# ---- design 1 ----
### Routed clock nets over the placement, design 1

Drawn at 6 px/um.
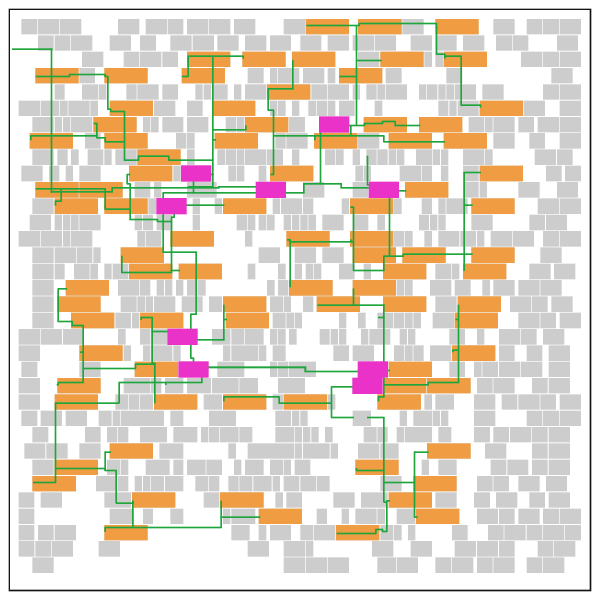
### Cell classes on the final placement, design 1

Drawn at 4 px/um. Fill, decap, tap and diode cells in grey.
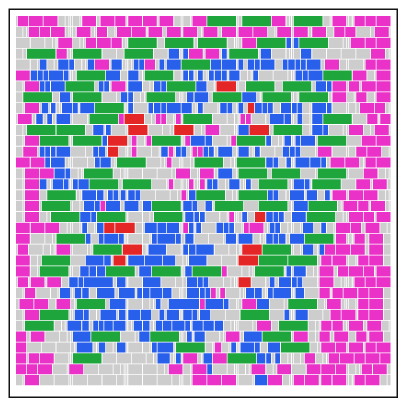
**src/rtl/dp_ram_fifo_ctrl.sv**
```systemverilog
// FWFT FIFO controller over a dual-port RAM macro (write port B, read port A).
// The RAM holds the bulk data. A 2-entry skid buffer in front of the read
// side hides the 1-cycle RAM read latency, so one push and one pop can
// happen every cycle.
module dp_ram_fifo_ctrl #(
  parameter int ADDR_WIDTH = 4,
  parameter int DATA_WIDTH = 32
) (
  input  logic                  CLK,
  input  logic                  RST,
  input  logic                  WR_VALID,
  output logic                  WR_READY,
  input  logic [DATA_WIDTH-1:0] WR_DATA,
  output logic                  RD_VALID,
  input  logic                  RD_READY,
  output logic [DATA_WIDTH-1:0] RD_DATA,
  output logic [ADDR_WIDTH+1:0] COUNT,
  output logic [ADDR_WIDTH-1:0] AA,
  output logic                  CEA,
  output logic [ADDR_WIDTH-1:0] AB,
  output logic [DATA_WIDTH-1:0] DB,
  output logic [DATA_WIDTH-1:0] BWB,
  output logic                  CEB,
  input  logic [DATA_WIDTH-1:0] QA
);

  localparam int DEPTH = 2 ** ADDR_WIDTH;
  localparam logic [ADDR_WIDTH:0] DEPTH_C = (ADDR_WIDTH + 1)'(DEPTH);

  logic [ADDR_WIDTH-1:0] r_wr_ptr;
  logic [ADDR_WIDTH-1:0] r_rd_ptr;
  logic [ADDR_WIDTH:0]   r_ram_cnt;
  logic                  r_rd_pend;
  logic [1:0]            r_out_cnt;
  logic [DATA_WIDTH-1:0] r_skid0;
  logic [DATA_WIDTH-1:0] r_skid1;
  logic [ADDR_WIDTH+1:0] r_count;

  logic                  w_wr_ready;
  logic                  w_push;
  logic                  w_pop;
  logic                  w_fetch;
  logic [ADDR_WIDTH:0]   w_ram_cnt_nxt;
  logic [1:0]            w_out_cnt_nxt;
  logic [DATA_WIDTH-1:0] w_skid0_nxt;
  logic [DATA_WIDTH-1:0] w_skid1_nxt;
  logic [ADDR_WIDTH+1:0] w_count_nxt;

  // Handshakes and RAM fetch decision; a fetch is only issued when the skid
  // buffer is guaranteed room for the returning word.
  always_comb begin
    w_wr_ready = !RST && (r_ram_cnt < DEPTH_C);
    w_push     = WR_VALID && w_wr_ready;
    w_pop      = (r_out_cnt != 2'd0) && RD_READY;
    w_fetch    = !RST && (r_ram_cnt != '0) &&
                 (({1'b0, r_out_cnt} + {2'b00, r_rd_pend}) < (3'd2 + {2'b00, w_pop}));
  end

  // Next-state for occupancy counters and the skid buffer contents.
  always_comb begin
    w_ram_cnt_nxt = r_ram_cnt;
    case ({w_push, w_fetch})
      2'b10:   w_ram_cnt_nxt = r_ram_cnt + 1'b1;
      2'b01:   w_ram_cnt_nxt = r_ram_cnt - 1'b1;
      default: w_ram_cnt_nxt = r_ram_cnt;
    endcase

    w_out_cnt_nxt = r_out_cnt + {1'b0, r_rd_pend} - {1'b0, w_pop};

    // Returning RAM data lands in the first slot left free after any pop.
    w_skid0_nxt = r_skid0;
    w_skid1_nxt = r_skid1;
    case (r_out_cnt)
      2'd0: begin
        if (r_rd_pend) w_skid0_nxt = QA;
      end
      2'd1: begin
        if (r_rd_pend && w_pop)       w_skid0_nxt = QA;
        else if (r_rd_pend && !w_pop) w_skid1_nxt = QA;
      end
      default: begin
        if (w_pop) begin
          w_skid0_nxt = r_skid1;
          if (r_rd_pend) w_skid1_nxt = QA;
        end
      end
    endcase

    w_count_nxt = {1'b0, w_ram_cnt_nxt} + (ADDR_WIDTH + 2)'(w_fetch) +
                  (ADDR_WIDTH + 2)'(w_out_cnt_nxt);
  end

  // State registers; reset drops everything including a read in flight.
  always_ff @(posedge CLK) begin
    if (RST) begin
      r_wr_ptr  <= '0;
      r_rd_ptr  <= '0;
      r_ram_cnt <= '0;
      r_rd_pend <= 1'b0;
      r_out_cnt <= '0;
      r_skid0   <= '0;
      r_skid1   <= '0;
      r_count   <= '0;
    end else begin
      if (w_push)  r_wr_ptr <= r_wr_ptr + 1'b1;
      if (w_fetch) r_rd_ptr <= r_rd_ptr + 1'b1;
      r_ram_cnt <= w_ram_cnt_nxt;
      r_rd_pend <= w_fetch;
      r_out_cnt <= w_out_cnt_nxt;
      r_skid0   <= w_skid0_nxt;
      r_skid1   <= w_skid1_nxt;
      r_count   <= w_count_nxt;
    end
  end

  // Output mapping onto the handshake pair and the RAM ports.
  always_comb begin
    WR_READY = w_wr_ready;
    RD_VALID = (r_out_cnt != 2'd0);
    RD_DATA  = r_skid0;
    COUNT    = r_count;
    AA       = r_rd_ptr;
    CEA      = w_fetch;
    AB       = r_wr_ptr;
    DB       = WR_DATA;
    CEB      = w_push;
    BWB      = {DATA_WIDTH{w_push}};
  end

endmodule

```
**config.mk**
```make
export PLATFORM = sky130hd
export DESIGN_NAME = dp_ram_fifo_ctrl
export DESIGN_NICKNAME = d
export VERILOG_FILES = /design/src/rtl/dp_ram_fifo_ctrl.sv
export SDC_FILE = /design/constraint.sdc
export NUM_CORES = 1
export LEC_CHECK = 0
export CORE_UTILIZATION = 47
export CTS_BUF_LIST = sky130_fd_sc_hd__clkbuf_8
export DETAILED_ROUTE_END_ITERATION = 10
export GPL_TIMING_DRIVEN = 0
export PLACE_DENSITY_LB_ADDON = 0.12
export SLEW_MARGIN = 20
export SYNTH_ARGS = -nofsm -noshare
export SYNTH_HDL_FRONTEND = slang
export SYNTH_SLANG_ARGS = --single-unit
```
**constraint.sdc**
```tcl
create_clock -name CLK -period 9.8 [get_ports CLK]
set_input_delay 1.96 -clock CLK [delete_from_list [all_inputs] [get_ports CLK]]
set_output_delay 1.96 -clock CLK [all_outputs]
set_load 0.02 [all_outputs]
```
==> run notes <==
run metrics: clock network fraction of total power 14.9%, number of antenna repair diodes 0, initial drt markers 123, Worst-Margin Slew 0.9018 ns, number of buffer and inverter stages on the critical path 2, number of warnings the tools reported 26, register-to-register setup slack 6.07 ns, final estimated routing congestion in global placement 0.8010, setup violation total in the final timing report 0, result of the run finished, final reports clean, largest incremental delay on the critical path 0.73 ns, f_max 163.0 MHz, group drawing the most power combinational cells, Cell Type Count 43, most common logic cells in the final layout sky130_fd_sc_hd__clkdlybuf4s50_1 (149), sky130_fd_sc_hd__dfxtp_1 (86), sky130_fd_sc_hd__nand2_1 (73), number of post-CTS setup repair buffers 0, clock buffer depth 2, Tot Pwr 1.529 mW, comb pwr 793 uW, Yosys Instances 487, most frequent cell on the critical path sky130_fd_sc_hd__clkdlybuf4s50_1, cell area after synthesis 0.004208 mm^2, antenna violations before repair 0, slowest cell on the critical path sky130_fd_sc_hd__clkdlybuf4s50_1, inverter count of the layout excluding clock inverters 9, routed vias/inst 5.046, share of the core filled with cells in the final layout 69.35%, Final non-clock buffer share 34.53%, post-synthesis cell count 487, number of nets in the layout 726, floorplan core area 0.008678 mm^2, Top area cell types sky130_fd_sc_hd__dfxtp_1 (41%), sky130_fd_sc_hd__buf_4 (11%), sky130_fd_sc_hd__mux2i_1 (8.1%), vias in the first global route 3532, total count of hold-check failures in the final report 0, Routed Wire Length 9.961 mm, count of boundary I/O pins 182, clock network power 228 uW, CTS-repair resized insts 0, signed area change from the synthesized netlist to the final layout 43.03%, Root Driver sky130_fd_sc_hd__clkbuf_8
Notes on 'Routed clock nets over the placement' of design 1 above:
Green shows clock wires, length 943 um. Orange shows flip-flops, count 86. Magenta shows cells driving clock nets, count 9.
There are 10 routed clock nets.

Notes on 'Cell classes on the final placement' of design 1 above:
Green shows flip-flops, cells 86, share of their area 29%. Magenta shows other buffers and delay cells, cells 241, share of their area 35%. Blue shows all other logic, cells 309, share of their area 32%. Red shows clock drivers and dummy loads, cells 16, share of their area 3.1%.
final design area excluding fillers: 0.006018 mm^2
site row count: 34

-- sequential cells by signal, indices dropped and copies added (netlist names) --
| register | cells |
|---|---|
| r_skid1 | 32 |
| RD_DATA | 32 |
| r_rd_pend | 1 |
| AA | 4 |
| AB | 4 |
| r_ram_cnt | 5 |
| COUNT | 6 |
| r_out_cnt | 2 |
-- cell families after synthesis --
logic type / after synthesis / synth area share, %
buf+inv: 101 / 14.72
compound gates: 91 / 14.48
fa+ha+maj: 11 / 3.449
xor+xnor: 11 / 2.290
flops: 86 / 40.92
simple gates: 151 / 15.52
mux: 36 / 8.623
-- how the worst max path moves through the flow --
stage	cells past startpoint	slack, ns	end
2_1_floorplan	4	4.11	BWB[0]
3_3_place_gp	6	3.16	BWB[6]
3_5_place_dp	5	3.68	CEA
4_1_cts	5	3.68	CEA
5_1_grt	5	3.57	CEA
6_report	5	3.67	CEA
-- per-layer routing --
metal  track usage (%)  up-vias  part of all wire, %
met3             6.069        8                  7.0
met1             27.65     1748                   46
met4             6.200        0                  1.2
met2             34.34      160                   46
met5                 0        -                    0
li1                  -     1919                    -

# ---- design 2 ----
### Cell classes on the final placement, design 2

Drawn at 8 px/um. Fill, decap, tap and diode cells in grey.
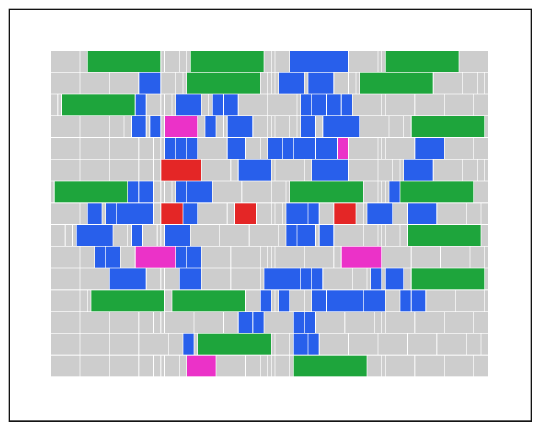
### Congestion heat map, design 2

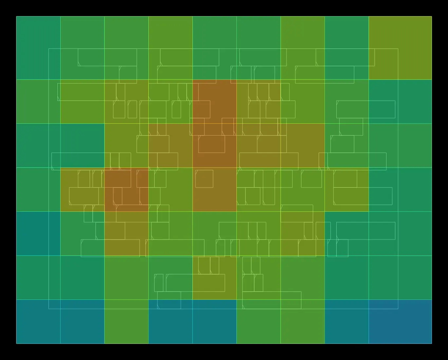
`src/rtl/adder_bist.sv`:
```
// Built-in self-test controller: sweeps every {a, b, c0} into an external adder and checks {c1, s}.
// Optional build macro ADDER_BIST_STOP_ON_FAIL_EN ends the run at the first mismatching vector.
module adder_bist #(
    parameter int WIDTH  = 1,
    parameter int SETTLE = 2
) (
    input  logic                 clk,
    input  logic                 rst,
    input  logic                 start,
    output logic [WIDTH-1:0]     a,
    output logic [WIDTH-1:0]     b,
    output logic                 c0,
    input  logic [WIDTH-1:0]     s,
    input  logic                 c1,
    output logic                 busy,
    output logic                 done,
    output logic                 pass,
    output logic [2*WIDTH+1:0]   err_count,
    output logic [2*WIDTH:0]     fail_vec
);

    localparam int VW = 2*WIDTH + 1;
    localparam int CW = (SETTLE > 1) ? $clog2(SETTLE) : 1;

`ifdef ADDER_BIST_STOP_ON_FAIL_EN
    localparam bit STOP_ON_FAIL = 1'b1;
`else
    localparam bit STOP_ON_FAIL = 1'b0;
`endif

    localparam logic [1:0] S_IDLE  = 2'd0;
    localparam logic [1:0] S_APPLY = 2'd1;
    localparam logic [1:0] S_CHECK = 2'd2;
    localparam logic [1:0] S_DONE  = 2'd3;

    logic [1:0]    r_state;
    logic [VW-1:0] r_vec;
    logic [CW-1:0] r_cnt;
    logic [VW:0]   r_err;
    logic [VW-1:0] r_fail;
    logic          r_busy;
    logic          r_done;
    logic          r_pass;

    logic [WIDTH:0] w_exp;
    logic           w_mismatch;
    logic           w_start_ok;
    logic           w_settled;
    logic           w_finish;

    // The adder response is only consumed in CHECK, so s/c1 never reach an output combinationally.
    assign w_exp      = {1'b0, a} + {1'b0, b} + {{WIDTH{1'b0}}, c0};
    assign w_mismatch = ({c1, s} != w_exp);
    assign w_start_ok = start && ((r_state == S_IDLE) || (r_state == S_DONE));
    assign w_settled  = (r_cnt == CW'(SETTLE - 1));
    assign w_finish   = (&r_vec) || (STOP_ON_FAIL && w_mismatch);

    always_ff @(posedge clk or posedge rst) begin
        if (rst) begin
            r_state <= S_IDLE;
            r_vec   <= '0;
            r_cnt   <= '0;
            r_err   <= '0;
            r_fail  <= '0;
            r_busy  <= 1'b0;
            r_done  <= 1'b0;
            r_pass  <= 1'b0;
        end else begin
            case (r_state)
                S_APPLY: begin
                    if (w_settled) begin
                        r_cnt   <= '0;
                        r_state <= S_CHECK;
                    end else begin
                        r_cnt <= r_cnt + CW'(1);
                    end
                end
                S_CHECK: begin
                    if (w_mismatch) begin
                        r_err <= r_err + (VW+1)'(1);
                        if (r_err == '0)
                            r_fail <= r_vec;
                    end
                    if (w_finish) begin
                        r_state <= S_DONE;
                        r_busy  <= 1'b0;
                        r_done  <= 1'b1;
                        r_pass  <= !w_mismatch && (r_err == '0);
                    end else begin
                        r_vec   <= r_vec + VW'(1);
                        r_state <= S_APPLY;
                    end
                end
                default: begin
                    if (w_start_ok) begin
                        r_vec   <= '0;
                        r_cnt   <= '0;
                        r_err   <= '0;
                        r_fail  <= '0;
                        r_busy  <= 1'b1;
                        r_done  <= 1'b0;
                        r_pass  <= 1'b0;
                        r_state <= S_APPLY;
                    end
                end
            endcase
        end
    end

    assign a         = r_vec[VW-1 -: WIDTH];
    assign b         = r_vec[WIDTH:1];
    assign c0        = r_vec[0];
    assign busy      = r_busy;
    assign done      = r_done;
    assign pass      = r_pass;
    assign err_count = r_err;
    assign fail_vec  = r_fail;

endmodule

```
`config.mk`:
```
export PLATFORM = sky130hd
export DESIGN_NAME = adder_bist
export DESIGN_NICKNAME = d
export VERILOG_FILES = /design/src/rtl/adder_bist.sv
export SDC_FILE = /design/constraint.sdc
export NUM_CORES = 1
export LEC_CHECK = 0
export CORE_ASPECT_RATIO = 0.75
export CORE_MARGIN = 5
export CORE_UTILIZATION = 40
export DETAILED_ROUTE_END_ITERATION = 7
export DONT_BUFFER_PORTS = 1
export GPL_TIMING_DRIVEN = 0
export PLACE_DENSITY = 0.53
export SLEW_MARGIN = 10
export SYNTH_ARGS = -nofsm -noshare
export SYNTH_HDL_FRONTEND = slang
export SYNTH_SLANG_ARGS = --single-unit
```
`constraint.sdc`:
```
create_clock -name clk -period 2.87 [get_ports clk]
set_input_delay 0.287 -clock clk [delete_from_list [all_inputs] [get_ports clk]]
set_output_delay 0.287 -clock clk [all_outputs]
set_load 0.02 [all_outputs]
```
==> run notes <==
run metrics: vias in the first global route 649, leading cell type by number of instances after synthesis sky130_fd_sc_hd__dfrtp_1, first-pass GRT wire length 3.174 mm, top metal layer carrying routed signals met4, Worst Hold End r_cnt$_DFFE_PP0P_, Yosys Instances 94, signed area change from the synthesized netlist to the final layout 8.528%, share of final-layout standard cells stronger than drive strength 1 11.11%, area fraction in and, or, nand and nor cells after synthesis 15.41%, quantity of hold-fixing buffers added after cts 1, setup violation total in the final timing report 0, Main synth FF type sky130_fd_sc_hd__dfrtp_1, result of the run finished, final reports clean, number of enable flip-flop cells 0, Clk pin slew, worst setup/hold paths 0.10 ns, Placed Cells 119, Routed Wire Length 1.782 mm, average instance area after synthesis 9.677 um^2, fin. max-slew vios 0
About 'Cell classes on the final placement' of design 2:
Blue shows all other logic, cells 74, share of their area 49%. Magenta shows other buffers and delay cells, cells 5, share of their area 5.5%. Red shows clock drivers and dummy loads, cells 4, share of their area 3.8%. Green shows flip-flops, cells 16, share of their area 42%.

About 'Congestion heat map' of design 2:
global routing usage on met1: 15.47%
met3 demand-to-capacity share in global routing: 6.374%
gr busiest metal: met2

power by group through the flow:
| stage | Sequential, mW | Combinational, mW | Clock [mW] |
|---|---|---|---|
| after floorplan | 0.428 | 0.375 | 0 |
| after global placement | 0.453 | 0.450 | 0 |
| after detailed placement | 0.456 | 0.456 | 0 |
| after CTS | 0.452 | 0.459 | 0.160 |
| after global routing | 0.463 | 0.525 | 0.174 |
| final | 0.448 | 0.452 | 0.153 |
stage by stage:
stage | utilization [%] | setup WS (ns) | hold WS, ns | total power [mW]
5_1_grt | 44.20 | 0.5040 | 0.2836 | 1.162
6_report | 44.20 | 0.6017 | 0.2815 | 1.053
4_1_cts | 44.20 | 0.5744 | 0.2835 | 1.070
3_5_place_dp | 42.13 | 0.6007 | 0.2993 | 0.9126
3_3_place_gp | 42.13 | 0.6026 | 0.2921 | 0.9031
2_1_floorplan | - | 0.7587 | 0.2007 | 0.8029
layout make-up:
| class | instances | area, um^2 |
|---|---|---|
| multi-input cells | 67 | 440.4 |
| clock buffers | 4 | 36.28 |
| flip-flops and latches | 16 | 400.4 |
| fillers | 225 | 1246 |
| well taps | 25 | 31.28 |
| plain buffers | 4 | 42.54 |
| repair buffers | 1 | 10.01 |
| inverters | 7 | 26.28 |

# ---- design 3 ----
==> src/rtl/seq_det_pkg.sv <==
// rtl/seq_det_pkg.sv - shared types and constants for the shared "101" detector scheduler
package seq_det_pkg;

    localparam int PAT_LEN = 3;

    typedef enum logic [$clog2(PAT_LEN)-1:0] {
        DS_S0,
        DS_S1,
        DS_S2
    } det_state_t;

    typedef enum logic [1:0] {
        C_IDLE,
        C_STREAM,
        C_DONE
    } ctrl_state_t;

endpackage

==> src/rtl/seq_det_core.sv <==
// rtl/seq_det_core.sv - serial "101" Mealy detector, advancing only on enabled bits
module seq_det_core
    import seq_det_pkg::*;
#(
    parameter int OVERLAP = 0
) (
    input  logic clk,
    input  logic rst,
    input  logic clr,
    input  logic en,
    input  logic din,
    output logic match
);

    det_state_t state;

    // Mealy output: the accepted bit itself completes the pattern.
    assign match = en && din && (state == DS_S2);

    always_ff @(posedge clk) begin
        if (rst || clr) begin
            state <= DS_S0;
        end else if (en) begin
            case (state)
                DS_S0:   state <= din ? DS_S1 : DS_S0;
                DS_S1:   state <= din ? DS_S1 : DS_S2;
                DS_S2:   state <= (din && (OVERLAP != 0)) ? DS_S1 : DS_S0;
                default: state <= DS_S0;
            endcase
        end
    end

endmodule

==> src/rtl/seq_det_sched.sv <==
// rtl/seq_det_sched.sv - round-robin frame scheduler sharing one detector core across lanes
module seq_det_sched
    import seq_det_pkg::*;
#(
    parameter int NUM_REQ = 4,
    parameter int CNT_W   = 8,
    parameter int OVERLAP = 0
) (
    input  logic                       clk,
    input  logic                       rst,
    input  logic [NUM_REQ-1:0]         req,
    input  logic [NUM_REQ-1:0]         bit_vld,
    input  logic [NUM_REQ-1:0]         bit_in,
    input  logic [NUM_REQ-1:0]         bit_last,
    output logic [NUM_REQ-1:0]         gnt,
    output logic                       bit_rdy,
    output logic                       det,
    output logic                       done,
    output logic [$clog2(NUM_REQ)-1:0] done_ch,
    output logic [CNT_W-1:0]           done_cnt,
    output logic                       done_abort,
    output logic                       busy
);

    localparam int IDX_W = $clog2(NUM_REQ);
    localparam logic [IDX_W:0]   NUM_REQ_W = (IDX_W + 1)'(NUM_REQ);
    localparam logic [IDX_W-1:0] LAST_IDX  = IDX_W'(NUM_REQ - 1);
    localparam logic [NUM_REQ-1:0] ONE_HOT0 = NUM_REQ'(1);

    ctrl_state_t      state;
    logic [IDX_W-1:0] g;
    logic [IDX_W-1:0] ptr;
    logic [CNT_W-1:0] count;
    logic [CNT_W-1:0] cnt_next;
    logic [IDX_W-1:0] pick;
    logic             pick_found;
    logic [IDX_W:0]   sum;
    logic             accept;
    logic             match;

    assign accept = bit_rdy && bit_vld[g];

    seq_det_core #(
        .OVERLAP (OVERLAP)
    ) u_core (
        .clk   (clk),
        .rst   (rst),
        .clr   (state == C_DONE),
        .en    (accept),
        .din   (bit_in[g]),
        .match (match)
    );

    // Circular search for the first requester at or after the pointer.
    always_comb begin
        pick       = ptr;
        pick_found = 1'b0;
        sum        = '0;
        for (int i = 0; i < NUM_REQ; i++) begin
            sum = {1'b0, ptr} + (IDX_W + 1)'(i);
            if (sum >= NUM_REQ_W) begin
                sum = sum - NUM_REQ_W;
            end
            if (!pick_found && req[sum[IDX_W-1:0]]) begin
                pick       = sum[IDX_W-1:0];
                pick_found = 1'b1;
            end
        end
    end

    always_comb begin
        cnt_next = count;
        if (match && (count != {CNT_W{1'b1}})) begin
            cnt_next = count + 1'b1;
        end
    end

    always_ff @(posedge clk) begin
        if (rst) begin
            state      <= C_IDLE;
            g          <= '0;
            ptr        <= '0;
            count      <= '0;
            gnt        <= '0;
            bit_rdy    <= 1'b0;
            det        <= 1'b0;
            done       <= 1'b0;
            done_ch    <= '0;
            done_cnt   <= '0;
            done_abort <= 1'b0;
            busy       <= 1'b0;
        end else begin
            det  <= 1'b0;
            done <= 1'b0;
            case (state)
                C_IDLE: begin
                    if (|req) begin
                        g       <= pick;
                        gnt     <= ONE_HOT0 << pick;
                        bit_rdy <= 1'b1;
                        busy    <= 1'b1;
                        state   <= C_STREAM;
                    end
                end
                C_STREAM: begin
                    det   <= match;
                    count <= cnt_next;
                    // bit_last outranks a simultaneous request drop.
                    if ((accept && bit_last[g]) || !req[g]) begin
                        gnt        <= '0;
                        bit_rdy    <= 1'b0;
                        done       <= 1'b1;
                        done_ch    <= g;
                        done_cnt   <= cnt_next;
                        done_abort <= !(accept && bit_last[g]);
                        state      <= C_DONE;
                    end
                end
                C_DONE: begin
                    count <= '0;
                    ptr   <= (g == LAST_IDX) ? '0 : g + 1'b1;
                    busy  <= 1'b0;
                    state <= C_IDLE;
                end
                default: begin
                    state <= C_IDLE;
                end
            endcase
        end
    end

endmodule

==> config.mk <==
export PLATFORM = sky130hd
export DESIGN_NAME = seq_det_sched
export DESIGN_NICKNAME = d
export VERILOG_FILES = /design/src/rtl/seq_det_pkg.sv /design/src/rtl/seq_det_core.sv /design/src/rtl/seq_det_sched.sv
export SDC_FILE = /design/constraint.sdc
export NUM_CORES = 1
export LEC_CHECK = 0
export ABC_AREA = 1
export ABC_CLOCK_PERIOD_IN_PS = 1700
export CAP_MARGIN = 10
export CORE_MARGIN = 3
export CORE_UTILIZATION = 55
export CTS_BUF_LIST = sky130_fd_sc_hd__clkbuf_8
export DETAILED_ROUTE_END_ITERATION = 8
export PLACE_DENSITY_LB_ADDON = 0.12
export SYNTH_ARGS = -nofsm -noshare
export SYNTH_HDL_FRONTEND = slang
export SYNTH_SLANG_ARGS = --single-unit
==> constraint.sdc <==
create_clock -name clk -period 1.7 [get_ports clk]
set_input_delay 0.34 -clock clk [delete_from_list [all_inputs] [get_ports clk]]
set_output_delay 0.34 -clock clk [all_outputs]
set_load 0.01 [all_outputs]
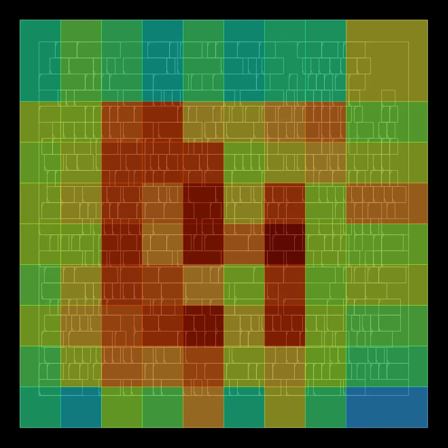
*Congestion heat map, design 3*
global routing usage on met1: 26.12%
met3 demand-to-capacity share in global routing: 5.348%
average detailed-routed wire length per instance: 14.09 um

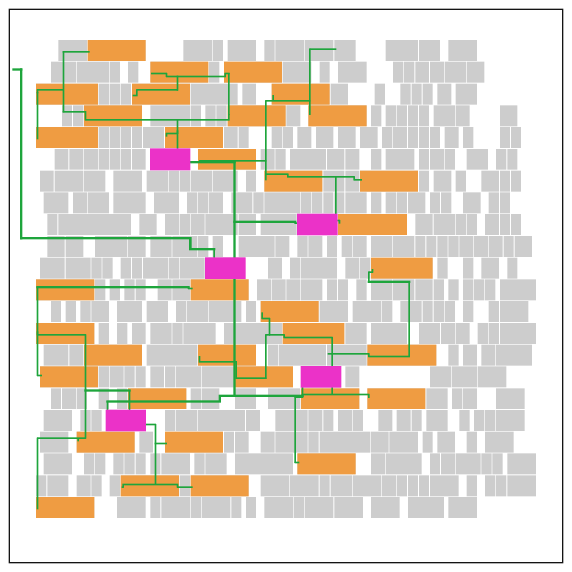
*Routed clock nets over the placement, design 3*
Drawn at 8 px/um.
Magenta shows cells driving clock nets, count 5. Green shows clock wires, length 433 um. Orange shows flip-flops, count 35.
There are 6 routed clock nets.

## state kept, by name (all words and copies together), names as in the netlist
name	cells
count	8
done_cnt	8
gnt	4
done_ch	2
g	2
ptr	2
state	2
u_core.state	2
bit_rdy	1
busy	1
det	1
done	1
done_abort	1
## through the flow
stage / TNS (ns) / hold slack (ns) / cells / setup WS [ns]
after floorplan: 0 / 0.4543 / 340 / 0.1378
after CTS: 0 / 0.4743 / 451 / 0.007788
after global routing: -1.112 / 0.4933 / 464 / -0.1283
final: -0.2320 / 0.4682 / 464 / -0.06805
after detailed placement: -5.686 / 0.4638 / 443 / -0.2597
after global placement: -4.916 / 0.4551 / 443 / -0.2759
## area by class of cell
type | count | area (um^2)
sequential | 35 | 713.2
clock buffer | 7 | 96.34
clock inverter | 1 | 7.507
timing repair buffer | 77 | 732.0
fill | 240 | 603.1
multi-input combinational | 256 | 1379
tap | 48 | 60.06
inverter | 40 | 152.6
## report_power, final
| part | switching, mW | internal, mW |
|---|---|---|
| Sequential | 0.175 | 1.04 |
| Clock | 0.305 | 0.369 |
| Combinational | 1.45 | 1.09 |
| Total | 1.93 | 2.50 |
==> run notes <==
run metrics: Buffers on Ports 36, quantity of hold-fixing buffers added after cts 0, critical register-to-register path startpoint count[1]$_SDFFE_PP0P_, cell type group with the largest total delay on the critical path simple AND/OR/NAND/NOR gates, TritonCTS Buffers 5, H-tree lvl count 2, number of buffer and inverter stages on the critical path 4, depth of the critical timing path with buffers and inverters included 12, number of warning messages in the yosys log 0, Main synth FF type sky130_fd_sc_hd__dfxtp_1, crit path DRT 1.89 ns, Max-area cell share 32.11%, die height 68.99 um, Layout Skew 0.01020 ns, XORs/XNORs by Area 1.606%, result of the run complete, but fails checks, leak pwr 1.510 nW, fin. max-slew vios 0, Synth async-reset ratio 0%, highest fanout seen on the critical path 3, setup violation total in the final timing report 7, share of final-layout standard cells stronger than drive strength 1 25.72%, Root Driver sky130_fd_sc_hd__clkbuf_8, sink count of the clock tree 35, minimum clock period 1.768 ns, area of the die 0.004759 mm^2, cell area after synthesis 0.002182 mm^2, met3 wire len 379 um, top metal layer carrying routed signals met4, post-layout worst setup margin -0.06805 ns, Worst Hold Launch gnt[0]$_SDFFE_PP0P_, final routed DRC violation total 0, violations in the final reports setup timing, routed vias 2515, min-delay worst type flop to flop, vias in the first global route 2085, Reg-to-Reg End done_cnt[2]$_SDFFE_PP0P_, area fraction in and, or, nand and nor cells after synthesis 38.88%, pwr dens 1412 mW/mm^2

# ---- design 4 ----
### Where the registers sit, design 4

Drawn at 8 px/um. Other sequential cells in the stronger grey, the rest of the logic in the fainter grey.
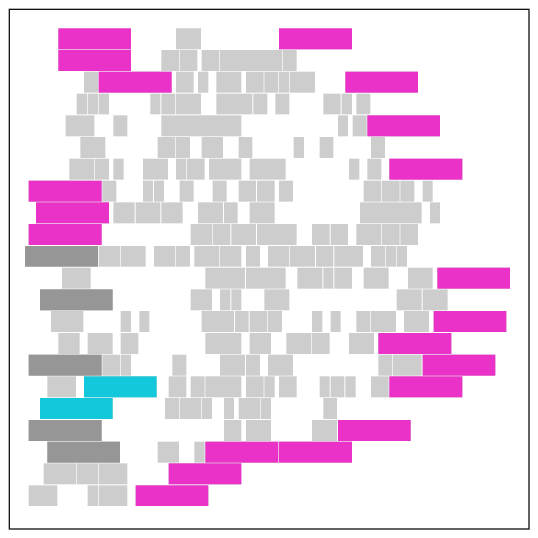
### Supply network, design 4

Drawn at 6 px/um. Pins as bars on the die edge.
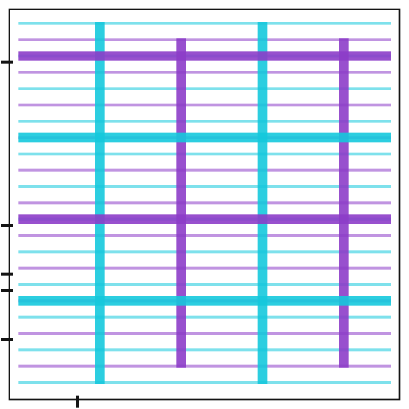
### Cell classes on the final placement, design 4

Drawn at 8 px/um. Fill, decap, tap and diode cells in grey.
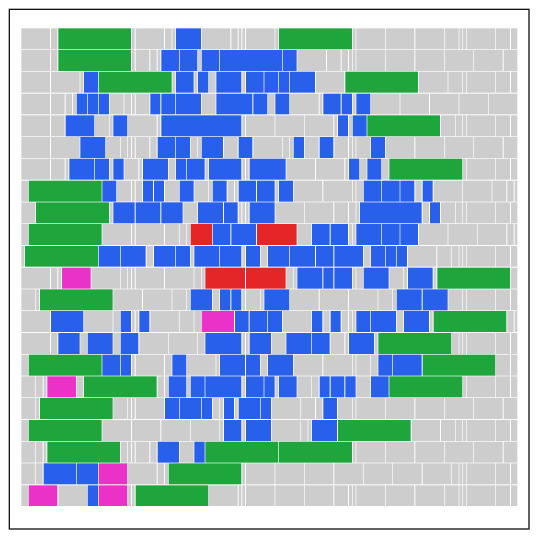
===== src/rtl/button_debounce_pulse.sv =====
// Pushbutton conditioner: synchroniser, stable-time debounce FSM, press/release strobes.
// Optional auto-repeat on a held button: define BUTTON_DEBOUNCE_PULSE_AUTO_REPEAT_EN.
module button_debounce_pulse #(
    parameter int SYNC_STAGES     = 2,
    parameter int DEBOUNCE_CYCLES = 1000000,
    parameter int REPEAT_DELAY    = 50000000,
    parameter int REPEAT_PERIOD   = 10000000
) (
    input  logic clk,
    input  logic rst,
    input  logic btn_in,
    output logic btn_level,
    output logic btn_press,
    output logic btn_release
);

`ifdef BUTTON_DEBOUNCE_PULSE_AUTO_REPEAT_EN
    localparam bit AUTO_REPEAT = 1'b1;
`else
    localparam bit AUTO_REPEAT = 1'b0;
`endif

    generate
        if (SYNC_STAGES < 2 || DEBOUNCE_CYCLES < 2 ||
            (AUTO_REPEAT && (REPEAT_DELAY < 1 || REPEAT_PERIOD < 1))) begin : g_param_err
            $error("button_debounce_pulse: illegal parameter value");
        end
    endgenerate

    localparam int CW = $clog2(DEBOUNCE_CYCLES);
    localparam logic [CW-1:0] CNT_ONE  = CW'(1);
    localparam logic [CW-1:0] CNT_LAST = CW'(DEBOUNCE_CYCLES - 1);

    typedef enum logic [1:0] {
        RELEASED,
        WAIT_PRESS,
        PRESSED,
        WAIT_RELEASE
    } state_t;

    logic [SYNC_STAGES-1:0] sync_chain_q;
    logic                   sync_q;

    state_t        state_q, state_d;
    logic [CW-1:0] cnt_q, cnt_d, cnt_inc;
    logic          level_q, level_d;
    logic          press_q, press_d;
    logic          release_q, release_d;
    logic          rpt_fire;

    always_ff @(posedge clk or posedge rst) begin
        if (rst) begin
            sync_chain_q <= '0;
        end else begin
            sync_chain_q <= {sync_chain_q[SYNC_STAGES-2:0], btn_in};
        end
    end

    assign sync_q  = sync_chain_q[SYNC_STAGES-1];
    assign cnt_inc = cnt_q + CNT_ONE;

    always_ff @(posedge clk or posedge rst) begin
        if (rst) begin
            state_q   <= RELEASED;
            cnt_q     <= '0;
            level_q   <= 1'b0;
            press_q   <= 1'b0;
            release_q <= 1'b0;
        end else begin
            state_q   <= state_d;
            cnt_q     <= cnt_d;
            level_q   <= level_d;
            press_q   <= press_d;
            release_q <= release_d;
        end
    end

    // The RELEASED/PRESSED sample counts as the first stable cycle.
    always_comb begin
        state_d = state_q;
        cnt_d   = cnt_q;
        unique case (state_q)
            RELEASED: begin
                if (sync_q) begin
                    state_d = WAIT_PRESS;
                    cnt_d   = '0;
                end
            end
            WAIT_PRESS: begin
                if (!sync_q) begin
                    state_d = RELEASED;
                    cnt_d   = '0;
                end else if (cnt_inc == CNT_LAST) begin
                    state_d = PRESSED;
                    cnt_d   = '0;
                end else begin
                    cnt_d = cnt_inc;
                end
            end
            PRESSED: begin
                if (!sync_q) begin
                    state_d = WAIT_RELEASE;
                    cnt_d   = '0;
                end
            end
            WAIT_RELEASE: begin
                if (sync_q) begin
                    state_d = PRESSED;
                    cnt_d   = '0;
                end else if (cnt_inc == CNT_LAST) begin
                    state_d = RELEASED;
                    cnt_d   = '0;
                end else begin
                    cnt_d = cnt_inc;
                end
            end
            default: begin
                state_d = RELEASED;
                cnt_d   = '0;
            end
        endcase
    end

    always_comb begin
        level_d   = (state_d == PRESSED) || (state_d == WAIT_RELEASE);
        press_d   = ((state_q == WAIT_PRESS) && (state_d == PRESSED)) || rpt_fire;
        release_d = (state_q == WAIT_RELEASE) && (state_d == RELEASED);
    end

`ifdef BUTTON_DEBOUNCE_PULSE_AUTO_REPEAT_EN
    localparam int RPT_MAX = (REPEAT_DELAY > REPEAT_PERIOD) ? REPEAT_DELAY : REPEAT_PERIOD;
    localparam int RW      = (RPT_MAX > 1) ? $clog2(RPT_MAX) : 1;
    localparam logic [RW-1:0] RPT_ONE  = RW'(1);
    localparam logic [RW-1:0] DLY_LAST = RW'(REPEAT_DELAY - 1);
    localparam logic [RW-1:0] PER_LAST = RW'(REPEAT_PERIOD - 1);

    logic [RW-1:0] rpt_q, rpt_d;
    logic          first_q, first_d;
    logic          rpt_fire_d;

    always_ff @(posedge clk or posedge rst) begin
        if (rst) begin
            rpt_q   <= '0;
            first_q <= 1'b1;
        end else begin
            rpt_q   <= rpt_d;
            first_q <= first_d;
        end
    end

    // First interval is REPEAT_DELAY, later ones REPEAT_PERIOD.
    always_comb begin
        rpt_d      = rpt_q;
        first_d    = first_q;
        rpt_fire_d = 1'b0;
        if ((state_q == WAIT_PRESS) && (state_d == PRESSED)) begin
            rpt_d   = '0;
            first_d = 1'b1;
        end else if (((state_q == PRESSED) || (state_q == WAIT_RELEASE)) &&
                     (state_d != RELEASED)) begin
            if (rpt_q == (first_q ? DLY_LAST : PER_LAST)) begin
                rpt_fire_d = 1'b1;
                rpt_d      = '0;
                first_d    = 1'b0;
            end else begin
                rpt_d = rpt_q + RPT_ONE;
            end
        end else begin
            rpt_d   = '0;
            first_d = 1'b1;
        end
    end

    assign rpt_fire = rpt_fire_d;
`else
    assign rpt_fire = 1'b0;
`endif

    assign btn_level   = level_q;
    assign btn_press   = press_q;
    assign btn_release = release_q;

endmodule


===== config.mk =====
export PLATFORM = sky130hd
export DESIGN_NAME = button_debounce_pulse
export DESIGN_NICKNAME = d
export VERILOG_FILES = /design/src/rtl/button_debounce_pulse.sv
export SDC_FILE = /design/constraint.sdc
export NUM_CORES = 1
export LEC_CHECK = 0
export CAP_MARGIN = 10
export CORE_UTILIZATION = 45
export CTS_CLUSTER_DIAMETER = 60
export CTS_CLUSTER_SIZE = 12
export DETAILED_ROUTE_END_ITERATION = 8
export HOLD_SLACK_MARGIN = 0.12
export PLACE_DENSITY = 0.61
export SYNTH_ARGS = -nofsm -noshare
export SYNTH_HDL_FRONTEND = slang
export SYNTH_SLANG_ARGS = --single-unit

===== constraint.sdc =====
create_clock -name clk -period 7.2 [get_ports clk]
set_input_delay 1.44 -clock clk [delete_from_list [all_inputs] [get_ports clk]]
set_output_delay 1.44 -clock clk [all_outputs]
set_load 0.05 [all_outputs]

==> run notes <==
run metrics: maximum vdd ir drop 0.00008692 V, final routed DRC violation total 0, most common logic cells in the final layout sky130_fd_sc_hd__dfrtp_1 (27), sky130_fd_sc_hd__nand2_1 (20), sky130_fd_sc_hd__nand3_1 (18), number of enable flip-flop cells 0, antenna violations before repair 0, max capacitance violation total 0, result of the run finished, final reports clean, post-detailed-placement cell area 0.001810 mm^2, Worst-Margin Slew 0.9843 ns, leak pwr 0.7800 nW, cell-by-cell listing of the critical path ha_1 -> nand3_1 -> nor4_4 -> xor2_1 -> o211ai_1 -> a2111oi_4 -> nor2_1 -> a221o_1, f_max 314.7 MHz, clock latency on the worst-skew pair 0.27 ns, first-pass GRT wire length 6.948 mm, count of boundary I/O pins 6, routed vias 1501, most numerous cell types in the synthesized netlist sky130_fd_sc_hd__dfrtp_1 (27), sky130_fd_sc_hd__nand2_1 (20), sky130_fd_sc_hd__nand3_1 (18), effective utilization at floorplan 47.74%, net count after synthesis 200, CP startpoint kind flop, number of warning messages in the yosys log 0, synthesized chip area reported by yosys 0.001774 mm^2, largest net degree at the start of global routing 28, number of synthesized register bits 27, number of nets in the layout 196, number of warnings the tools reported 27, number of cells on the worst hold path 0, cell area after synthesis 0.001774 mm^2, cell type group with the largest total delay on the critical path AND-OR/OR-AND gates, final design area excluding fillers 0.001871 mm^2
## Picture notes: 'Where the registers sit' of design 4
Magenta shows cnt_q, flops 20, where spread over the die. Cyan shows state_q, flops 2.
Another 5 sequential cells are not coloured.

## Picture notes: 'Supply network' of design 4
Purple shows VDD. Cyan shows VSS.
4 straps on met4. 6 signal pins sit on the boundary.

## Picture notes: 'Cell classes on the final placement' of design 4
Red shows clock drivers and dummy loads, cells 4, share of their area 2.7%. Blue shows all other logic, cells 153, share of their area 57%. Green shows flip-flops, cells 27, share of their area 37%. Magenta shows other buffers and delay cells, cells 6, share of their area 3.4%.
share of the core filled with cells in the final layout: 50.34%
Seq/total area: 36.12%
site row count: 22

==> power by group <==
| group | internal (mW) | total [mW] | leakage [nW] | switching (mW) |
|---|---|---|---|---|
| registers | 0.153 | 0.156 | 0.369 | 0.00285 |
| clock network | 0.0393 | 0.0893 | 0.0217 | 0.0500 |
| logic | 0.00429 | 0.0145 | 0.389 | 0.0102 |
==> cell type report <==
cell class,count,area (um^2)
Fill cell,351,1846
Multi-Input combinational cell,148,1006
Sequential cell,27,675.6
Timing Repair Buffer,6,61.31
Tap cell,48,60.06
Clock buffer,3,41.29
Inverter,5,18.77
Clock inverter,1,7.507
==> logic make-up after synthesis <==
| family | Yosys count |
|---|---|
| AND/OR/NAND/NOR | 95 |
| XOR/XNOR | 10 |
| buffers and inverters | 20 |
| flip-flops | 27 |
| adder cells (fa/ha/maj) | 2 |
| AND-OR/OR-AND | 39 |
| multiplexers | 2 |
==> layer usage <==
layer,routed length [um],global-route usage (%),share of wire (%),vias to the layer above
met5,0,0,0,-
met4,119,10.83,3.0,0
met3,128,3.697,3.2,13
met2,1847,32.94,47,41
met1,1859,28.99,47,729
li1,-,-,-,718

# ---- design 5 ----
`config.mk`:
```
export PLATFORM = sky130hd
export DESIGN_NAME = mcdf_formatter
export DESIGN_NICKNAME = d
export VERILOG_FILES = /design/src/rtl/mcdf_pkg.sv /design/src/rtl/mcdf_fmt_fifo.sv /design/src/rtl/mcdf_formatter.sv
export SDC_FILE = /design/constraint.sdc
export NUM_CORES = 1
export LEC_CHECK = 0
export CAP_MARGIN = 10
export CORE_ASPECT_RATIO = 2
export CORE_UTILIZATION = 30
export DETAILED_ROUTE_END_ITERATION = 7
export GPL_ROUTABILITY_DRIVEN = 0
export HOLD_SLACK_MARGIN = 0.06
export PLACE_DENSITY_LB_ADDON = 0.3
export SLEW_MARGIN = 20
export SYNTH_ARGS = -nofsm -noshare
export SYNTH_HDL_FRONTEND = slang
export SYNTH_SLANG_ARGS = --single-unit
export TNS_END_PERCENT = 50
```
`constraint.sdc`:
```
create_clock -name clk_i -period 12.49 [get_ports clk_i]
set_clock_uncertainty 0.2 [all_clocks]
set_input_delay 2.498 -clock clk_i [delete_from_list [all_inputs] [get_ports clk_i]]
set_output_delay 2.498 -clock clk_i [all_outputs]
set_load 0.02 [all_outputs]
```
`src/rtl/mcdf_pkg.sv`:
```
// Shared MCDF definitions: formatter state encoding, packet length constants
// and the length-select decode used by the arbiter, register block and formatter.
package mcdf_pkg;

   typedef enum logic [1:0] {
      IDLE    = 2'd0,
      COLLECT = 2'd1,
      REQ     = 2'd2,
      SEND    = 2'd3
   } fmt_state_e;

   localparam logic [5:0] PKGLEN_4  = 6'd4;
   localparam logic [5:0] PKGLEN_8  = 6'd8;
   localparam logic [5:0] PKGLEN_16 = 6'd16;
   localparam logic [5:0] PKGLEN_32 = 6'd32;

   // Reserved select codes 4-7 fall back to the longest packet.
   function automatic logic [5:0] pkglen_decode(input logic [2:0] sel);
      case (sel)
         3'd0:    return PKGLEN_4;
         3'd1:    return PKGLEN_8;
         3'd2:    return PKGLEN_16;
         default: return PKGLEN_32;
      endcase
   endfunction

endpackage

```
`src/rtl/mcdf_fmt_fifo.sv`:
```
// Single-clock packet buffer with registered read data; pointers wrap modulo DEPTH.
// Read data holds its value between reads so the formatter output stays put after a burst.
module mcdf_fmt_fifo
   import mcdf_pkg::*;
#(
   parameter int DATA_W = 32,
   parameter int DEPTH  = 32,
   parameter int AW     = 5
) (
   input  logic              clk,
   input  logic              rstn,
   input  logic              wr_en,
   input  logic [DATA_W-1:0] wdata,
   input  logic              rd_en,
   output logic [DATA_W-1:0] rdata
);

   logic [DATA_W-1:0] mem [DEPTH];
   logic [AW-1:0]     wr_ptr_reg;
   logic [AW-1:0]     rd_ptr_reg;

   // Storage kept out of the reset domain so it maps onto block RAM.
   always_ff @(posedge clk) begin
      if (wr_en) begin
         mem[wr_ptr_reg] <= wdata;
      end
   end

   always_ff @(posedge clk or negedge rstn) begin
      if (!rstn) begin
         wr_ptr_reg <= '0;
         rd_ptr_reg <= '0;
         rdata      <= '0;
      end else begin
         if (wr_en) begin
            wr_ptr_reg <= wr_ptr_reg + AW'(1);
         end
         if (rd_en) begin
            rdata      <= mem[rd_ptr_reg];
            rd_ptr_reg <= rd_ptr_reg + AW'(1);
         end
      end
   end

endmodule

```
`src/rtl/mcdf_formatter.sv`:
```
// MCDF formatter: collects one arbiter packet into a buffer, requests the output
// bus, then replays the packet as a contiguous start/end framed burst.
module mcdf_formatter
   import mcdf_pkg::*;
#(
   parameter int DATA_W     = 32,
   parameter int FIFO_DEPTH = 32,
   parameter int AW         = 5
) (
   input  logic              clk_i,
   input  logic              rstn_i,
   input  logic              a2f_val_i,
   input  logic [1:0]        a2f_id_i,
   input  logic [DATA_W-1:0] a2f_data_i,
   input  logic [2:0]        a2f_pkglen_sel_i,
   output logic              f2a_id_req_o,
   output logic              f2a_ack_o,
   input  logic              fmt_grant_i,
   output logic              fmt_req_o,
   output logic [1:0]        fmt_chid_o,
   output logic [5:0]        fmt_length_o,
   output logic [DATA_W-1:0] fmt_data_o,
   output logic              fmt_start_o,
   output logic              fmt_end_o
);

   localparam logic [1:0] ST_IDLE    = IDLE;
   localparam logic [1:0] ST_COLLECT = COLLECT;
   localparam logic [1:0] ST_REQ     = REQ;
   localparam logic [1:0] ST_SEND    = SEND;

   logic [1:0] state_reg;
   logic [5:0] cnt_reg;
   logic [1:0] chid_reg;
   logic [5:0] len_reg;
   logic       start_reg;
   logic       end_reg;

   logic in_idle, in_collect, in_req, in_send;
   logic xfer, rd_en;

   assign in_idle    = (state_reg == ST_IDLE);
   assign in_collect = (state_reg == ST_COLLECT);
   assign in_req     = (state_reg == ST_REQ);
   assign in_send    = (state_reg == ST_SEND);

   // Handshakes are masked while reset is held so every output reads 0 at once.
   assign f2a_id_req_o = rstn_i & in_idle;
   assign f2a_ack_o    = rstn_i & (in_idle | in_collect);
   assign fmt_req_o    = rstn_i & in_req;

   assign xfer = a2f_val_i & f2a_ack_o;
   // The first read is issued on the grant edge so word 0 appears right after it.
   assign rd_en = (in_req & fmt_grant_i) | (in_send & (cnt_reg < len_reg));

   assign fmt_chid_o   = chid_reg;
   assign fmt_length_o = len_reg;
   assign fmt_start_o  = start_reg;
   assign fmt_end_o    = end_reg;

   always_ff @(posedge clk_i or negedge rstn_i) begin
      if (!rstn_i) begin
         state_reg <= ST_IDLE;
         cnt_reg   <= '0;
         chid_reg  <= '0;
         len_reg   <= '0;
         start_reg <= 1'b0;
         end_reg   <= 1'b0;
      end else begin
         start_reg <= 1'b0;
         end_reg   <= 1'b0;
         case (state_reg)
            ST_IDLE: begin
               if (xfer) begin
                  chid_reg  <= a2f_id_i;
                  len_reg   <= pkglen_decode(a2f_pkglen_sel_i);
                  cnt_reg   <= 6'd1;
                  state_reg <= ST_COLLECT;
               end
            end
            ST_COLLECT: begin
               if (xfer) begin
                  if (cnt_reg == len_reg - 6'd1) begin
                     cnt_reg   <= '0;
                     state_reg <= ST_REQ;
                  end else begin
                     cnt_reg <= cnt_reg + 6'd1;
                  end
               end
            end
            ST_REQ: begin
               if (fmt_grant_i) begin
                  cnt_reg   <= 6'd1;
                  start_reg <= 1'b1;
                  state_reg <= ST_SEND;
               end
            end
            ST_SEND: begin
               // One extra SEND cycle after the last read lets fmt_end_o
               // show before the arbiter is asked for the next packet.
               if (cnt_reg < len_reg) begin
                  cnt_reg <= cnt_reg + 6'd1;
                  end_reg <= (cnt_reg == len_reg - 6'd1);
               end else begin
                  cnt_reg   <= '0;
                  state_reg <= ST_IDLE;
               end
            end
            default: state_reg <= ST_IDLE;
         endcase
      end
   end

   mcdf_fmt_fifo #(
      .DATA_W (DATA_W),
      .DEPTH  (FIFO_DEPTH),
      .AW     (AW)
   ) u_fifo (
      .clk   (clk_i),
      .rstn  (rstn_i),
      .wr_en (xfer),
      .wdata (a2f_data_i),
      .rd_en (rd_en),
      .rdata (fmt_data_o)
   );

endmodule

```
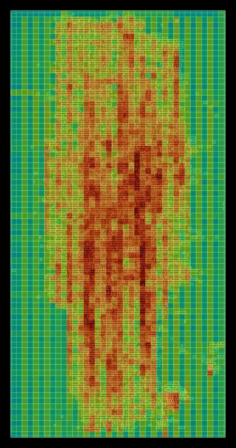
*Congestion heat map, design 5*
M2 GR Usage: 31.11%
met3 demand-to-capacity share in global routing: 2.272%

==> run notes <==
run metrics: die width 263.5 um, Root Driver sky130_fd_sc_hd__clkbuf_16, unrepaired setup endpoints after global routing false, vias in the first global route 20180, first-pass GRT wire length 163.5 mm, max FFs per register 1024, count of boundary I/O pins 86, Cell Type Count 50, power dissipated by switching net loads 3.381 mW, aggregate global routing overflow 0, tally of nets with antenna violations remaining after routing 0, area of the die 0.1383 mm^2, average detailed-routed wire length per instance 31.61 um, largest incremental delay on the critical path 0.62 ns, share of final-layout standard cells stronger than drive strength 1 27.14%, floorplan core area 0.1355 mm^2, cell-by-cell listing of the critical path buf_4 -> nor2b_1 -> clkdlybuf4s50_1, drt pass-1 iters 5, met3 wire len 5.707 mm, clock network fraction of total power 28.6%, final worst hold slack 0.3060 ns, result of the run finished, final reports clean, post-synthesis cell count 1823, crit path DRT 9.79 ns, Setup Crit Path Kind input port to primary output, f_max 162.7 MHz, number of synthesized register bits 1082, CP startpoint kind input port, synthesized chip area reported by yosys 0.04103 mm^2, Met1 Wirelength 41.09 mm
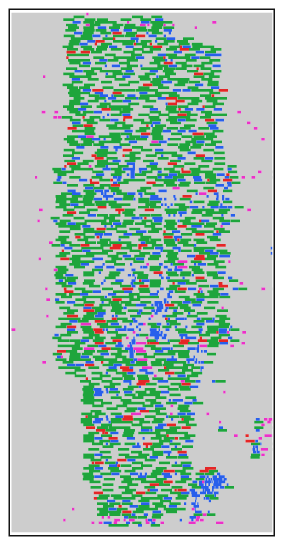
*Cell classes on the final placement, design 5*
Drawn at 1 px/um. Fill, decap, tap and diode cells in grey.
Blue shows all other logic, cells 646, share of their area 19%. Magenta shows other buffers and delay cells, cells 114, share of their area 2.6%. Green shows flip-flops, cells 1082, share of their area 72%. Red shows clock drivers and dummy loads, cells 166, share of their area 6.8%.

## critical path, delay by kind of cell
kind / cells / cell delay [ns]
buffers and inverters: 2 / 0.79
AND/OR/NAND/NOR: 1 / 0.15
## area by class of cell
type | count | area, um^2 | area share [%]
sequential | 1082 | 32210 | 68.26
timing repair buffer | 114 | 1167 | 2.474
tap | 1737 | 2173 | 4.606
inverter | 14 | 52.55 | 0.1114
antenna | 1 | 2.502 | 0.005303
multi-input combinational | 632 | 8513 | 18.04
clock buffer | 105 | 2402 | 5.091
clock inverter | 61 | 664.4 | 1.408
## cell families (layout without fill, tap and decap cells)
| family | count (synthesis) | in the layout | synth area share (%) |
|---|---|---|---|
| other | 1 | 3 | 0.009140 |
| XOR/XNOR | 13 | 13 | 0.2775 |
| flip-flops | 1082 | 1082 | 78.48 |
| adder cells (fa/ha/maj) | 15 | 15 | 0.4574 |
| AND/OR/NAND/NOR | 147 | 147 | 1.772 |
| AND-OR/OR-AND | 160 | 160 | 2.516 |
| buffers and inverters | 110 | 294 | 1.494 |
| multiplexers | 295 | 295 | 14.99 |

# ---- design 6 ----
**config.mk**
```make
export PLATFORM = sky130hd
export DESIGN_NAME = led_matrix_scan
export DESIGN_NICKNAME = d
export VERILOG_FILES = /design/src/rtl/led_matrix_pkg.sv /design/src/rtl/led_matrix_scan_timer.sv /design/src/rtl/led_matrix_scan.sv
export SDC_FILE = /design/constraint.sdc
export NUM_CORES = 1
export LEC_CHECK = 0
export CAP_MARGIN = 20
export CORE_MARGIN = 8
export CORE_UTILIZATION = 45
export DETAILED_ROUTE_END_ITERATION = 8
export DONT_BUFFER_PORTS = 1
export PLACE_DENSITY = 0.63
export SYNTH_ARGS = -nofsm -noshare
export SYNTH_HDL_FRONTEND = slang
export SYNTH_SLANG_ARGS = --single-unit
```
**constraint.sdc**
```tcl
create_clock -name clk -period 3.2 [get_ports clk]
set_input_delay 0.32 -clock clk [delete_from_list [all_inputs] [get_ports clk]]
set_output_delay 0.32 -clock clk [all_outputs]
set_load 0.03 [all_outputs]
```
**src/rtl/led_matrix_pkg.sv**
```systemverilog
// Shared constants, FSM state type and row extraction for the 6x6 LED matrix scanner.
package led_matrix_pkg;

  localparam int unsigned ROWS  = 6;
  localparam int unsigned COLS  = 6;
  localparam int unsigned IMG_W = 36;

  typedef enum logic {ST_BLANK, ST_ON} state_e;

  function automatic logic [COLS-1:0] row_slice(input logic [IMG_W-1:0] img,
                                                input logic [2:0]       r);
    return img[COLS*r +: COLS];
  endfunction

endpackage

```
**src/rtl/led_matrix_scan_timer.sv**
```systemverilog
// Loadable down-counter with a terminal-count flag; holds at zero rather than wrapping.
module scan_timer #(
  parameter int unsigned    CW      = 4,
  parameter logic [CW-1:0]  RST_VAL = '0
) (
  input  logic          clk,
  input  logic          rst,
  input  logic          load,
  input  logic [CW-1:0] load_val,
  output logic [CW-1:0] cnt,
  output logic          tc
);

  logic [CW-1:0] cnt_q, cnt_d;

  always_comb begin
    cnt_d = cnt_q;
    if (load)
      cnt_d = load_val;
    else if (cnt_q != '0)
      cnt_d = cnt_q - CW'(1);
  end

  always_ff @(posedge clk) begin
    if (rst) cnt_q <= RST_VAL;
    else     cnt_q <= cnt_d;
  end

  assign cnt = cnt_q;
  assign tc  = (cnt_q == '0);

endmodule

```
**src/rtl/led_matrix_scan.sv**
```systemverilog
// Row-multiplexed 6x6 LED matrix driver with double-buffered image, blanking and PWM brightness.
module led_matrix_scan
  import led_matrix_pkg::*;
#(
  parameter int unsigned DWELL_CYCLES   = 2000,
  parameter int unsigned BLANK_CYCLES   = 16,
  parameter bit          ROW_ACTIVE_LOW = 1'b1,
  parameter bit          COL_ACTIVE_LOW = 1'b0,
  parameter int unsigned PWM_BITS       = 4
) (
  input  logic                clk,
  input  logic                rst,
  input  logic [IMG_W-1:0]    img_in,
  input  logic                img_valid,
  output logic                img_ready,
  input  logic [PWM_BITS-1:0] brightness,
  output logic [ROWS-1:0]     row_drv,
  output logic [COLS-1:0]     col_drv,
  output logic                frame_done
);

  localparam int unsigned CNT_MAX = (DWELL_CYCLES > BLANK_CYCLES) ? DWELL_CYCLES : BLANK_CYCLES;
  localparam int unsigned CW      = $clog2(CNT_MAX);
  localparam int unsigned DW      = (CW > PWM_BITS) ? CW : PWM_BITS;

  localparam logic [ROWS-1:0] ROW_OFF = ROW_ACTIVE_LOW ? '1 : '0;
  localparam logic [COLS-1:0] COL_OFF = COL_ACTIVE_LOW ? '1 : '0;

  state_e              state_q, state_d;
  logic [2:0]          row_q, row_d;
  logic [PWM_BITS-1:0] bri_q, bri_d;
  logic [IMG_W-1:0]    active_q, active_d;
  logic [IMG_W-1:0]    shadow_q, shadow_d;
  logic                ready_q, ready_d;
  logic [ROWS-1:0]     row_drv_q, row_drv_d;
  logic [COLS-1:0]     col_drv_q, col_drv_d;
  logic                frame_done_q, frame_done_d;

  logic [CW-1:0]       cnt;
  logic                tc;
  logic [CW-1:0]       load_val;
  logic [PWM_BITS-1:0] phase;
  logic                lit;
  logic [ROWS-1:0]     sel;
  logic [COLS-1:0]     cols;

  // The timer counts down, so the dwell index is recovered as (DWELL-1) - cnt.
  assign load_val = (state_q == ST_BLANK) ? CW'(DWELL_CYCLES - 1) : CW'(BLANK_CYCLES - 1);
  assign phase    = PWM_BITS'(DW'(DWELL_CYCLES - 1) - DW'(cnt));
  assign lit      = (phase < bri_q) || (bri_q == '1);

  scan_timer #(
    .CW      (CW),
    .RST_VAL (CW'(BLANK_CYCLES - 1))
  ) u_timer (
    .clk      (clk),
    .rst      (rst),
    .load     (tc),
    .load_val (load_val),
    .cnt      (cnt),
    .tc       (tc)
  );

  always_comb begin
    state_d      = state_q;
    row_d        = row_q;
    bri_d        = bri_q;
    active_d     = active_q;
    shadow_d     = shadow_q;
    ready_d      = ready_q;
    frame_done_d = 1'b0;
    sel          = '0;
    cols         = '0;

    if (img_valid && ready_q) begin
      shadow_d = img_in;
      ready_d  = 1'b0;
    end

    unique case (state_q)
      ST_BLANK: begin
        if (tc) begin
          bri_d   = brightness;
          state_d = ST_ON;
        end
      end
      ST_ON: begin
        sel = ROWS'(1) << row_q;
        if (lit) cols = row_slice(active_q, row_q);
        if (tc) begin
          state_d = ST_BLANK;
          row_d   = (row_q == 3'd5) ? 3'd0 : row_q + 3'd1;
          if (row_q == 3'd5) begin
            frame_done_d = 1'b1;
            // Shadow is full exactly when ready is low, so no accept can collide here.
            if (!ready_q) begin
              active_d = shadow_q;
              ready_d  = 1'b1;
            end
          end
        end
      end
      default: state_d = ST_BLANK;
    endcase

    row_drv_d = ROW_ACTIVE_LOW ? ~sel : sel;
    col_drv_d = COL_ACTIVE_LOW ? ~cols : cols;
  end

  always_ff @(posedge clk) begin
    if (rst) begin
      state_q      <= ST_BLANK;
      row_q        <= '0;
      bri_q        <= '0;
      active_q     <= '0;
      shadow_q     <= '0;
      ready_q      <= 1'b1;
      row_drv_q    <= ROW_OFF;
      col_drv_q    <= COL_OFF;
      frame_done_q <= 1'b0;
    end else begin
      state_q      <= state_d;
      row_q        <= row_d;
      bri_q        <= bri_d;
      active_q     <= active_d;
      shadow_q     <= shadow_d;
      ready_q      <= ready_d;
      row_drv_q    <= row_drv_d;
      col_drv_q    <= col_drv_d;
      frame_done_q <= frame_done_d;
    end
  end

  assign img_ready  = ready_q;
  assign row_drv    = row_drv_q;
  assign col_drv    = col_drv_q;
  assign frame_done = frame_done_q;

endmodule
```
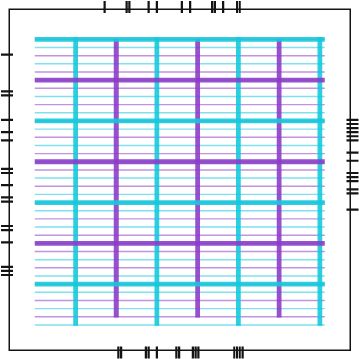
*Supply network, design 6*
Drawn at 3 px/um. Pins as bars on the die edge.
Cyan shows VSS. Purple shows VDD.
7 straps on met5. 7 straps on met4.
die width: 113.1 um
maximum vdd ir drop: 0.0002259 V
floorplan core area: 0.009196 mm^2
die height: 113.1 um

==> run notes <==
run metrics: result of the run finished, final reports clean, Logic Gate Count 362, number of well taps 111, most numerous cell types in the synthesized netlist sky130_fd_sc_hd__dfxtp_1 (105), sky130_fd_sc_hd__a21oi_1 (94), sky130_fd_sc_hd__nand2_1 (89), area fraction in and, or, nand and nor cells after synthesis 20.42%, effective utilization at floorplan 46.18%, clock buffer depth 2, Top area cell types sky130_fd_sc_hd__dfxtp_1 (49%), sky130_fd_sc_hd__a21oi_1 (11%), sky130_fd_sc_hd__nand2_1 (7.9%), number of post-CTS setup repair buffers 0, Worst Hold End row_q[0]$_SDFFE_PP0P_, clock latency on the worst-skew pair 0.36 ns, sink count of the clock tree 105, Max-area cell share 49.50%, initial drt markers 266, Reg-to-Reg End bri_q[3]$_SDFFE_PP0P_, top metal layer carrying routed signals met4, power dissipated by switching net loads 497.0 uW
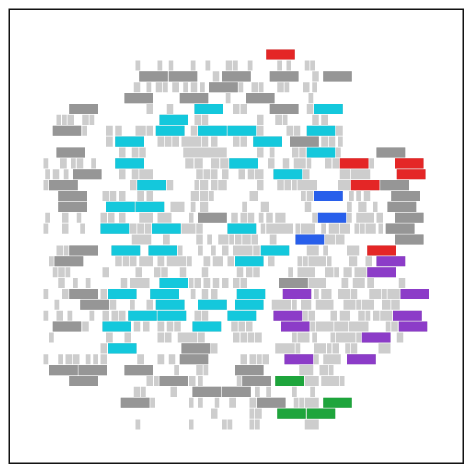
*Where the registers sit, design 6*
Drawn at 4 px/um. Other sequential cells in the stronger grey, the rest of the logic in the fainter grey.
Purple shows u_timer.cnt, flops 11. Blue shows row_q, flops 3. Red shows col_drv, flops 6. Cyan shows active_q, flops 36. Green shows bri_q, flops 4.
Seq. cell area: 0.002102 mm^2
share of the core filled with cells in the final layout: 48.57%
Flop+latch power: 1.36 mW
Seq/total area: 47.06%

==> layout by cell type (no fill, tap or decap), types with 2 or more instances in the layout <==
cell,n
sky130_fd_sc_hd__o22ai_1,6
sky130_fd_sc_hd__o21ai_0,41
sky130_fd_sc_hd__inv_1,17
sky130_fd_sc_hd__xnor2_1,6
sky130_fd_sc_hd__or3_1,2
sky130_fd_sc_hd__clkbuf_1,2
sky130_fd_sc_hd__nand2_1,89
sky130_fd_sc_hd__a21oi_1,94
sky130_fd_sc_hd__nor2_1,26
sky130_fd_sc_hd__dfxtp_1,105
sky130_fd_sc_hd__mux2i_1,11
sky130_fd_sc_hd__ha_1,8
sky130_fd_sc_hd__buf_4,8
sky130_fd_sc_hd__and2_1,2
sky130_fd_sc_hd__xor2_1,3
sky130_fd_sc_hd__nor3_1,10
sky130_fd_sc_hd__clkbuf_8,11
sky130_fd_sc_hd__nand2b_1,8
sky130_fd_sc_hd__nand3_1,41
==> sequential cells by signal, summed over array words and instances, names as in the netlist <==
name / flops
active_q: 36
state_q: 1
row_q: 3
bri_q: 4
row_drv: 6
img_ready: 1
shadow_q: 36
frame_done: 1
col_drv: 6
u_timer.cnt: 11

# ---- design 7 ----
## src/rtl/wb_sequencer_pkg.sv

```systemverilog
// Shared definitions for the writeback sequencer: write-data mux select
// encodings and the controller state type.
package wb_sequencer_pkg;

   localparam logic [1:0] WB_ALU = 2'b00;
   localparam logic [1:0] WB_PC  = 2'b01;
   localparam logic [1:0] WB_MEM = 2'b10;

   typedef enum logic [1:0] {
      IDLE     = 2'b00,
      WAIT_MEM = 2'b01,
      WRITE    = 2'b10
   } wb_state_e;

endpackage

```

## src/rtl/wb_sequencer.sv

```systemverilog
// Writeback-stage controller: registers MemToReg/RegWrite per request and stalls
// upstream on loads until read data is valid. Optional load timeout: WB_TIMEOUT_EN.
module wb_sequencer
   import wb_sequencer_pkg::*;
#(
   parameter int ADDR_W      = 5,
   parameter bit ZERO_REG_RO = 1'b1,
   parameter int MEM_TIMEOUT = 15
) (
   input  logic              clk,
   input  logic              rst,
   input  logic              in_valid,
   output logic              in_ready,
   input  logic [1:0]        wb_sel,
   input  logic              reg_write,
   input  logic [ADDR_W-1:0] rd_addr,
   input  logic              mem_rd_valid,
   output logic              mem_rd_ack,
   output logic [1:0]        MemToReg,
   output logic              RegWrite,
   output logic [ADDR_W-1:0] wb_addr,
   output logic              stall,
   output logic              err
);

   wb_state_e         state_q, state_d;
   logic [1:0]        mem_to_reg_q, mem_to_reg_d;
   logic              reg_write_q, reg_write_d;
   logic [ADDR_W-1:0] wb_addr_q, wb_addr_d;
   logic              ack_q, ack_d;
   logic              ld_we_q, ld_we_d;
   logic              accept;
   logic              eff_we;
   logic              tmo_hit;

   assign in_ready = (state_q != WAIT_MEM);
   assign stall    = ~in_ready;
   assign accept   = in_valid && in_ready;
   // A write to r0 is dropped here so loads to r0 still drain memory normally.
   assign eff_we   = reg_write && !(ZERO_REG_RO && (rd_addr == '0));

`ifdef WB_TIMEOUT_EN
   localparam int CNT_W = (MEM_TIMEOUT < 2) ? 1 : $clog2(MEM_TIMEOUT);

   logic [CNT_W-1:0] cnt_q;
   logic             err_q;

   assign tmo_hit = (state_q == WAIT_MEM) && !mem_rd_valid
                    && (cnt_q == CNT_W'(MEM_TIMEOUT - 1));

   // Counter sits at zero outside WAIT_MEM, so every wait starts fresh.
   always_ff @(posedge clk or posedge rst) begin
      if (rst) begin
         cnt_q <= '0;
         err_q <= 1'b0;
      end else begin
         cnt_q <= (state_q == WAIT_MEM) ? cnt_q + 1'b1 : '0;
         err_q <= err_q | tmo_hit;
      end
   end

   assign err = err_q;
`else
   assign tmo_hit = 1'b0;
   // Constant 0; the comparison only keeps MEM_TIMEOUT referenced in this build.
   assign err     = (MEM_TIMEOUT < 0);
`endif

   always_comb begin
      // NOTE: every next-state signal gets a default first so no path infers a latch.
      state_d      = IDLE;
      reg_write_d  = 1'b0;
      mem_to_reg_d = WB_ALU;
      wb_addr_d    = wb_addr_q;
      ack_d        = 1'b0;
      ld_we_d      = ld_we_q;

      unique case (state_q)
         IDLE, WRITE: begin
            if (accept) begin
               if (wb_sel == WB_MEM) begin
                  state_d   = WAIT_MEM;
                  wb_addr_d = rd_addr;
                  ld_we_d   = eff_we;
               end else if (eff_we) begin
                  state_d      = WRITE;
                  reg_write_d  = 1'b1;
                  wb_addr_d    = rd_addr;
                  mem_to_reg_d = (wb_sel == WB_PC) ? WB_PC : WB_ALU;
               end
            end
         end
         WAIT_MEM: begin
            if (mem_rd_valid) begin
               state_d      = WRITE;
               ack_d        = 1'b1;
               reg_write_d  = ld_we_q;
               mem_to_reg_d = ld_we_q ? WB_MEM : WB_ALU;
            end else if (tmo_hit) begin
               state_d = IDLE;
            end else begin
               state_d = WAIT_MEM;
            end
         end
         default: state_d = IDLE;
      endcase
   end

   always_ff @(posedge clk or posedge rst) begin
      if (rst) begin
         state_q      <= IDLE;
         reg_write_q  <= 1'b0;
         mem_to_reg_q <= WB_ALU;
         wb_addr_q    <= '0;
         ack_q        <= 1'b0;
         ld_we_q      <= 1'b0;
      end else begin
         // NOTE: non-blocking updates so every register samples pre-edge values.
         state_q      <= state_d;
         reg_write_q  <= reg_write_d;
         mem_to_reg_q <= mem_to_reg_d;
         wb_addr_q    <= wb_addr_d;
         ack_q        <= ack_d;
         ld_we_q      <= ld_we_d;
      end
   end

   assign RegWrite   = reg_write_q;
   assign MemToReg   = mem_to_reg_q;
   assign wb_addr    = wb_addr_q;
   assign mem_rd_ack = ack_q;

endmodule

```

## config.mk

```make
export PLATFORM = sky130hd
export DESIGN_NAME = wb_sequencer
export DESIGN_NICKNAME = d
export VERILOG_FILES = /design/src/rtl/wb_sequencer_pkg.sv /design/src/rtl/wb_sequencer.sv
export SDC_FILE = /design/constraint.sdc
export NUM_CORES = 1
export LEC_CHECK = 0
export CAP_MARGIN = 15
export CORE_AREA = 8 8 45 47
export CTS_CLUSTER_DIAMETER = 80
export DETAILED_ROUTE_END_ITERATION = 10
export DIE_AREA = 0 0 53 55
export PLACE_DENSITY = 0.83
export SLEW_MARGIN = 20
export SYNTH_ARGS = -nofsm -noshare
export SYNTH_HDL_FRONTEND = slang
export SYNTH_SLANG_ARGS = --single-unit
```

## constraint.sdc

```tcl
create_clock -name clk -period 2.6 [get_ports clk]
set_input_delay 0.65 -clock clk [delete_from_list [all_inputs] [get_ports clk]]
set_output_delay 0.65 -clock clk [all_outputs]
set_load 0.02 [all_outputs]
```

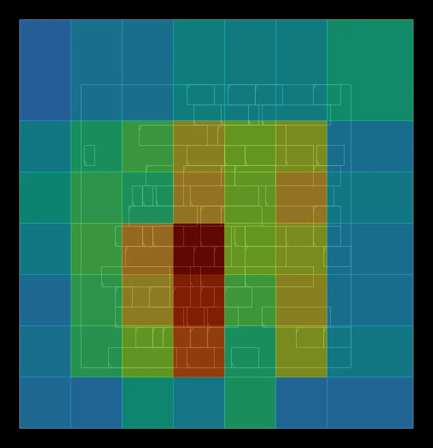
*Congestion heat map, design 7*
total routing usage reported by global routing: 9.724%
global routing usage on met1: 8.464%

==> run notes <==
run metrics: main kind of combinational logic by area simple AND/OR/NAND/NOR gates, Routed met2 length 668 um, register area share after synthesis 55.81%, half-perimeter wire length after placement 1.016 mm, pre-CTS setup slack 0.3597 ns, Worst Hold End MemToReg[1]$_DFF_PP0_, min-delay worst type flop to flop, net count after synthesis 53, pwr dens 640.9 mW/mm^2, result of the run finished, final reports clean, Layout Skew 0.001615 ns, cell type taking the most area registers, Clk pin slew, worst setup/hold paths 0.08 ns, initial drt markers 6, average detailed-routed wire length per instance 15.48 um, Cell Type Count 19, combinational share of cell area 27.13%, multiplexer share of the synthesized area 16.05%, clock buffer depth 2, area fraction in and, or, nand and nor cells after synthesis 21.40%, effective utilization at floorplan 38.88%, power dissipated by switching net loads 137.7 uW, Switching Fraction 26.61%, most numerous cell types in the synthesized netlist sky130_fd_sc_hd__dfrtp_1 (12), sky130_fd_sc_hd__mux2_4 (5), sky130_fd_sc_hd__inv_1 (3), sky130_fd_sc_hd__nand2b_1 (3), Worst Hold Launch ld_we_q$_DFFE_PP0N_, quantity of hold-fixing buffers added after cts 0, aggregate negative setup slack 0 ns, routed vias/inst 4.768, largest incremental delay on the critical path 0.64 ns, cell type group with the largest total delay on the critical path buffers and inverters, Max-area cell share 55.81%, num sequential 12, die height 55 um, first-pass GRT wire length 1.980 mm, Clock Network Area Fraction 4.496%
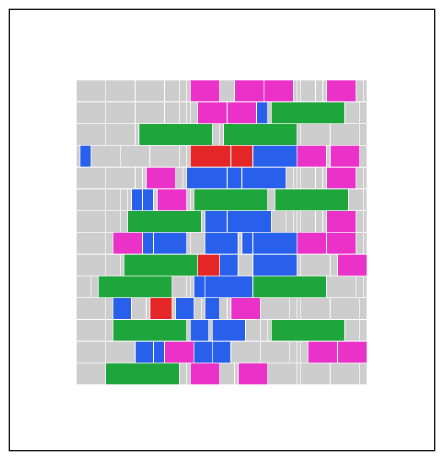
*Cell classes on the final placement, design 7*
Drawn at 8 px/um. Fill, decap, tap and diode cells in grey.
Blue shows all other logic, cells 28, share of their area 29%. Green shows flip-flops, cells 12, share of their area 38%. Magenta shows other buffers and delay cells, cells 22, share of their area 28%. Red shows clock drivers and dummy loads, cells 4, share of their area 4.6%.
final design area excluding fillers: 807.0 um^2
Seq/total area: 37.21%
share of the core filled with cells in the final layout: 58.32%

-- power by group through the flow --
stage | Sequential [mW] | Clock [mW] | Combinational [mW]
6_report | 0.224 | 0.147 | 0.147
5_1_grt | 0.228 | 0.160 | 0.155
3_5_place_dp | 0.228 | 0 | 0.148
2_1_floorplan | 0.249 | 0 | 0.0554
4_1_cts | 0.224 | 0.151 | 0.149
3_3_place_gp | 0.227 | 0 | 0.145
-- per-stage QoR --
step / instances / hold slack (ns) / utilization [%]
after floorplan: 41 / 0.4473 / -
after global placement: 78 / 0.4711 / 55.70
after detailed placement: 78 / 0.4729 / 55.70
after CTS: 82 / 0.4905 / 58.32
after global routing: 82 / 0.5107 / 58.32
final: 82 / 0.4850 / 58.32
-- worst reg2reg max path, cell delays in order, from the launching register on --
cell and delay [ns]:
sky130_fd_sc_hd__dfrtp_1 0.39, sky130_fd_sc_hd__nand2b_1 0.21, sky130_fd_sc_hd__nor3_4 0.36, sky130_fd_sc_hd__mux2_4 0.34
-- registers in the layout (all words and copies together), names as in the netlist --
signal      count
state_q         2
MemToReg        2
RegWrite        1
mem_rd_ack      1
ld_we_q         1
wb_addr         5

# ---- design 8 ----
### Congestion heat map, design 8

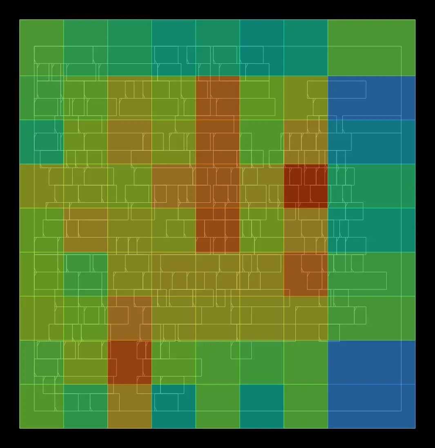
### Where the registers sit, design 8

Drawn at 8 px/um. Other sequential cells in the stronger grey, the rest of the logic in the fainter grey.
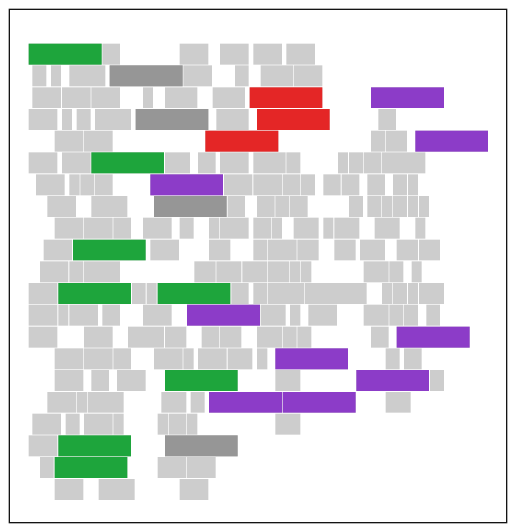
[config.mk]
export PLATFORM = sky130hd
export DESIGN_NAME = burst_col_addr_gen
export DESIGN_NICKNAME = d
export VERILOG_FILES = /design/src/rtl/burst_col_addr_gen.sv
export SDC_FILE = /design/constraint.sdc
export NUM_CORES = 1
export LEC_CHECK = 0
export CORE_AREA = 2 2 60 62
export DETAILED_ROUTE_END_ITERATION = 10
export DIE_AREA = 0 0 62 64
export PLACE_DENSITY = 0.82
export SLEW_MARGIN = 15
export SYNTH_ARGS = -nofsm -noshare
export SYNTH_HDL_FRONTEND = slang
export SYNTH_SLANG_ARGS = --single-unit
[constraint.sdc]
create_clock -name clk_i -period 3.75 [get_ports clk_i]
set_clock_uncertainty 0.05 [all_clocks]
set_input_delay 0.75 -clock clk_i [delete_from_list [all_inputs] [get_ports clk_i]]
set_output_delay 0.75 -clock clk_i [all_outputs]
set_load 0.05 [all_outputs]
[src/rtl/burst_col_addr_gen.sv]
// rtl/burst_col_addr_gen.sv - burst column address generator driven by an external carry-mask stage
// Optional feature: define BURST_STOP_EN to let stop_i terminate a burst early.
module burst_col_addr_gen (
   input  logic       clk_i,
   input  logic       rst_n_i,
   input  logic       start_i,
   input  logic [7:0] start_col_i,
   input  logic [2:0] burst_length_i,
   input  logic       addr_mode_i,
   input  logic       stop_i,
   input  logic [7:0] carry_mask_i,
   output logic [2:0] cfg_burst_length_o,
   output logic       cfg_addr_mode_o,
   output logic [7:0] col_addr_o,
   output logic       col_valid_o,
   output logic       busy_o,
   output logic       burst_done_o
);

   typedef enum logic {IDLE, BURST} state_e;

   state_e     state_q;
   logic [7:0] col_addr_q;
   logic       col_valid_q;
   logic       busy_q;
   logic       done_q;
   logic [2:0] cfg_bl_q;
   logic       cfg_mode_q;
   logic [8:0] beat_cnt_q;

   logic [7:0] carry;
   logic [7:0] col_addr_d;
   logic [8:0] beat_total;
   logic [8:0] beat_cnt_d;
   logic       stop_hit;

`ifdef BURST_STOP_EN
   assign stop_hit = stop_i;
`else
   logic unused_stop;
   assign unused_stop = stop_i;
   assign stop_hit    = 1'b0;
`endif

   // Ripple increment gated per bit by the externally decoded mask; the wrap
   // boundary lives entirely in carry_mask_i, this block never decodes it.
   always_comb begin
      carry    = '0;
      carry[0] = carry_mask_i[0];
      for (int i = 1; i < 8; i++) begin
         carry[i] = col_addr_q[i-1] & carry[i-1] & carry_mask_i[i];
      end
      col_addr_d = col_addr_q ^ carry;
   end

   assign beat_total = (cfg_bl_q == 3'd7) ? 9'd256 : (9'd1 << cfg_bl_q);
   assign beat_cnt_d = beat_cnt_q + 9'd1;

   always_ff @(posedge clk_i or negedge rst_n_i) begin
      if (!rst_n_i) begin
         state_q     <= IDLE;
         col_addr_q  <= 8'h00;
         col_valid_q <= 1'b0;
         busy_q      <= 1'b0;
         done_q      <= 1'b0;
         cfg_bl_q    <= 3'b000;
         cfg_mode_q  <= 1'b0;
         beat_cnt_q  <= 9'd0;
      end else begin
         case (state_q)
            IDLE: begin
               if (start_i) begin
                  state_q     <= BURST;
                  col_addr_q  <= start_col_i;
                  col_valid_q <= 1'b1;
                  busy_q      <= 1'b1;
                  done_q      <= (burst_length_i == 3'd0);
                  cfg_bl_q    <= burst_length_i;
                  cfg_mode_q  <= addr_mode_i;
                  beat_cnt_q  <= 9'd1;
               end
            end
            BURST: begin
               // start_i is deliberately not looked at here, even on the final beat.
               if (done_q || stop_hit) begin
                  state_q     <= IDLE;
                  col_valid_q <= 1'b0;
                  busy_q      <= 1'b0;
                  done_q      <= 1'b0;
                  beat_cnt_q  <= 9'd0;
               end else begin
                  col_addr_q  <= col_addr_d;
                  beat_cnt_q  <= beat_cnt_d;
                  done_q      <= (beat_cnt_d == beat_total);
               end
            end
            default: state_q <= IDLE;
         endcase
      end
   end

   assign cfg_burst_length_o = cfg_bl_q;
   assign cfg_addr_mode_o    = cfg_mode_q;
   assign col_addr_o         = col_addr_q;
   assign col_valid_o        = col_valid_q;
   assign busy_o             = busy_q;
   assign burst_done_o       = done_q;

endmodule

==> run notes <==
run metrics: slowest cell on the critical path sky130_fd_sc_hd__clkdlybuf4s50_1, Tot Pwr 1.603 mW, number of post-CTS setup repair buffers 0, aggregate negative setup slack 0 ns, largest net degree at the start of global routing 25, half-perimeter wire length after placement 2.706 mm, final estimated routing congestion in global placement 0.8629, Worst-Margin Slew 0.7639 ns, most numerous cell types in the synthesized netlist sky130_fd_sc_hd__dfrtp_1 (24), sky130_fd_sc_hd__nand2_1 (17), sky130_fd_sc_hd__o21ai_0 (16), site row count 21, antenna violations before repair 0, group drawing the most power combinational cells, number of enable flip-flop cells 0, number of signal-net buffers in the layout 37, share of the core filled with cells in the final layout 59.20%, total count of hold-check failures in the final report 0, number of warnings the tools reported 27, comb pwr 946 uW, power dissipated by switching net loads 810.4 uW, initial drt markers 78, Cell Type Count 44, unrepaired setup endpoints after global routing false, Setup Crit Path Kind input port to flop, result of the run finished, final reports clean, clock network power 114 uW, max capacitance violation total 0, top metal layer carrying routed signals met4, Yosys Instances 161, pre-CTS setup slack -0.1315 ns, register containing the most flip-flops in the final layout beat_cnt_q, net count after synthesis 193, clock buf count 3, register area share after synthesis 38.40%, cell taking the most area after synthesis sky130_fd_sc_hd__dfrtp_1, post-synthesis cell count 161, effective utilization at floorplan 47.62%, area of the die 0.003968 mm^2, Seq/total area 30.89%, Switching Fraction 50.56%
## Picture notes: 'Congestion heat map' of design 8
M2 GR Usage: 34.51%
met3 demand-to-capacity share in global routing: 3.441%
total routing usage reported by global routing: 20.28%
global routing usage on met1: 27.26%
average detailed-routed wire length per instance: 14.73 um

## Picture notes: 'Where the registers sit' of design 8
Purple shows beat_cnt_q, flops 9. Red shows cfg_burst_length_o, flops 3. Green shows col_addr_o, flops 8.

==> worst max-delay path, delay by kind of cell <==
kind	cells	cell delay (ns)
AOI/OAI and AO/OA	1	0.09
adders and majority gates	7	1.29
buffers and inverters	1	0.42
muxes	1	0.15
and+or+nand+nor	6	0.91
==> routing by layer <==
metal | vias up | global-route usage, %
li1 | 651 | -
met1 | 643 | 27.26
met2 | 42 | 34.51
met3 | 2 | 3.441
met4 | 0 | 2.394
met5 | - | 0
==> cell usage in the layout, fill, tap and decap left out, drive strengths merged, types with 4 or more instances in the layout <==
master / instances
o21ai: 16
dfrtp: 24
inv: 6
xnor2: 5
mux2: 4
nor4: 4
mux2i: 10
a21oi: 4
nand2: 17
and2: 8
clkdlybuf4s50: 36
nand3: 6
nor2: 4
ha: 8
==> cells by family (layout without fill, tap and decap cells) <==
logic type,Yosys count,after routing,synth area share [%]
xor+xnor,7,7,3.920
buf+inv,14,46,5.600
compound gates,38,38,16.40
mux,14,14,9.280
fa+ha+maj,8,8,6.400
simple gates,56,56,20.00
flops,24,24,38.40

# ---- design 9 ----
### Supply network, design 9

Drawn at 2 px/um. Pins as bars on the die edge.
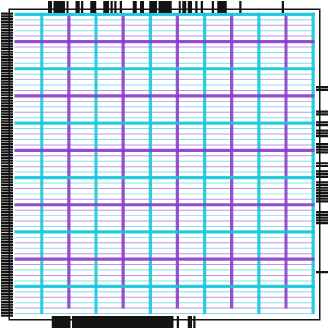
### Congestion heat map, design 9

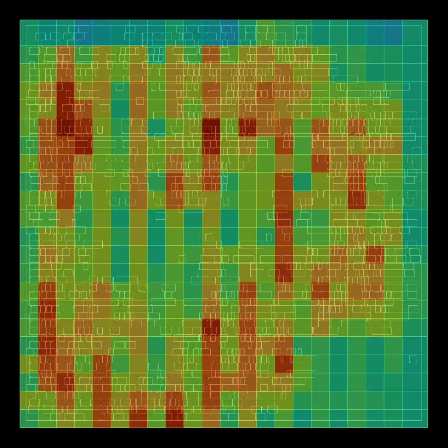
### Where the registers sit, design 9

Drawn at 3 px/um. Other sequential cells in the stronger grey, the rest of the logic in the fainter grey.
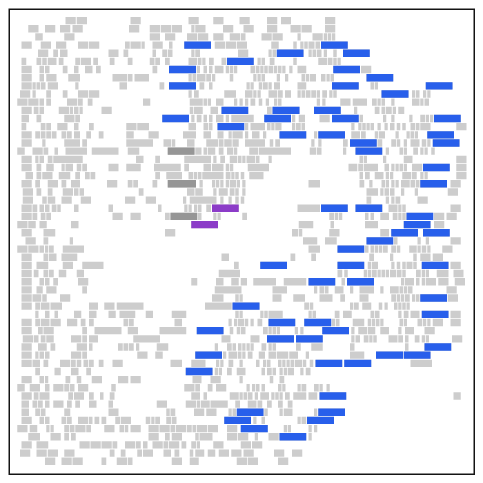
`src/rtl/eth_tx_arbiter_pkg.sv`:
```
// ---------------------------------------------------------------------------
// eth_tx_arbiter_pkg
// Shared types and helpers for the Ethernet TX packet arbiter.
//   state_t     : arbiter FSM state (IDLE, PASS)
//   keep_width  : tkeep width for a given tdata width (one bit per byte)
//   MAX_PORTS   : largest supported number of upstream requesters
// ---------------------------------------------------------------------------
package eth_tx_arbiter_pkg;

    localparam int MAX_PORTS = 8;

    typedef enum logic {
        IDLE = 1'b0,
        PASS = 1'b1
    } state_t;

    function automatic int keep_width(input int data_width);
        return data_width / 8;
    endfunction

endpackage

```
`src/rtl/eth_tx_arbiter_pick.sv`:
```
// ---------------------------------------------------------------------------
// rr_priority_pick
// Purely combinational round-robin picker: returns the lowest requesting
// index at or above ptr_i, wrapping to the lowest requesting index overall
// when nothing at or above the pointer is requesting.
// Ports:
//   req_i  : one request bit per port
//   ptr_i  : index holding highest priority this round
//   any_o  : at least one request is present
//   idx_o  : chosen index (0 when any_o is low)
// ---------------------------------------------------------------------------
module rr_priority_pick #(
    parameter int NUM_PORTS = 4
) (
    input  logic [NUM_PORTS-1:0]         req_i,
    input  logic [$clog2(NUM_PORTS)-1:0] ptr_i,
    output logic                         any_o,
    output logic [$clog2(NUM_PORTS)-1:0] idx_o
);

    localparam int IDX_W = $clog2(NUM_PORTS);

    logic             found_hi;
    logic [IDX_W-1:0] idx_hi;
    logic [IDX_W-1:0] idx_lo;

    // Scanning downwards leaves the lowest matching index in each candidate.
    always_comb begin
        found_hi = 1'b0;
        idx_hi   = '0;
        idx_lo   = '0;
        for (int p = NUM_PORTS - 1; p >= 0; p--) begin
            if (req_i[p]) begin
                idx_lo = IDX_W'(p);
                if (IDX_W'(p) >= ptr_i) begin
                    idx_hi   = IDX_W'(p);
                    found_hi = 1'b1;
                end
            end
        end
        any_o = |req_i;
        idx_o = found_hi ? idx_hi : idx_lo;
    end

endmodule

```
`src/rtl/eth_tx_arbiter.sv`:
```
// ---------------------------------------------------------------------------
// eth_tx_arbiter
// Packet-level round-robin arbiter sharing the MAC/PCS TX AXI-Stream between
// NUM_PORTS upstream requesters. A grant is held from the first beat to the
// accepted tlast beat, so frames never interleave. One idle cycle separates
// consecutive frames (the MAC inserts IPG anyway).
// Ports:
//   i_clk, i_reset_n         : TX user clock, asynchronous active-low reset
//   s_axis_*                 : packed upstream streams, port p at slice p
//   m00_axis_*               : stream to the MAC s00_axis port
//   o_busy                   : a frame is currently granted
//   o_grant                  : current or most recent granted port
//   o_frame_count            : packed per-port completed-frame counters
// ---------------------------------------------------------------------------
module eth_tx_arbiter
    import eth_tx_arbiter_pkg::*;
#(
    parameter int NUM_PORTS  = 4,
    parameter int DATA_WIDTH = 32,
    parameter int CNT_WIDTH  = 16
) (
    input  logic                              i_clk,
    input  logic                              i_reset_n,
    input  logic [NUM_PORTS*DATA_WIDTH-1:0]   s_axis_tdata,
    input  logic [NUM_PORTS*DATA_WIDTH/8-1:0] s_axis_tkeep,
    input  logic [NUM_PORTS-1:0]              s_axis_tvalid,
    input  logic [NUM_PORTS-1:0]              s_axis_tlast,
    output logic [NUM_PORTS-1:0]              s_axis_tready,
    output logic [DATA_WIDTH-1:0]             m00_axis_tdata,
    output logic [DATA_WIDTH/8-1:0]           m00_axis_tkeep,
    output logic                              m00_axis_tvalid,
    output logic                              m00_axis_tlast,
    input  logic                              m00_axis_tready,
    output logic                              o_busy,
    output logic [$clog2(NUM_PORTS)-1:0]      o_grant,
    output logic [NUM_PORTS*CNT_WIDTH-1:0]    o_frame_count
);

    localparam int KEEP_W = keep_width(DATA_WIDTH);
    localparam int IDX_W  = $clog2(NUM_PORTS);

    state_t               state_q, state_d;
    logic [IDX_W-1:0]     rr_ptr_q, rr_ptr_d;
    logic [IDX_W-1:0]     grant_q, grant_d;
    logic [CNT_WIDTH-1:0] cnt_q [NUM_PORTS];
    logic [CNT_WIDTH-1:0] cnt_d [NUM_PORTS];

    logic                  pick_any;
    logic [IDX_W-1:0]      pick_idx;
    logic [DATA_WIDTH-1:0] sel_tdata;
    logic [KEEP_W-1:0]     sel_tkeep;
    logic                  sel_tvalid;
    logic                  sel_tlast;
    logic                  frame_done;

    rr_priority_pick #(
        .NUM_PORTS (NUM_PORTS)
    ) u_pick (
        .req_i (s_axis_tvalid),
        .ptr_i (rr_ptr_q),
        .any_o (pick_any),
        .idx_o (pick_idx)
    );

    // Granted-port stream mux.
    always_comb begin
        sel_tdata  = '0;
        sel_tkeep  = '0;
        sel_tvalid = 1'b0;
        sel_tlast  = 1'b0;
        for (int p = 0; p < NUM_PORTS; p++) begin
            if (grant_q == IDX_W'(p)) begin
                sel_tdata  = s_axis_tdata[p*DATA_WIDTH +: DATA_WIDTH];
                sel_tkeep  = s_axis_tkeep[p*KEEP_W +: KEEP_W];
                sel_tvalid = s_axis_tvalid[p];
                sel_tlast  = s_axis_tlast[p];
            end
        end
    end

    // FSM next state and outputs. IDLE drives a fully quiet bus; PASS is a
    // straight combinational connection of the granted port to the MAC.
    always_comb begin
        state_d         = state_q;
        rr_ptr_d        = rr_ptr_q;
        grant_d         = grant_q;
        frame_done      = 1'b0;
        s_axis_tready   = '0;
        m00_axis_tdata  = '0;
        m00_axis_tkeep  = '0;
        m00_axis_tvalid = 1'b0;
        m00_axis_tlast  = 1'b0;
        o_busy          = 1'b0;
        case (state_q)
            IDLE: begin
                if (pick_any) begin
                    grant_d = pick_idx;
                    state_d = PASS;
                end
            end
            PASS: begin
                m00_axis_tdata         = sel_tdata;
                m00_axis_tkeep         = sel_tkeep;
                m00_axis_tvalid        = sel_tvalid;
                m00_axis_tlast         = sel_tlast;
                s_axis_tready[grant_q] = m00_axis_tready;
                o_busy                 = 1'b1;
                if (sel_tvalid && m00_axis_tready && sel_tlast) begin
                    frame_done = 1'b1;
                    state_d    = IDLE;
                    // The port that just sent drops to lowest priority.
                    rr_ptr_d   = (grant_q == IDX_W'(NUM_PORTS - 1)) ? '0
                                                                    : grant_q + IDX_W'(1);
                end
            end
            default: state_d = IDLE;
        endcase
    end

    // Per-port counters wrap naturally at 2^CNT_WIDTH.
    always_comb begin
        for (int p = 0; p < NUM_PORTS; p++) begin
            cnt_d[p] = cnt_q[p];
            if (frame_done && (grant_q == IDX_W'(p))) begin
                cnt_d[p] = cnt_q[p] + CNT_WIDTH'(1);
            end
        end
    end

    always_ff @(posedge i_clk or negedge i_reset_n) begin
        if (!i_reset_n) begin
            state_q  <= IDLE;
            rr_ptr_q <= '0;
            grant_q  <= '0;
            for (int p = 0; p < NUM_PORTS; p++) begin
                cnt_q[p] <= '0;
            end
        end else begin
            state_q  <= state_d;
            rr_ptr_q <= rr_ptr_d;
            grant_q  <= grant_d;
            for (int p = 0; p < NUM_PORTS; p++) begin
                cnt_q[p] <= cnt_d[p];
            end
        end
    end

    assign o_grant = grant_q;

    for (genvar g = 0; g < NUM_PORTS; g++) begin : g_cnt_out
        assign o_frame_count[g*CNT_WIDTH +: CNT_WIDTH] = cnt_q[g];
    end

endmodule

```
`config.mk`:
```
export PLATFORM = sky130hd
export DESIGN_NAME = eth_tx_arbiter
export DESIGN_NICKNAME = d
export VERILOG_FILES = /design/src/rtl/eth_tx_arbiter_pkg.sv /design/src/rtl/eth_tx_arbiter_pick.sv /design/src/rtl/eth_tx_arbiter.sv
export SDC_FILE = /design/constraint.sdc
export NUM_CORES = 1
export LEC_CHECK = 0
export ABC_AREA = 1
export CAP_MARGIN = 20
export CORE_MARGIN = 2
export CORE_UTILIZATION = 25
export CTS_BUF_LIST = sky130_fd_sc_hd__clkbuf_8
export DETAILED_ROUTE_END_ITERATION = 8
export GPL_TIMING_DRIVEN = 0
export MAX_ROUTING_LAYER = met4
export SYNTH_ARGS = -nofsm -noshare
export SYNTH_HDL_FRONTEND = slang
export SYNTH_HIERARCHICAL = 1
export SYNTH_SLANG_ARGS = --single-unit
export TNS_END_PERCENT = 50
```
`constraint.sdc`:
```
create_clock -name i_clk -period 2.6 [get_ports i_clk]
set_input_delay 0.52 -clock i_clk [delete_from_list [all_inputs] [get_ports i_clk]]
set_output_delay 0.52 -clock i_clk [all_outputs]
set_load 0.02 [all_outputs]
```
==> run notes <==
run metrics: aggregate negative setup slack 0 ns, worst setup path endpoint m00_axis_tdata[6], clock buffer depth 2, area fraction in and, or, nand and nor cells after synthesis 36.49%, multiplexer share of the synthesized area 0%, XORs/XNORs by Area 5.878%, result of the run finished, final reports clean, design internal power 4.558 mW, Top area cell types sky130_fd_sc_hd__dfrtp_1 (30%), sky130_fd_sc_hd__nand2_1 (16%), sky130_fd_sc_hd__o21ai_0 (10%), Reg-to-Reg End o_frame_count[14]$_DFFE_PN0P_, Root Driver sky130_fd_sc_hd__clkbuf_8, fraction of the cycle the final worst path needs 99.75%, routed vias/inst 4.767, TritonCTS clock tree built, post-layout worst setup margin 0.006576 ns, Worst Setup SP o_grant[1]$_DFFE_PN0P_, pre-CTS setup slack -1.107 ns, initial drt markers 331, average detailed-routed wire length per instance 16.74 um, share of the core filled with cells in the final layout 42.42%, final routed DRC violation total 0, final worst hold slack 0.1247 ns, f_max 385.6 MHz, H-tree lvl count 3, Sequential Power Share 14.4%, drt pass-1 iters 4
Notes on 'Supply network' of design 9 above:
Purple shows VDD. Cyan shows VSS.
11 straps on met5. 264 signal pins sit on the boundary.
die height: 154.5 um
die width: 154.5 um
maximum vdd ir drop: 0.0006696 V
floorplan core area: 0.02243 mm^2

Notes on 'Congestion heat map' of design 9 above:
total routing usage reported by global routing: 20.59%
M2 GR Usage: 36.14%
met3 demand-to-capacity share in global routing: 3.138%

Notes on 'Where the registers sit' of design 9 above:
Purple shows rr_ptr_q, flops 2. Blue shows o_frame_count, flops 64.

-- final cells by class --
class                   instances  area, um^2  area share [%]
inverters                      44       182.7           1.920
well taps                     285       356.6           3.747
repair buffers                291        2828           29.71
diodes                          2       5.005         0.05259
flip-flops and latches         69        1728           18.16
clock buffers                   9       123.9           1.302
plain buffers                  50       615.6           6.469
clock inverters                 7       73.82          0.7757
multi-input cells             715        3603           37.86
-- routing by layer --
| metal | track usage [%] | wire length, um | up-vias |
|---|---|---|---|
| li1 | - | - | 3511 |
| met1 | 23.79 | 10180 | 3235 |
| met2 | 36.14 | 12680 | 238 |
| met3 | 3.138 | 1188 | 33 |
| met4 | 7.672 | 592 | 0 |
| met5 | - | 0 | - |
-- worst max-delay path, stage by stage, from the launching register on --
cell and delay [ns]:
sky130_fd_sc_hd__dfrtp_1 0.42, sky130_fd_sc_hd__inv_2 0.13, sky130_fd_sc_hd__ha_4 0.26, sky130_fd_sc_hd__clkbuf_4 0.25, sky130_fd_sc_hd__a21oi_1 0.06, sky130_fd_sc_hd__o21ai_1 0.13
sky130_fd_sc_hd__o21ai_1 0.10, sky130_fd_sc_hd__a21oi_2 0.20, sky130_fd_sc_hd__buf_4 0.17

# ---- design 10 ----
`src/rtl/uart_tx_pkg.sv`:
```
// Shared UART definitions: FSM state encoding, parity selections and baud arithmetic.
package uart_tx_pkg;

   typedef enum logic [2:0] {
      StIdle,
      StStart,
      StData,
      StParity,
      StStop
   } uart_state_e;

   localparam int unsigned PARITY_NONE = 0;
   localparam int unsigned PARITY_ODD  = 1;
   localparam int unsigned PARITY_EVEN = 2;

   // Clocks per bit, integer division (truncates).
   function automatic int unsigned clks_per_bit(input int unsigned clk_hz,
                                                input int unsigned baud);
      return clk_hz / baud;
   endfunction

endpackage

```
`src/rtl/uart_tx_baud_gen.sv`:
```
// Bit-period timer: counts 0..CLKS_PER_BIT-1 and pulses bit_done on the last count.
// restart reloads RESTART_VAL, so a receiver can start at a half-bit offset.
module uart_tx_baud_gen #(
   parameter int unsigned CLKS_PER_BIT = 104,
   parameter int unsigned RESTART_VAL  = 0
) (
   input  logic clk,
   input  logic reset,
   input  logic restart,
   output logic bit_done
);

   localparam int unsigned CntW = (CLKS_PER_BIT > 1) ? $clog2(CLKS_PER_BIT) : 1;
   localparam logic [CntW-1:0] LastCnt  = CntW'(CLKS_PER_BIT - 1);
   localparam logic [CntW-1:0] StartCnt = CntW'(RESTART_VAL);

   logic [CntW-1:0] cnt_q, cnt_d;

   // Free-running wrap counter with synchronous restart.
   always_comb begin
      cnt_d = cnt_q;
      if (restart) begin
         cnt_d = StartCnt;
      end else if (cnt_q == LastCnt) begin
         cnt_d = '0;
      end else begin
         cnt_d = cnt_q + 1'b1;
      end
   end

   // Counter register.
   always_ff @(posedge clk or posedge reset) begin
      if (reset) begin
         cnt_q <= '0;
      end else begin
         cnt_q <= cnt_d;
      end
   end

   assign bit_done = (cnt_q == LastCnt);

endmodule

```
`src/rtl/uart_tx.sv`:
```
// UART transmitter: one-entry holding register, LSB-first framing with optional parity and
// one or two stop bits, CTS# sampled at each frame start.
module uart_tx
   import uart_tx_pkg::*;
#(
   parameter int unsigned CLK_HZ    = 12_000_000,
   parameter int unsigned BAUD      = 115_200,
   parameter int unsigned PARITY    = 0,
   parameter int unsigned STOP_BITS = 1
) (
   input  logic       clk,
   input  logic       reset,
   input  logic [7:0] tx_data,
   input  logic       tx_data_ready,
   output logic       tx_ready,
   output logic       tx_busy,
   output logic       tx,
   input  logic       cts_n
);

   localparam int unsigned ClksPerBit = clks_per_bit(CLK_HZ, BAUD);
   localparam logic [2:0]  LastStop   = 3'(STOP_BITS - 1);

   uart_state_e state_q, state_d;
   logic [7:0]  holding_q, holding_d;
   logic        holding_full_q, holding_full_d;
   logic [7:0]  shift_q, shift_d;
   logic        parity_q, parity_d;
   logic [2:0]  bit_cnt_q, bit_cnt_d;
   logic        tx_q, tx_d;
   logic        busy_q, busy_d;
   logic        cts_meta_q, cts_s_q;
   logic        accept, start_frame, baud_restart, bit_done;

   assign accept = tx_data_ready & ~holding_full_q;

   uart_tx_baud_gen #(
      .CLKS_PER_BIT (ClksPerBit),
      .RESTART_VAL  (0)
   ) u_baud (
      .clk      (clk),
      .reset    (reset),
      .restart  (baud_restart),
      .bit_done (bit_done)
   );

   // CTS# synchroniser; resets to "not clear".
   always_ff @(posedge clk or posedge reset) begin
      if (reset) begin
         cts_meta_q <= 1'b1;
         cts_s_q    <= 1'b1;
      end else begin
         cts_meta_q <= cts_n;
         cts_s_q    <= cts_meta_q;
      end
   end

   // Next-state: holding register load, frame sequencing and line level.
   always_comb begin
      state_d        = state_q;
      holding_d      = holding_q;
      holding_full_d = holding_full_q;
      shift_d        = shift_q;
      parity_d       = parity_q;
      bit_cnt_d      = bit_cnt_q;
      tx_d           = tx_q;
      start_frame    = 1'b0;
      baud_restart   = 1'b0;

      if (accept) begin
         holding_d      = tx_data;
         holding_full_d = 1'b1;
      end

      case (state_q)
         StIdle: begin
            tx_d = 1'b1;
            if (holding_full_q && !cts_s_q) start_frame = 1'b1;
         end
         StStart: begin
            if (bit_done) begin
               state_d   = StData;
               tx_d      = shift_q[0];
               bit_cnt_d = '0;
            end
         end
         StData: begin
            if (bit_done) begin
               if (bit_cnt_q == 3'd7) begin
                  bit_cnt_d = '0;
                  if (PARITY != PARITY_NONE) begin
                     state_d = StParity;
                     tx_d    = parity_q;
                  end else begin
                     state_d = StStop;
                     tx_d    = 1'b1;
                  end
               end else begin
                  shift_d   = shift_q >> 1;
                  tx_d      = shift_q[1];
                  bit_cnt_d = bit_cnt_q + 3'd1;
               end
            end
         end
         StParity: begin
            if (bit_done) begin
               state_d   = StStop;
               tx_d      = 1'b1;
               bit_cnt_d = '0;
            end
         end
         StStop: begin
            if (bit_done) begin
               if (bit_cnt_q == LastStop) begin
                  // Chain straight into the next frame when a byte is waiting.
                  if (holding_full_q && !cts_s_q) begin
                     start_frame = 1'b1;
                  end else begin
                     state_d = StIdle;
                  end
               end else begin
                  bit_cnt_d = bit_cnt_q + 3'd1;
               end
            end
         end
         default: begin
            state_d = StIdle;
            tx_d    = 1'b1;
         end
      endcase

      // accept needs holding empty, start_frame needs it full: never both.
      if (start_frame) begin
         state_d        = StStart;
         shift_d        = holding_q;
         parity_d       = (PARITY == PARITY_ODD) ? ~(^holding_q) : (^holding_q);
         holding_full_d = 1'b0;
         tx_d           = 1'b0;
         baud_restart   = 1'b1;
      end

      busy_d = holding_full_d | (state_d != StIdle);
   end

   // State register; reset forces the line idle and discards any byte.
   always_ff @(posedge clk or posedge reset) begin
      if (reset) begin
         state_q        <= StIdle;
         holding_q      <= '0;
         holding_full_q <= 1'b0;
         shift_q        <= '0;
         parity_q       <= 1'b0;
         bit_cnt_q      <= '0;
         tx_q           <= 1'b1;
         busy_q         <= 1'b0;
      end else begin
         state_q        <= state_d;
         holding_q      <= holding_d;
         holding_full_q <= holding_full_d;
         shift_q        <= shift_d;
         parity_q       <= parity_d;
         bit_cnt_q      <= bit_cnt_d;
         tx_q           <= tx_d;
         busy_q         <= busy_d;
      end
   end

   assign tx_ready = ~holding_full_q;
   assign tx_busy  = busy_q;
   assign tx       = tx_q;

endmodule

```
`config.mk`:
```
export PLATFORM = sky130hd
export DESIGN_NAME = uart_tx
export DESIGN_NICKNAME = d
export VERILOG_FILES = /design/src/rtl/uart_tx_pkg.sv /design/src/rtl/uart_tx_baud_gen.sv /design/src/rtl/uart_tx.sv
export SDC_FILE = /design/constraint.sdc
export NUM_CORES = 1
export LEC_CHECK = 0
export CAP_MARGIN = 20
export CORE_ASPECT_RATIO = 1.4
export CORE_MARGIN = 4
export CORE_UTILIZATION = 60
export DETAILED_ROUTE_END_ITERATION = 8
export PLACE_DENSITY = 0.83
export RECOVER_POWER = 25
export SETUP_SLACK_MARGIN = 0.4
export SYNTH_ARGS = -nofsm -noshare
export SYNTH_HDL_FRONTEND = slang
export SYNTH_SLANG_ARGS = --single-unit
```
`constraint.sdc`:
```
create_clock -name clk -period 6.5 [get_ports clk]
set_input_delay 1.625 -clock clk [delete_from_list [all_inputs] [get_ports clk]]
set_output_delay 1.625 -clock clk [all_outputs]
set_load 0.02 [all_outputs]
```
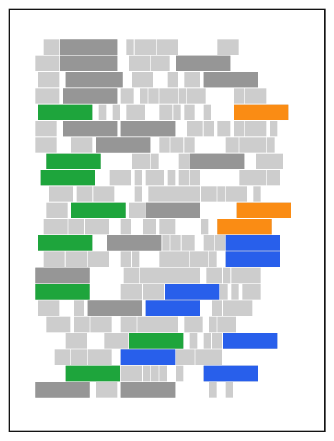
*Where the registers sit, design 10*
Drawn at 6 px/um. Other sequential cells in the stronger grey, the rest of the logic in the fainter grey.
Green shows holding_q, flops 8. Blue shows u_baud.cnt_q, flops 7. Orange shows bit_cnt_q, flops 3.
Another 16 sequential cells are not coloured.

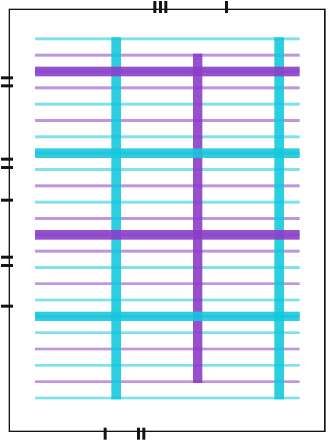
*Supply network, design 10*
Drawn at 6 px/um. Pins as bars on the die edge.
Purple shows VDD. Cyan shows VSS.
23 met1 rails follow the rows. 3 straps on met4.
maximum vdd ir drop: 0.0002704 V
floorplan core area: 0.002643 mm^2
die height: 70.10 um
die width: 52.36 um

## critical path: cells and delay by family
kind | cells | cell delay [ns]
buffers and inverters | 3 | 1.85
## kinds of logic (layout without fill, tap and decap cells)
group | count (synthesis) | in the layout | synth area share, %
XOR/XNOR | 6 | 6 | 3.179
flip-flops | 34 | 34 | 51.70
multiplexers | 12 | 12 | 7.873
buffers and inverters | 16 | 34 | 4.618
AND-OR/OR-AND | 25 | 25 | 12.95
AND/OR/NAND/NOR | 45 | 45 | 16.65
adder cells (fa/ha/maj) | 4 | 4 | 3.028
## metal layers
metal | up-vias | track usage [%] | part of all wire [%]
met5 | - | 0 | 0
met4 | 0 | 9.375 | 2.3
met3 | 8 | 6.397 | 3.0
met2 | 15 | 33.15 | 53
met1 | 543 | 24.72 | 42
li1 | 532 | - | -
## flip-flops by register name, indices dropped and copies added, names as in the netlist
register and count:
tx 1, shift_q 8, state_q 3, u_baud.cnt_q 7, holding_q 8, holding_full_q 1
cts_meta_q 1, cts_s_q 1, bit_cnt_q 3, tx_busy 1
## per-stage QoR
step                      cell area [um^2]  std cells
after floorplan                       1653        142
after global placement                1814        188
after detailed placement              1814        188
after CTS                             1878        196
after global routing                  1864        196
final                                 1864        196
==> run notes <==
run metrics: result of the run complete, but fails checks, violations in the final reports capacitance limit, slew limit, clock network fraction of total power 20.4%, effective utilization at floorplan 62.55%, register area share after synthesis 51.70%, final routed DRC violation total 0, cell area after synthesis 0.001653 mm^2, Synth async-reset ratio 100.0%, most numerous cell types in the synthesized netlist sky130_fd_sc_hd__dfrtp_1 (31), sky130_fd_sc_hd__nor2_1 (16), sky130_fd_sc_hd__inv_1 (10), Sequential Power Share 55.3%, site row count 22, average instance area after synthesis 11.64 um^2, leak pwr 0.8237 nW, Clock Network Area Fraction 3.423%, number of synthesized register bits 34, unrepaired setup endpoints after global routing false, cell type taking the most area registers, Setup crit end kind asynchronous set/reset pin, design internal power 423.5 uW, Max-area cell share 46.93%, clock buf count 6, fin. max-slew vios 35, routed vias/inst 5.602, Top area cell types sky130_fd_sc_hd__dfrtp_1 (47%), sky130_fd_sc_hd__mux2_2 (5.5%), sky130_fd_sc_hd__dfstp_2 (4.8%), number of warnings the tools reported 27, drt pass-1 iters 4, critical register-to-register path startpoint bit_cnt_q[0]$_DFFE_PP0P_, CP startpoint kind input port, min-delay worst type flop to flop, antenna violations before repair 0, H-tree lvl count 2, max capacitance violation total 1, average detailed-routed wire length per instance 15.26 um, total routing usage reported by global routing 20.67%, TritonCTS Buffers 5, quantity of hold-fixing buffers added after cts 0, Yosys Instances 142, Cell Type Count 39, register-to-register setup slack 4.06 ns

# ---- design 11 ----
### Congestion heat map, design 11

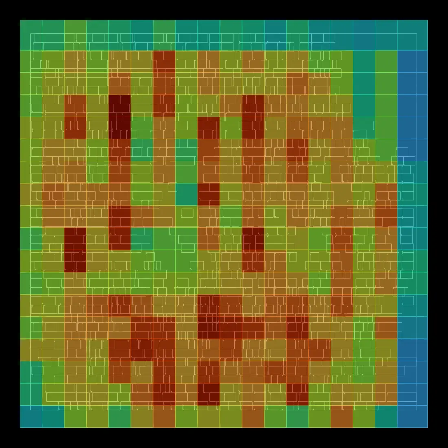
**src/rtl/cpu_pkg.sv**
```systemverilog
// Shared definitions for the fetch stage: FSM encoding, reset PC and opcode field position.
package cpu_pkg;

   typedef enum logic [1:0] {
      ST_IDLE  = 2'd0,
      ST_FETCH = 2'd1,
      ST_EXEC  = 2'd2,
      ST_HALT  = 2'd3
   } state_e;

   localparam logic [31:0] RESET_PC_DEF = 32'h0000_3000;
   localparam int          OPC_MSB      = 31;
   localparam int          OPC_LSB      = 26;

endpackage

```
**src/rtl/next_pc_calc.sv**
```systemverilog
// Combinational next-PC selection: jr over jmp over taken branch over fall-through.
module next_pc_calc (
   input  logic [31:0] pc,
   input  logic [25:0] instr,
   input  logic        branch,
   input  logic        branch_taken,
   input  logic        jmp,
   input  logic        jr,
   input  logic [31:0] jr_target,
   output logic [31:0] next_pc,
   output logic [31:0] pc4,
   output logic        misaligned
);

   logic [31:0] br_off;

   assign pc4    = pc + 32'd4;
   assign br_off = {{14{instr[15]}}, instr[15:0], 2'b00};

   always_comb begin
      next_pc = pc4;
      if (jr) begin
         next_pc = jr_target;
      end else if (jmp) begin
         next_pc = {pc4[31:28], instr[25:0], 2'b00};
      end else if (branch && branch_taken) begin
         next_pc = pc4 + br_off;
      end
   end

   // Fall-through from an aligned PC is always aligned, so this only fires on redirects.
   assign misaligned = (next_pc[1:0] != 2'b00);

endmodule

```
**src/rtl/ifetch_unit.sv**
```systemverilog
// Instruction fetch / PC sequencing stage. Handshake: a fetch is outstanding while
// imem_req=1 in FETCH; imem_addr is held until the cycle imem_ready=1 delivers imem_rdata.
module ifetch_unit
   import cpu_pkg::*;
#(
   parameter logic [31:0] RESET_PC = RESET_PC_DEF,
   parameter int          CNT_W    = 32
) (
   input  logic             clk,
   input  logic             rst,
   output logic             imem_req,
   output logic [31:0]      imem_addr,
   input  logic [31:0]      imem_rdata,
   input  logic             imem_ready,
   output logic [31:0]      instr,
   output logic [5:0]       opcode,
   output logic             instr_valid,
   input  logic             retire,
   input  logic             branch,
   input  logic             branch_taken,
   input  logic             jmp,
   input  logic             jr,
   input  logic [31:0]      jr_target,
   output logic [31:0]      pc,
   output logic [31:0]      link_addr,
   output logic             misaligned_err,
   output logic [CNT_W-1:0] retire_count,
   output logic [1:0]       state_dbg
);

   state_e           state_q, state_d;
   logic [31:0]      pc_q, pc_d;
   logic [31:0]      instr_q, instr_d;
   logic             err_q, err_d;
   logic [CNT_W-1:0] cnt_q, cnt_d;

   logic [31:0] next_pc;
   logic [31:0] pc4;
   logic        misaligned;

   next_pc_calc u_next_pc (
      .pc           (pc_q),
      .instr        (instr_q[25:0]),
      .branch       (branch),
      .branch_taken (branch_taken),
      .jmp          (jmp),
      .jr           (jr),
      .jr_target    (jr_target),
      .next_pc      (next_pc),
      .pc4          (pc4),
      .misaligned   (misaligned)
   );

   always_comb begin
      state_d = state_q;
      pc_d    = pc_q;
      instr_d = instr_q;
      err_d   = err_q;
      cnt_d   = cnt_q;
      case (state_q)
         ST_IDLE: state_d = ST_FETCH;
         ST_FETCH: begin
            if (imem_ready) begin
               instr_d = imem_rdata;
               state_d = ST_EXEC;
            end
         end
         ST_EXEC: begin
            if (retire) begin
               cnt_d = cnt_q + CNT_W'(1);
               if (misaligned) begin
                  err_d   = 1'b1;
                  state_d = ST_HALT;
               end else begin
                  pc_d    = next_pc;
                  state_d = ST_FETCH;
               end
            end
         end
         default: state_d = ST_HALT;
      endcase
   end

   always_ff @(posedge clk or posedge rst) begin
      if (rst) begin
         state_q <= ST_IDLE;
         pc_q    <= RESET_PC;
         instr_q <= 32'd0;
         err_q   <= 1'b0;
         cnt_q   <= '0;
      end else begin
         state_q <= state_d;
         pc_q    <= pc_d;
         instr_q <= instr_d;
         err_q   <= err_d;
         cnt_q   <= cnt_d;
      end
   end

   assign imem_req       = (state_q == ST_FETCH);
   assign imem_addr      = pc_q;
   assign instr          = instr_q;
   assign opcode         = instr_q[OPC_MSB:OPC_LSB];
   assign instr_valid    = (state_q == ST_EXEC);
   assign pc             = pc_q;
   assign link_addr      = pc4;
   assign misaligned_err = err_q;
   assign retire_count   = cnt_q;
   assign state_dbg      = state_q;

endmodule

```
**config.mk**
```make
export PLATFORM = sky130hd
export DESIGN_NAME = ifetch_unit
export DESIGN_NICKNAME = d
export VERILOG_FILES = /design/src/rtl/cpu_pkg.sv /design/src/rtl/next_pc_calc.sv /design/src/rtl/ifetch_unit.sv
export SDC_FILE = /design/constraint.sdc
export NUM_CORES = 1
export LEC_CHECK = 0
export CORE_MARGIN = 3
export CORE_UTILIZATION = 51
export DETAILED_ROUTE_END_ITERATION = 8
export GPL_TIMING_DRIVEN = 1
export PLACE_DENSITY = 0.95
export SLEW_MARGIN = 20
export SYNTH_ARGS = -nofsm -noshare
export SYNTH_HDL_FRONTEND = slang
export SYNTH_HIERARCHICAL = 1
export SYNTH_SLANG_ARGS = --single-unit
```
**constraint.sdc**
```tcl
create_clock -name clk -period 9 [get_ports clk]
set_input_delay 0.9 -clock clk [delete_from_list [all_inputs] [get_ports clk]]
set_output_delay 0.9 -clock clk [all_outputs]
set_load 0.005 [all_outputs]
```
==> run notes <==
run metrics: unrepaired setup endpoints after global routing false, total routing usage reported by global routing 29.43%, cell area after synthesis 0.007427 mm^2, comb pwr 592 uW, slowest cell on the critical path sky130_fd_sc_hd__a211oi_1, final worst hold slack 0.4752 ns, Flop+latch power 579 uW, vias in the first global route 6943, num sequential 99, multiplexer share of the synthesized area 10.39%, Main synth FF type sky130_fd_sc_hd__dfrtp_1, synthesized chip area reported by yosys 0.007427 mm^2, Worst Setup SP imem_addr[2]$_DFFE_PP0P_, Layout Skew 0.01253 ns, drt pass-1 iters 5, minimum clock period 4.440 ns, TritonCTS clock tree built, share of final-layout standard cells stronger than drive strength 1 12.08%, Routed met2 length 11.87 mm, result of the run finished, final reports clean, initial drt markers 524, number of antenna repair diodes 0, effective utilization at floorplan 52.89%, min-delay worst type flop to flop, tally of nets with antenna violations remaining after routing 0, Slew HR 30.22%, combinational share of cell area 44.78%, Switching Fraction 35.19%, clock network fraction of total power 26.0%
About 'Congestion heat map' of design 11:
gr busiest metal: met2
average detailed-routed wire length per instance: 20.73 um
met3 demand-to-capacity share in global routing: 5.853%
global routing usage on met1: 38.53%
share of the core filled with cells in the final layout: 71.13%

[worst min-delay path by stage]
stage | slack (ns) | to | from
3_5_place_dp | 0.46 | retire_count[31]$_DFFE_PP0P_ | retire_count[31]$_DFFE_PP0P_
6_report | 0.48 | retire_count[31]$_DFFE_PP0P_ | retire_count[31]$_DFFE_PP0P_
3_3_place_gp | 0.46 | retire_count[31]$_DFFE_PP0P_ | retire_count[31]$_DFFE_PP0P_
5_1_grt | 0.51 | retire_count[31]$_DFFE_PP0P_ | retire_count[31]$_DFFE_PP0P_
2_1_floorplan | 0.45 | misaligned_err$_DFFE_PP0P_ | misaligned_err$_DFFE_PP0P_
4_1_cts | 0.48 | retire_count[31]$_DFFE_PP0P_ | retire_count[31]$_DFFE_PP0P_
[Yosys cell counts, drive strengths merged (3+ instances only)]
library cell	number
mux2	65
ha	37
mux2i	4
nand3b	3
o21a	6
nor4	6
a31oi	7
o211ai	14
inv	11
and4	6
nor2	49
o31ai	8
nor2b	8
buf	49
nand3	27
and2	9
or3	4
a21o	14
o22ai	7
nand2	80
nor3	15
a211oi	13
o21ai	36
clkbuf	19
dfrtp	97
nand2b	4
xnor2	48
and3	15
xor2	30
nand4	25
a21oi	36
nor3b	6

# ---- design 12 ----
**config.mk**
```make
export PLATFORM = sky130hd
export DESIGN_NAME = control_fsm_flat
export DESIGN_NICKNAME = d
export VERILOG_FILES = /design/src/rtl/control_fsm_if.sv /design/src/rtl/control_fsm.sv /design/src/flat_wrapper.sv
export SDC_FILE = /design/constraint.sdc
export NUM_CORES = 1
export LEC_CHECK = 0
export CORE_UTILIZATION = 45
export DETAILED_ROUTE_END_ITERATION = 10
export PLACE_DENSITY = 0.85
export SETUP_SLACK_MARGIN = 0.05
export SLEW_MARGIN = 0
export SYNTH_ARGS = -nofsm -noshare
export SYNTH_HDL_FRONTEND = slang
export SYNTH_SLANG_ARGS = --single-unit
```
**constraint.sdc**
```tcl
create_clock -name clk -period 3.47 [get_ports clk]
set_input_delay 0.694 -clock clk [delete_from_list [all_inputs] [get_ports clk]]
set_output_delay 0.694 -clock clk [all_outputs]
set_load 0.01 [all_outputs]
```
**src/rtl/control_fsm_if.sv**
```systemverilog
// control_fsm_if: instruction- and data-memory handshake bundle of the sequencer
//   master (sequencer): drives imem_req, imem_addr, instr_load, dmem_req, dmem_we
//   slave  (memories) : drives imem_ack, dmem_ack
interface control_fsm_if #(
    parameter int PC_WIDTH = 32
);
    logic                imem_req;
    logic [PC_WIDTH-1:0] imem_addr;
    logic                imem_ack;
    logic                instr_load;
    logic                dmem_req;
    logic                dmem_we;
    logic                dmem_ack;

    modport master (
        output imem_req, imem_addr, instr_load, dmem_req, dmem_we,
        input  imem_ack, dmem_ack
    );

    modport slave (
        input  imem_req, imem_addr, instr_load, dmem_req, dmem_we,
        output imem_ack, dmem_ack
    );
endinterface

```
**src/rtl/control_fsm.sv**
```systemverilog
// control_fsm: multi-cycle RV32 sequencer (fetch/decode/execute/memory/writeback), owns pc
//   clk, rst (sync, active-low)       clock and reset
//   register_arith .. opcode_valid    decoder class flags, sampled in DECODE
//   branch_taken, jump_target         branch result and target, sampled in WRITEBACK
//   bus (control_fsm_if.master)       imem/dmem handshakes and instr_load
//   rf_we, wb_sel, pc, retire, halted sequencer outputs
//   CONTROL_FSM_ILLEGAL_HALT_EN       when defined, an illegal opcode halts instead of acting as a NOP
module control_fsm #(
    parameter int                  PC_WIDTH = 32,
    parameter logic [PC_WIDTH-1:0] RESET_PC = '0
) (
    input  logic                clk,
    input  logic                rst,
    input  logic                register_arith,
    input  logic                immediate_arith,
    input  logic                load,
    input  logic                store,
    input  logic                branch,
    input  logic                immediate_jump,
    input  logic                register_jump,
    input  logic                load_upper,
    input  logic                load_upper_pc,
    input  logic                environment,
    input  logic                opcode_valid,
    input  logic                branch_taken,
    input  logic [PC_WIDTH-1:0] jump_target,
    control_fsm_if.master       bus,
    output logic                rf_we,
    output logic [1:0]          wb_sel,
    output logic [PC_WIDTH-1:0] pc,
    output logic                retire,
    output logic                halted
);
    typedef enum logic [2:0] {FETCH, DECODE, EXECUTE, MEMORY, WRITEBACK, HALT} state_t;

    typedef struct packed {
        logic ld;
        logic st;
        logic br;
        logic jmp;
        logic rf;
    } cls_t;

    state_t              state, state_nxt;
    cls_t                cls, cls_dec;
    logic [PC_WIDTH-1:0] pc_nxt;
    logic                imem_req_d, instr_load_d, dmem_req_d, dmem_we_d;
    logic                rf_we_d, retire_d, halted_d;
    logic [1:0]          wb_sel_d;
    logic                unused_lsbs;

    // targets are word aligned, so the two low bits of jump_target are dropped
    assign unused_lsbs = ^jump_target[1:0];

    // an illegal opcode latches an empty class so it behaves as a NOP in WRITEBACK
    always_comb begin
        cls_dec     = '0;
        cls_dec.ld  = load;
        cls_dec.st  = store;
        cls_dec.br  = branch;
        cls_dec.jmp = immediate_jump | register_jump;
        cls_dec.rf  = register_arith | immediate_arith | load | immediate_jump
                    | register_jump | load_upper | load_upper_pc;
        if (!opcode_valid)
            cls_dec = '0;
    end

    always_ff @(posedge clk) begin
        if (!rst) begin
            state <= FETCH;
            pc    <= RESET_PC;
        end else begin
            state <= state_nxt;
            pc    <= pc_nxt;
        end
    end

    always_ff @(posedge clk) begin
        if (state == DECODE)
            cls <= cls_dec;
    end

    always_comb begin
        state_nxt    = state;
        pc_nxt       = pc;
        imem_req_d   = 1'b0;
        instr_load_d = 1'b0;
        dmem_req_d   = 1'b0;
        dmem_we_d    = 1'b0;
        rf_we_d      = 1'b0;
        wb_sel_d     = 2'd0;
        retire_d     = 1'b0;
        halted_d     = 1'b0;
        case (state)
            FETCH: begin
                imem_req_d   = 1'b1;
                instr_load_d = bus.imem_ack;
                state_nxt    = bus.imem_ack ? DECODE : FETCH;
            end
            DECODE: begin
`ifdef CONTROL_FSM_ILLEGAL_HALT_EN
                state_nxt = environment ? HALT : !opcode_valid ? HALT : EXECUTE;
`else
                state_nxt = environment ? HALT : !opcode_valid ? WRITEBACK : EXECUTE;
`endif
            end
            EXECUTE: state_nxt = (cls.ld | cls.st) ? MEMORY : WRITEBACK;
            MEMORY: begin
                dmem_req_d = 1'b1;
                dmem_we_d  = cls.st;
                state_nxt  = bus.dmem_ack ? WRITEBACK : MEMORY;
            end
            WRITEBACK: begin
                retire_d  = 1'b1;
                rf_we_d   = cls.rf;
                wb_sel_d  = cls.ld ? 2'd1 : cls.jmp ? 2'd2 : 2'd0;
                pc_nxt    = (cls.jmp | (cls.br & branch_taken))
                          ? {jump_target[PC_WIDTH-1:2], 2'b00}
                          : pc + PC_WIDTH'(4);
                state_nxt = FETCH;
            end
            HALT: halted_d = 1'b1;
            default: state_nxt = FETCH;
        endcase
    end

    // reset is synchronous, so outputs are masked by rst directly while it is held low
    assign bus.imem_req   = rst & imem_req_d;
    assign bus.imem_addr  = pc;
    assign bus.instr_load = rst & instr_load_d;
    assign bus.dmem_req   = rst & dmem_req_d;
    assign bus.dmem_we    = rst & dmem_we_d;
    assign rf_we          = rst & rf_we_d;
    assign wb_sel         = rst ? wb_sel_d : 2'd0;
    assign retire         = rst & retire_d;
    assign halted         = rst & halted_d;
endmodule

```
**src/flat_wrapper.sv**
```systemverilog
// flat-port wrapper written by rule: the top's interface ports become plain ports
module control_fsm_flat 
#(
    parameter int                  PC_WIDTH = 32,
    parameter logic [PC_WIDTH-1:0] RESET_PC = '0
)
  (clk, rst, register_arith, immediate_arith, load, store, branch, immediate_jump, register_jump, load_upper, load_upper_pc, environment, opcode_valid, branch_taken, jump_target, rf_we, wb_sel, pc, retire, halted, bus_imem_req, bus_imem_addr, bus_instr_load, bus_dmem_req, bus_dmem_we, bus_imem_ack, bus_dmem_ack);
  control_fsm_if #(.PC_WIDTH(PC_WIDTH)) bus_i ();
  input  logic clk;
  input  logic rst;
  input  logic register_arith;
  input  logic immediate_arith;
  input  logic load;
  input  logic store;
  input  logic branch;
  input  logic immediate_jump;
  input  logic register_jump;
  input  logic load_upper;
  input  logic load_upper_pc;
  input  logic environment;
  input  logic opcode_valid;
  input  logic branch_taken;
  input  logic [PC_WIDTH-1:0] jump_target;
  output logic rf_we;
  output logic [1:0] wb_sel;
  output logic [PC_WIDTH-1:0] pc;
  output logic retire;
  output logic halted;
  output wire logic [$bits(bus_i.imem_req)-1:0] bus_imem_req;
  output wire logic [$bits(bus_i.imem_addr)-1:0] bus_imem_addr;
  output wire logic [$bits(bus_i.instr_load)-1:0] bus_instr_load;
  output wire logic [$bits(bus_i.dmem_req)-1:0] bus_dmem_req;
  output wire logic [$bits(bus_i.dmem_we)-1:0] bus_dmem_we;
  input wire logic [$bits(bus_i.imem_ack)-1:0] bus_imem_ack;
  input wire logic [$bits(bus_i.dmem_ack)-1:0] bus_dmem_ack;
  assign bus_imem_req = bus_i.imem_req;
  assign bus_imem_addr = bus_i.imem_addr;
  assign bus_instr_load = bus_i.instr_load;
  assign bus_dmem_req = bus_i.dmem_req;
  assign bus_dmem_we = bus_i.dmem_we;
  assign bus_i.imem_ack = bus_imem_ack;
  assign bus_i.dmem_ack = bus_dmem_ack;
  control_fsm #(.PC_WIDTH(PC_WIDTH), .RESET_PC(RESET_PC)) u_core (.clk(clk), .rst(rst), .register_arith(register_arith), .immediate_arith(immediate_arith), .load(load), .store(store), .branch(branch), .immediate_jump(immediate_jump), .register_jump(register_jump), .load_upper(load_upper), .load_upper_pc(load_upper_pc), .environment(environment), .opcode_valid(opcode_valid), .branch_taken(branch_taken), .jump_target(jump_target), .bus(bus_i), .rf_we(rf_we), .wb_sel(wb_sel), .pc(pc), .retire(retire), .halted(halted));
endmodule
```
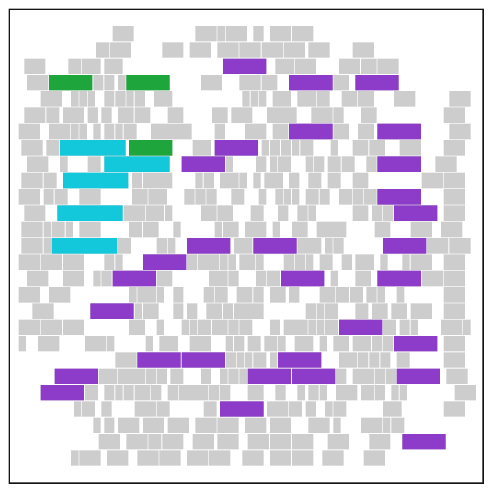
*Where the registers sit, design 12*
Drawn at 6 px/um. Other cells in grey.
Cyan shows u_core.cls, flops 5. Purple shows u_core.bus.imem_addr, flops 30. Green shows u_core.state, flops 3.

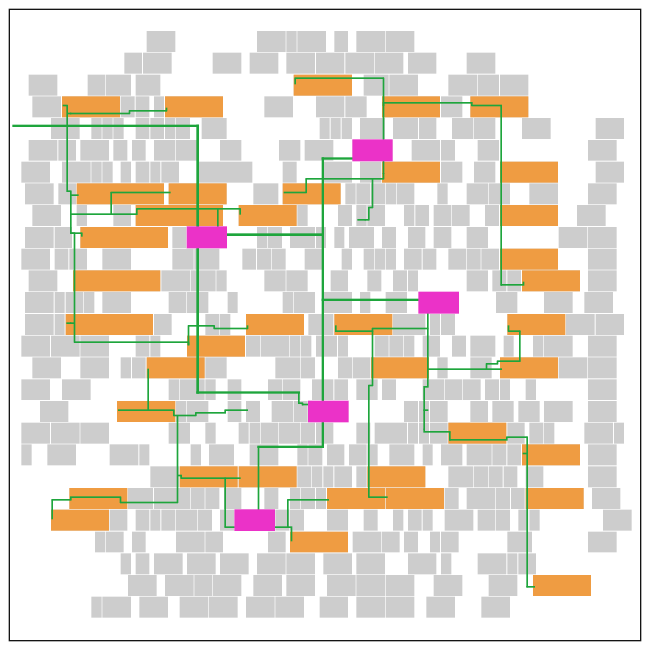
*Routed clock nets over the placement, design 12*
Drawn at 8 px/um.
Orange shows flip-flops, count 38. Magenta shows cells driving clock nets, count 5. Green shows clock wires, length 556 um.
Position of the flops: spread over the die.

[cells in the mapped netlist (5+ instances only)]
cell type / number / area [um^2]
sky130_fd_sc_hd__and3_1: 6 / 37.54
sky130_fd_sc_hd__nor4_1: 9 / 56.30
sky130_fd_sc_hd__nand4_1: 6 / 37.54
sky130_fd_sc_hd__a22oi_1: 12 / 90.09
sky130_fd_sc_hd__nor3_1: 14 / 70.07
sky130_fd_sc_hd__buf_4: 35 / 262.8
sky130_fd_sc_hd__inv_1: 5 / 18.77
sky130_fd_sc_hd__nand3_1: 16 / 80.08
sky130_fd_sc_hd__o31ai_1: 5 / 37.54
sky130_fd_sc_hd__clkbuf_1: 13 / 48.80
sky130_fd_sc_hd__a31oi_1: 7 / 43.79
sky130_fd_sc_hd__o211ai_1: 5 / 37.54
sky130_fd_sc_hd__edfxtp_1: 5 / 150.1
sky130_fd_sc_hd__nand2_1: 41 / 153.9
sky130_fd_sc_hd__a21oi_1: 25 / 125.1
sky130_fd_sc_hd__o21ai_0: 22 / 110.1
sky130_fd_sc_hd__nor2_1: 29 / 108.9
sky130_fd_sc_hd__and2_1: 8 / 50.05
sky130_fd_sc_hd__dfxtp_1: 33 / 660.6
==> run notes <==
run metrics: clock latency on the worst-skew pair 0.30 ns, half-perimeter wire length after placement 5.665 mm, post-layout worst setup margin 0.3933 ns, max capacitance violation total 0, post-detailed-placement cell area 0.003590 mm^2, number of warnings the tools reported 28, tally of nets with antenna violations remaining after routing 0, post-route insts no fill 503, fin. max-slew vios 0, share of the core filled with cells in the final layout 65.46%, M2 GR Usage 42.96%, minimum clock period 3.077 ns, total count of hold-check failures in the final report 0, floorplan core area 0.005608 mm^2, number of synthesized register bits 38, cell area after synthesis 0.002650 mm^2, gr busiest metal met2, inverter count of the layout excluding clock inverters 5, met3 demand-to-capacity share in global routing 5.517%, clock network power 307 uW, crit path DRT 2.78 ns, quantity of hold-fixing buffers added after cts 0, number of nets in the layout 479, sink count of the clock tree 38, Buffers on Ports 114, final routed DRC violation total 0, Yosys Instances 353, Worst Setup SP rst, number of signal-net buffers in the layout 123, pwr dens 295.4 mW/mm^2, cell-by-cell listing of the critical path clkdlybuf4s50_1 -> inv_1 -> nor4b_1 -> clkdlybuf4s50_1, Logic Gate Count 257, result of the run finished, final reports clean, signed area change from the synthesized netlist to the final layout 38.53%


==> screenshots <==
Routed clock nets over the placement.
picture 1
Drawn at 4 px/um.
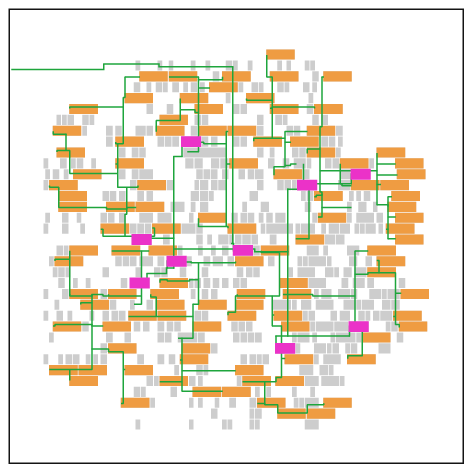
picture 2
Drawn at 10 px/um.
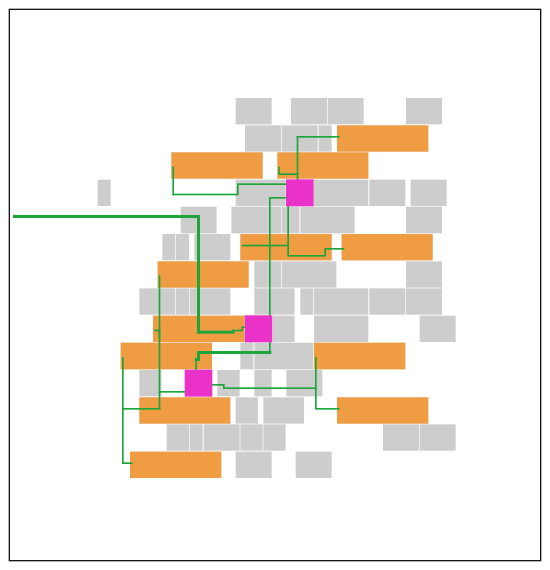
picture 3
Drawn at 10 px/um.
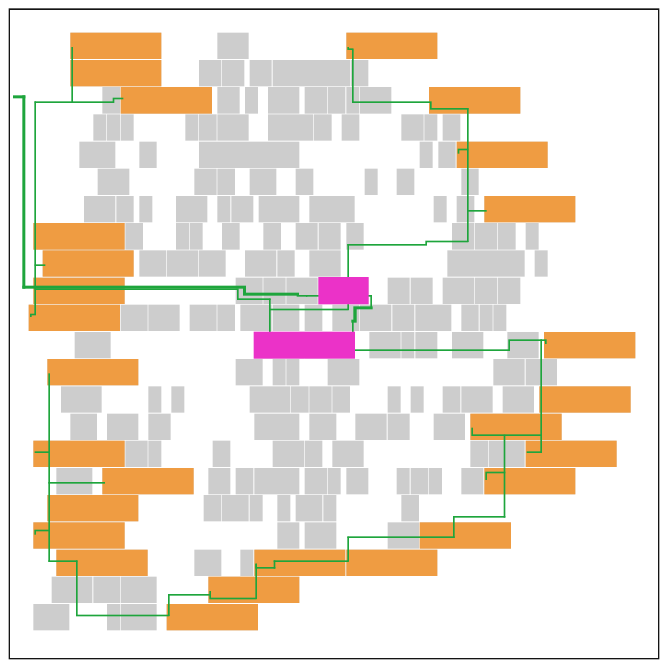
picture 4
Drawn at 10 px/um.
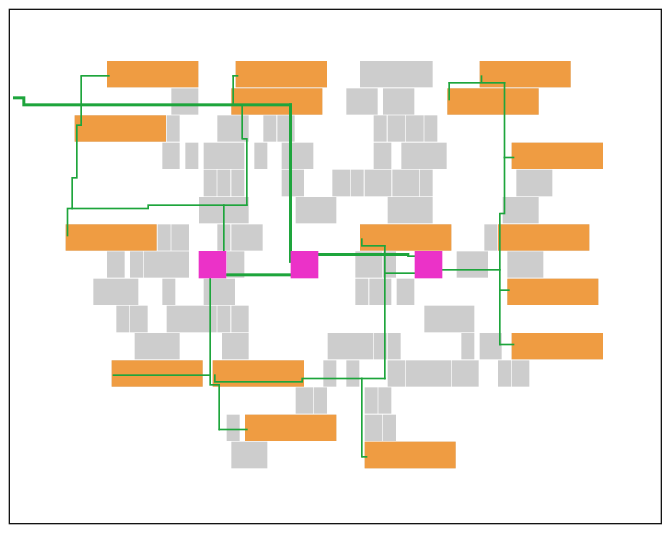
picture 5
Drawn at 1.5 px/um.
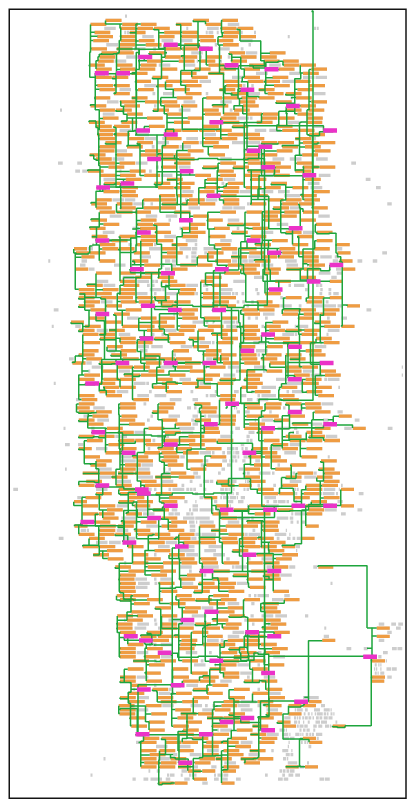
picture 6
Drawn at 10 px/um.
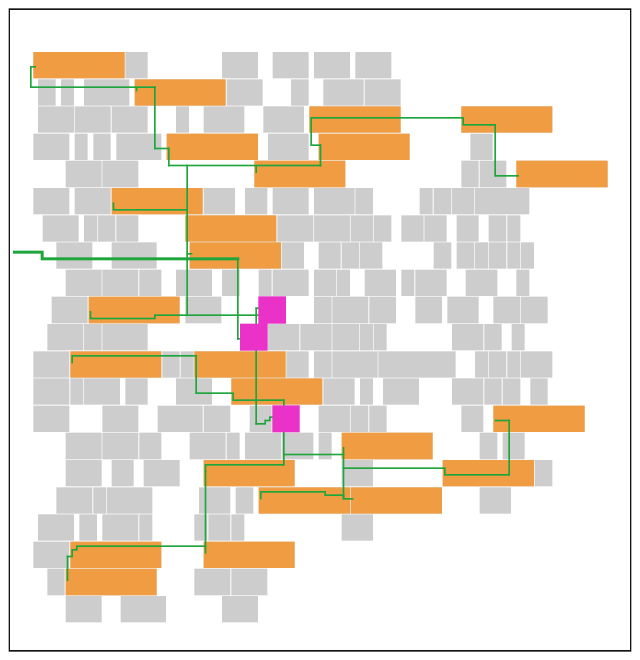
The one with the most sequential cells is picture 5.
picture 2 -> design 7
picture 3 -> design 4
picture 5 -> design 5
picture 6 -> design 8
picture 1 -> design 6
picture 4 -> design 2

Key to picture 4:
Green shows clock wires, length 248 um. Magenta shows cells driving clock nets, count 3. Orange shows flip-flops, count 16.
Position of the flops: spread over the die. There are 4 routed clock nets.

Power is estimated from default activity; no workload was simulated.
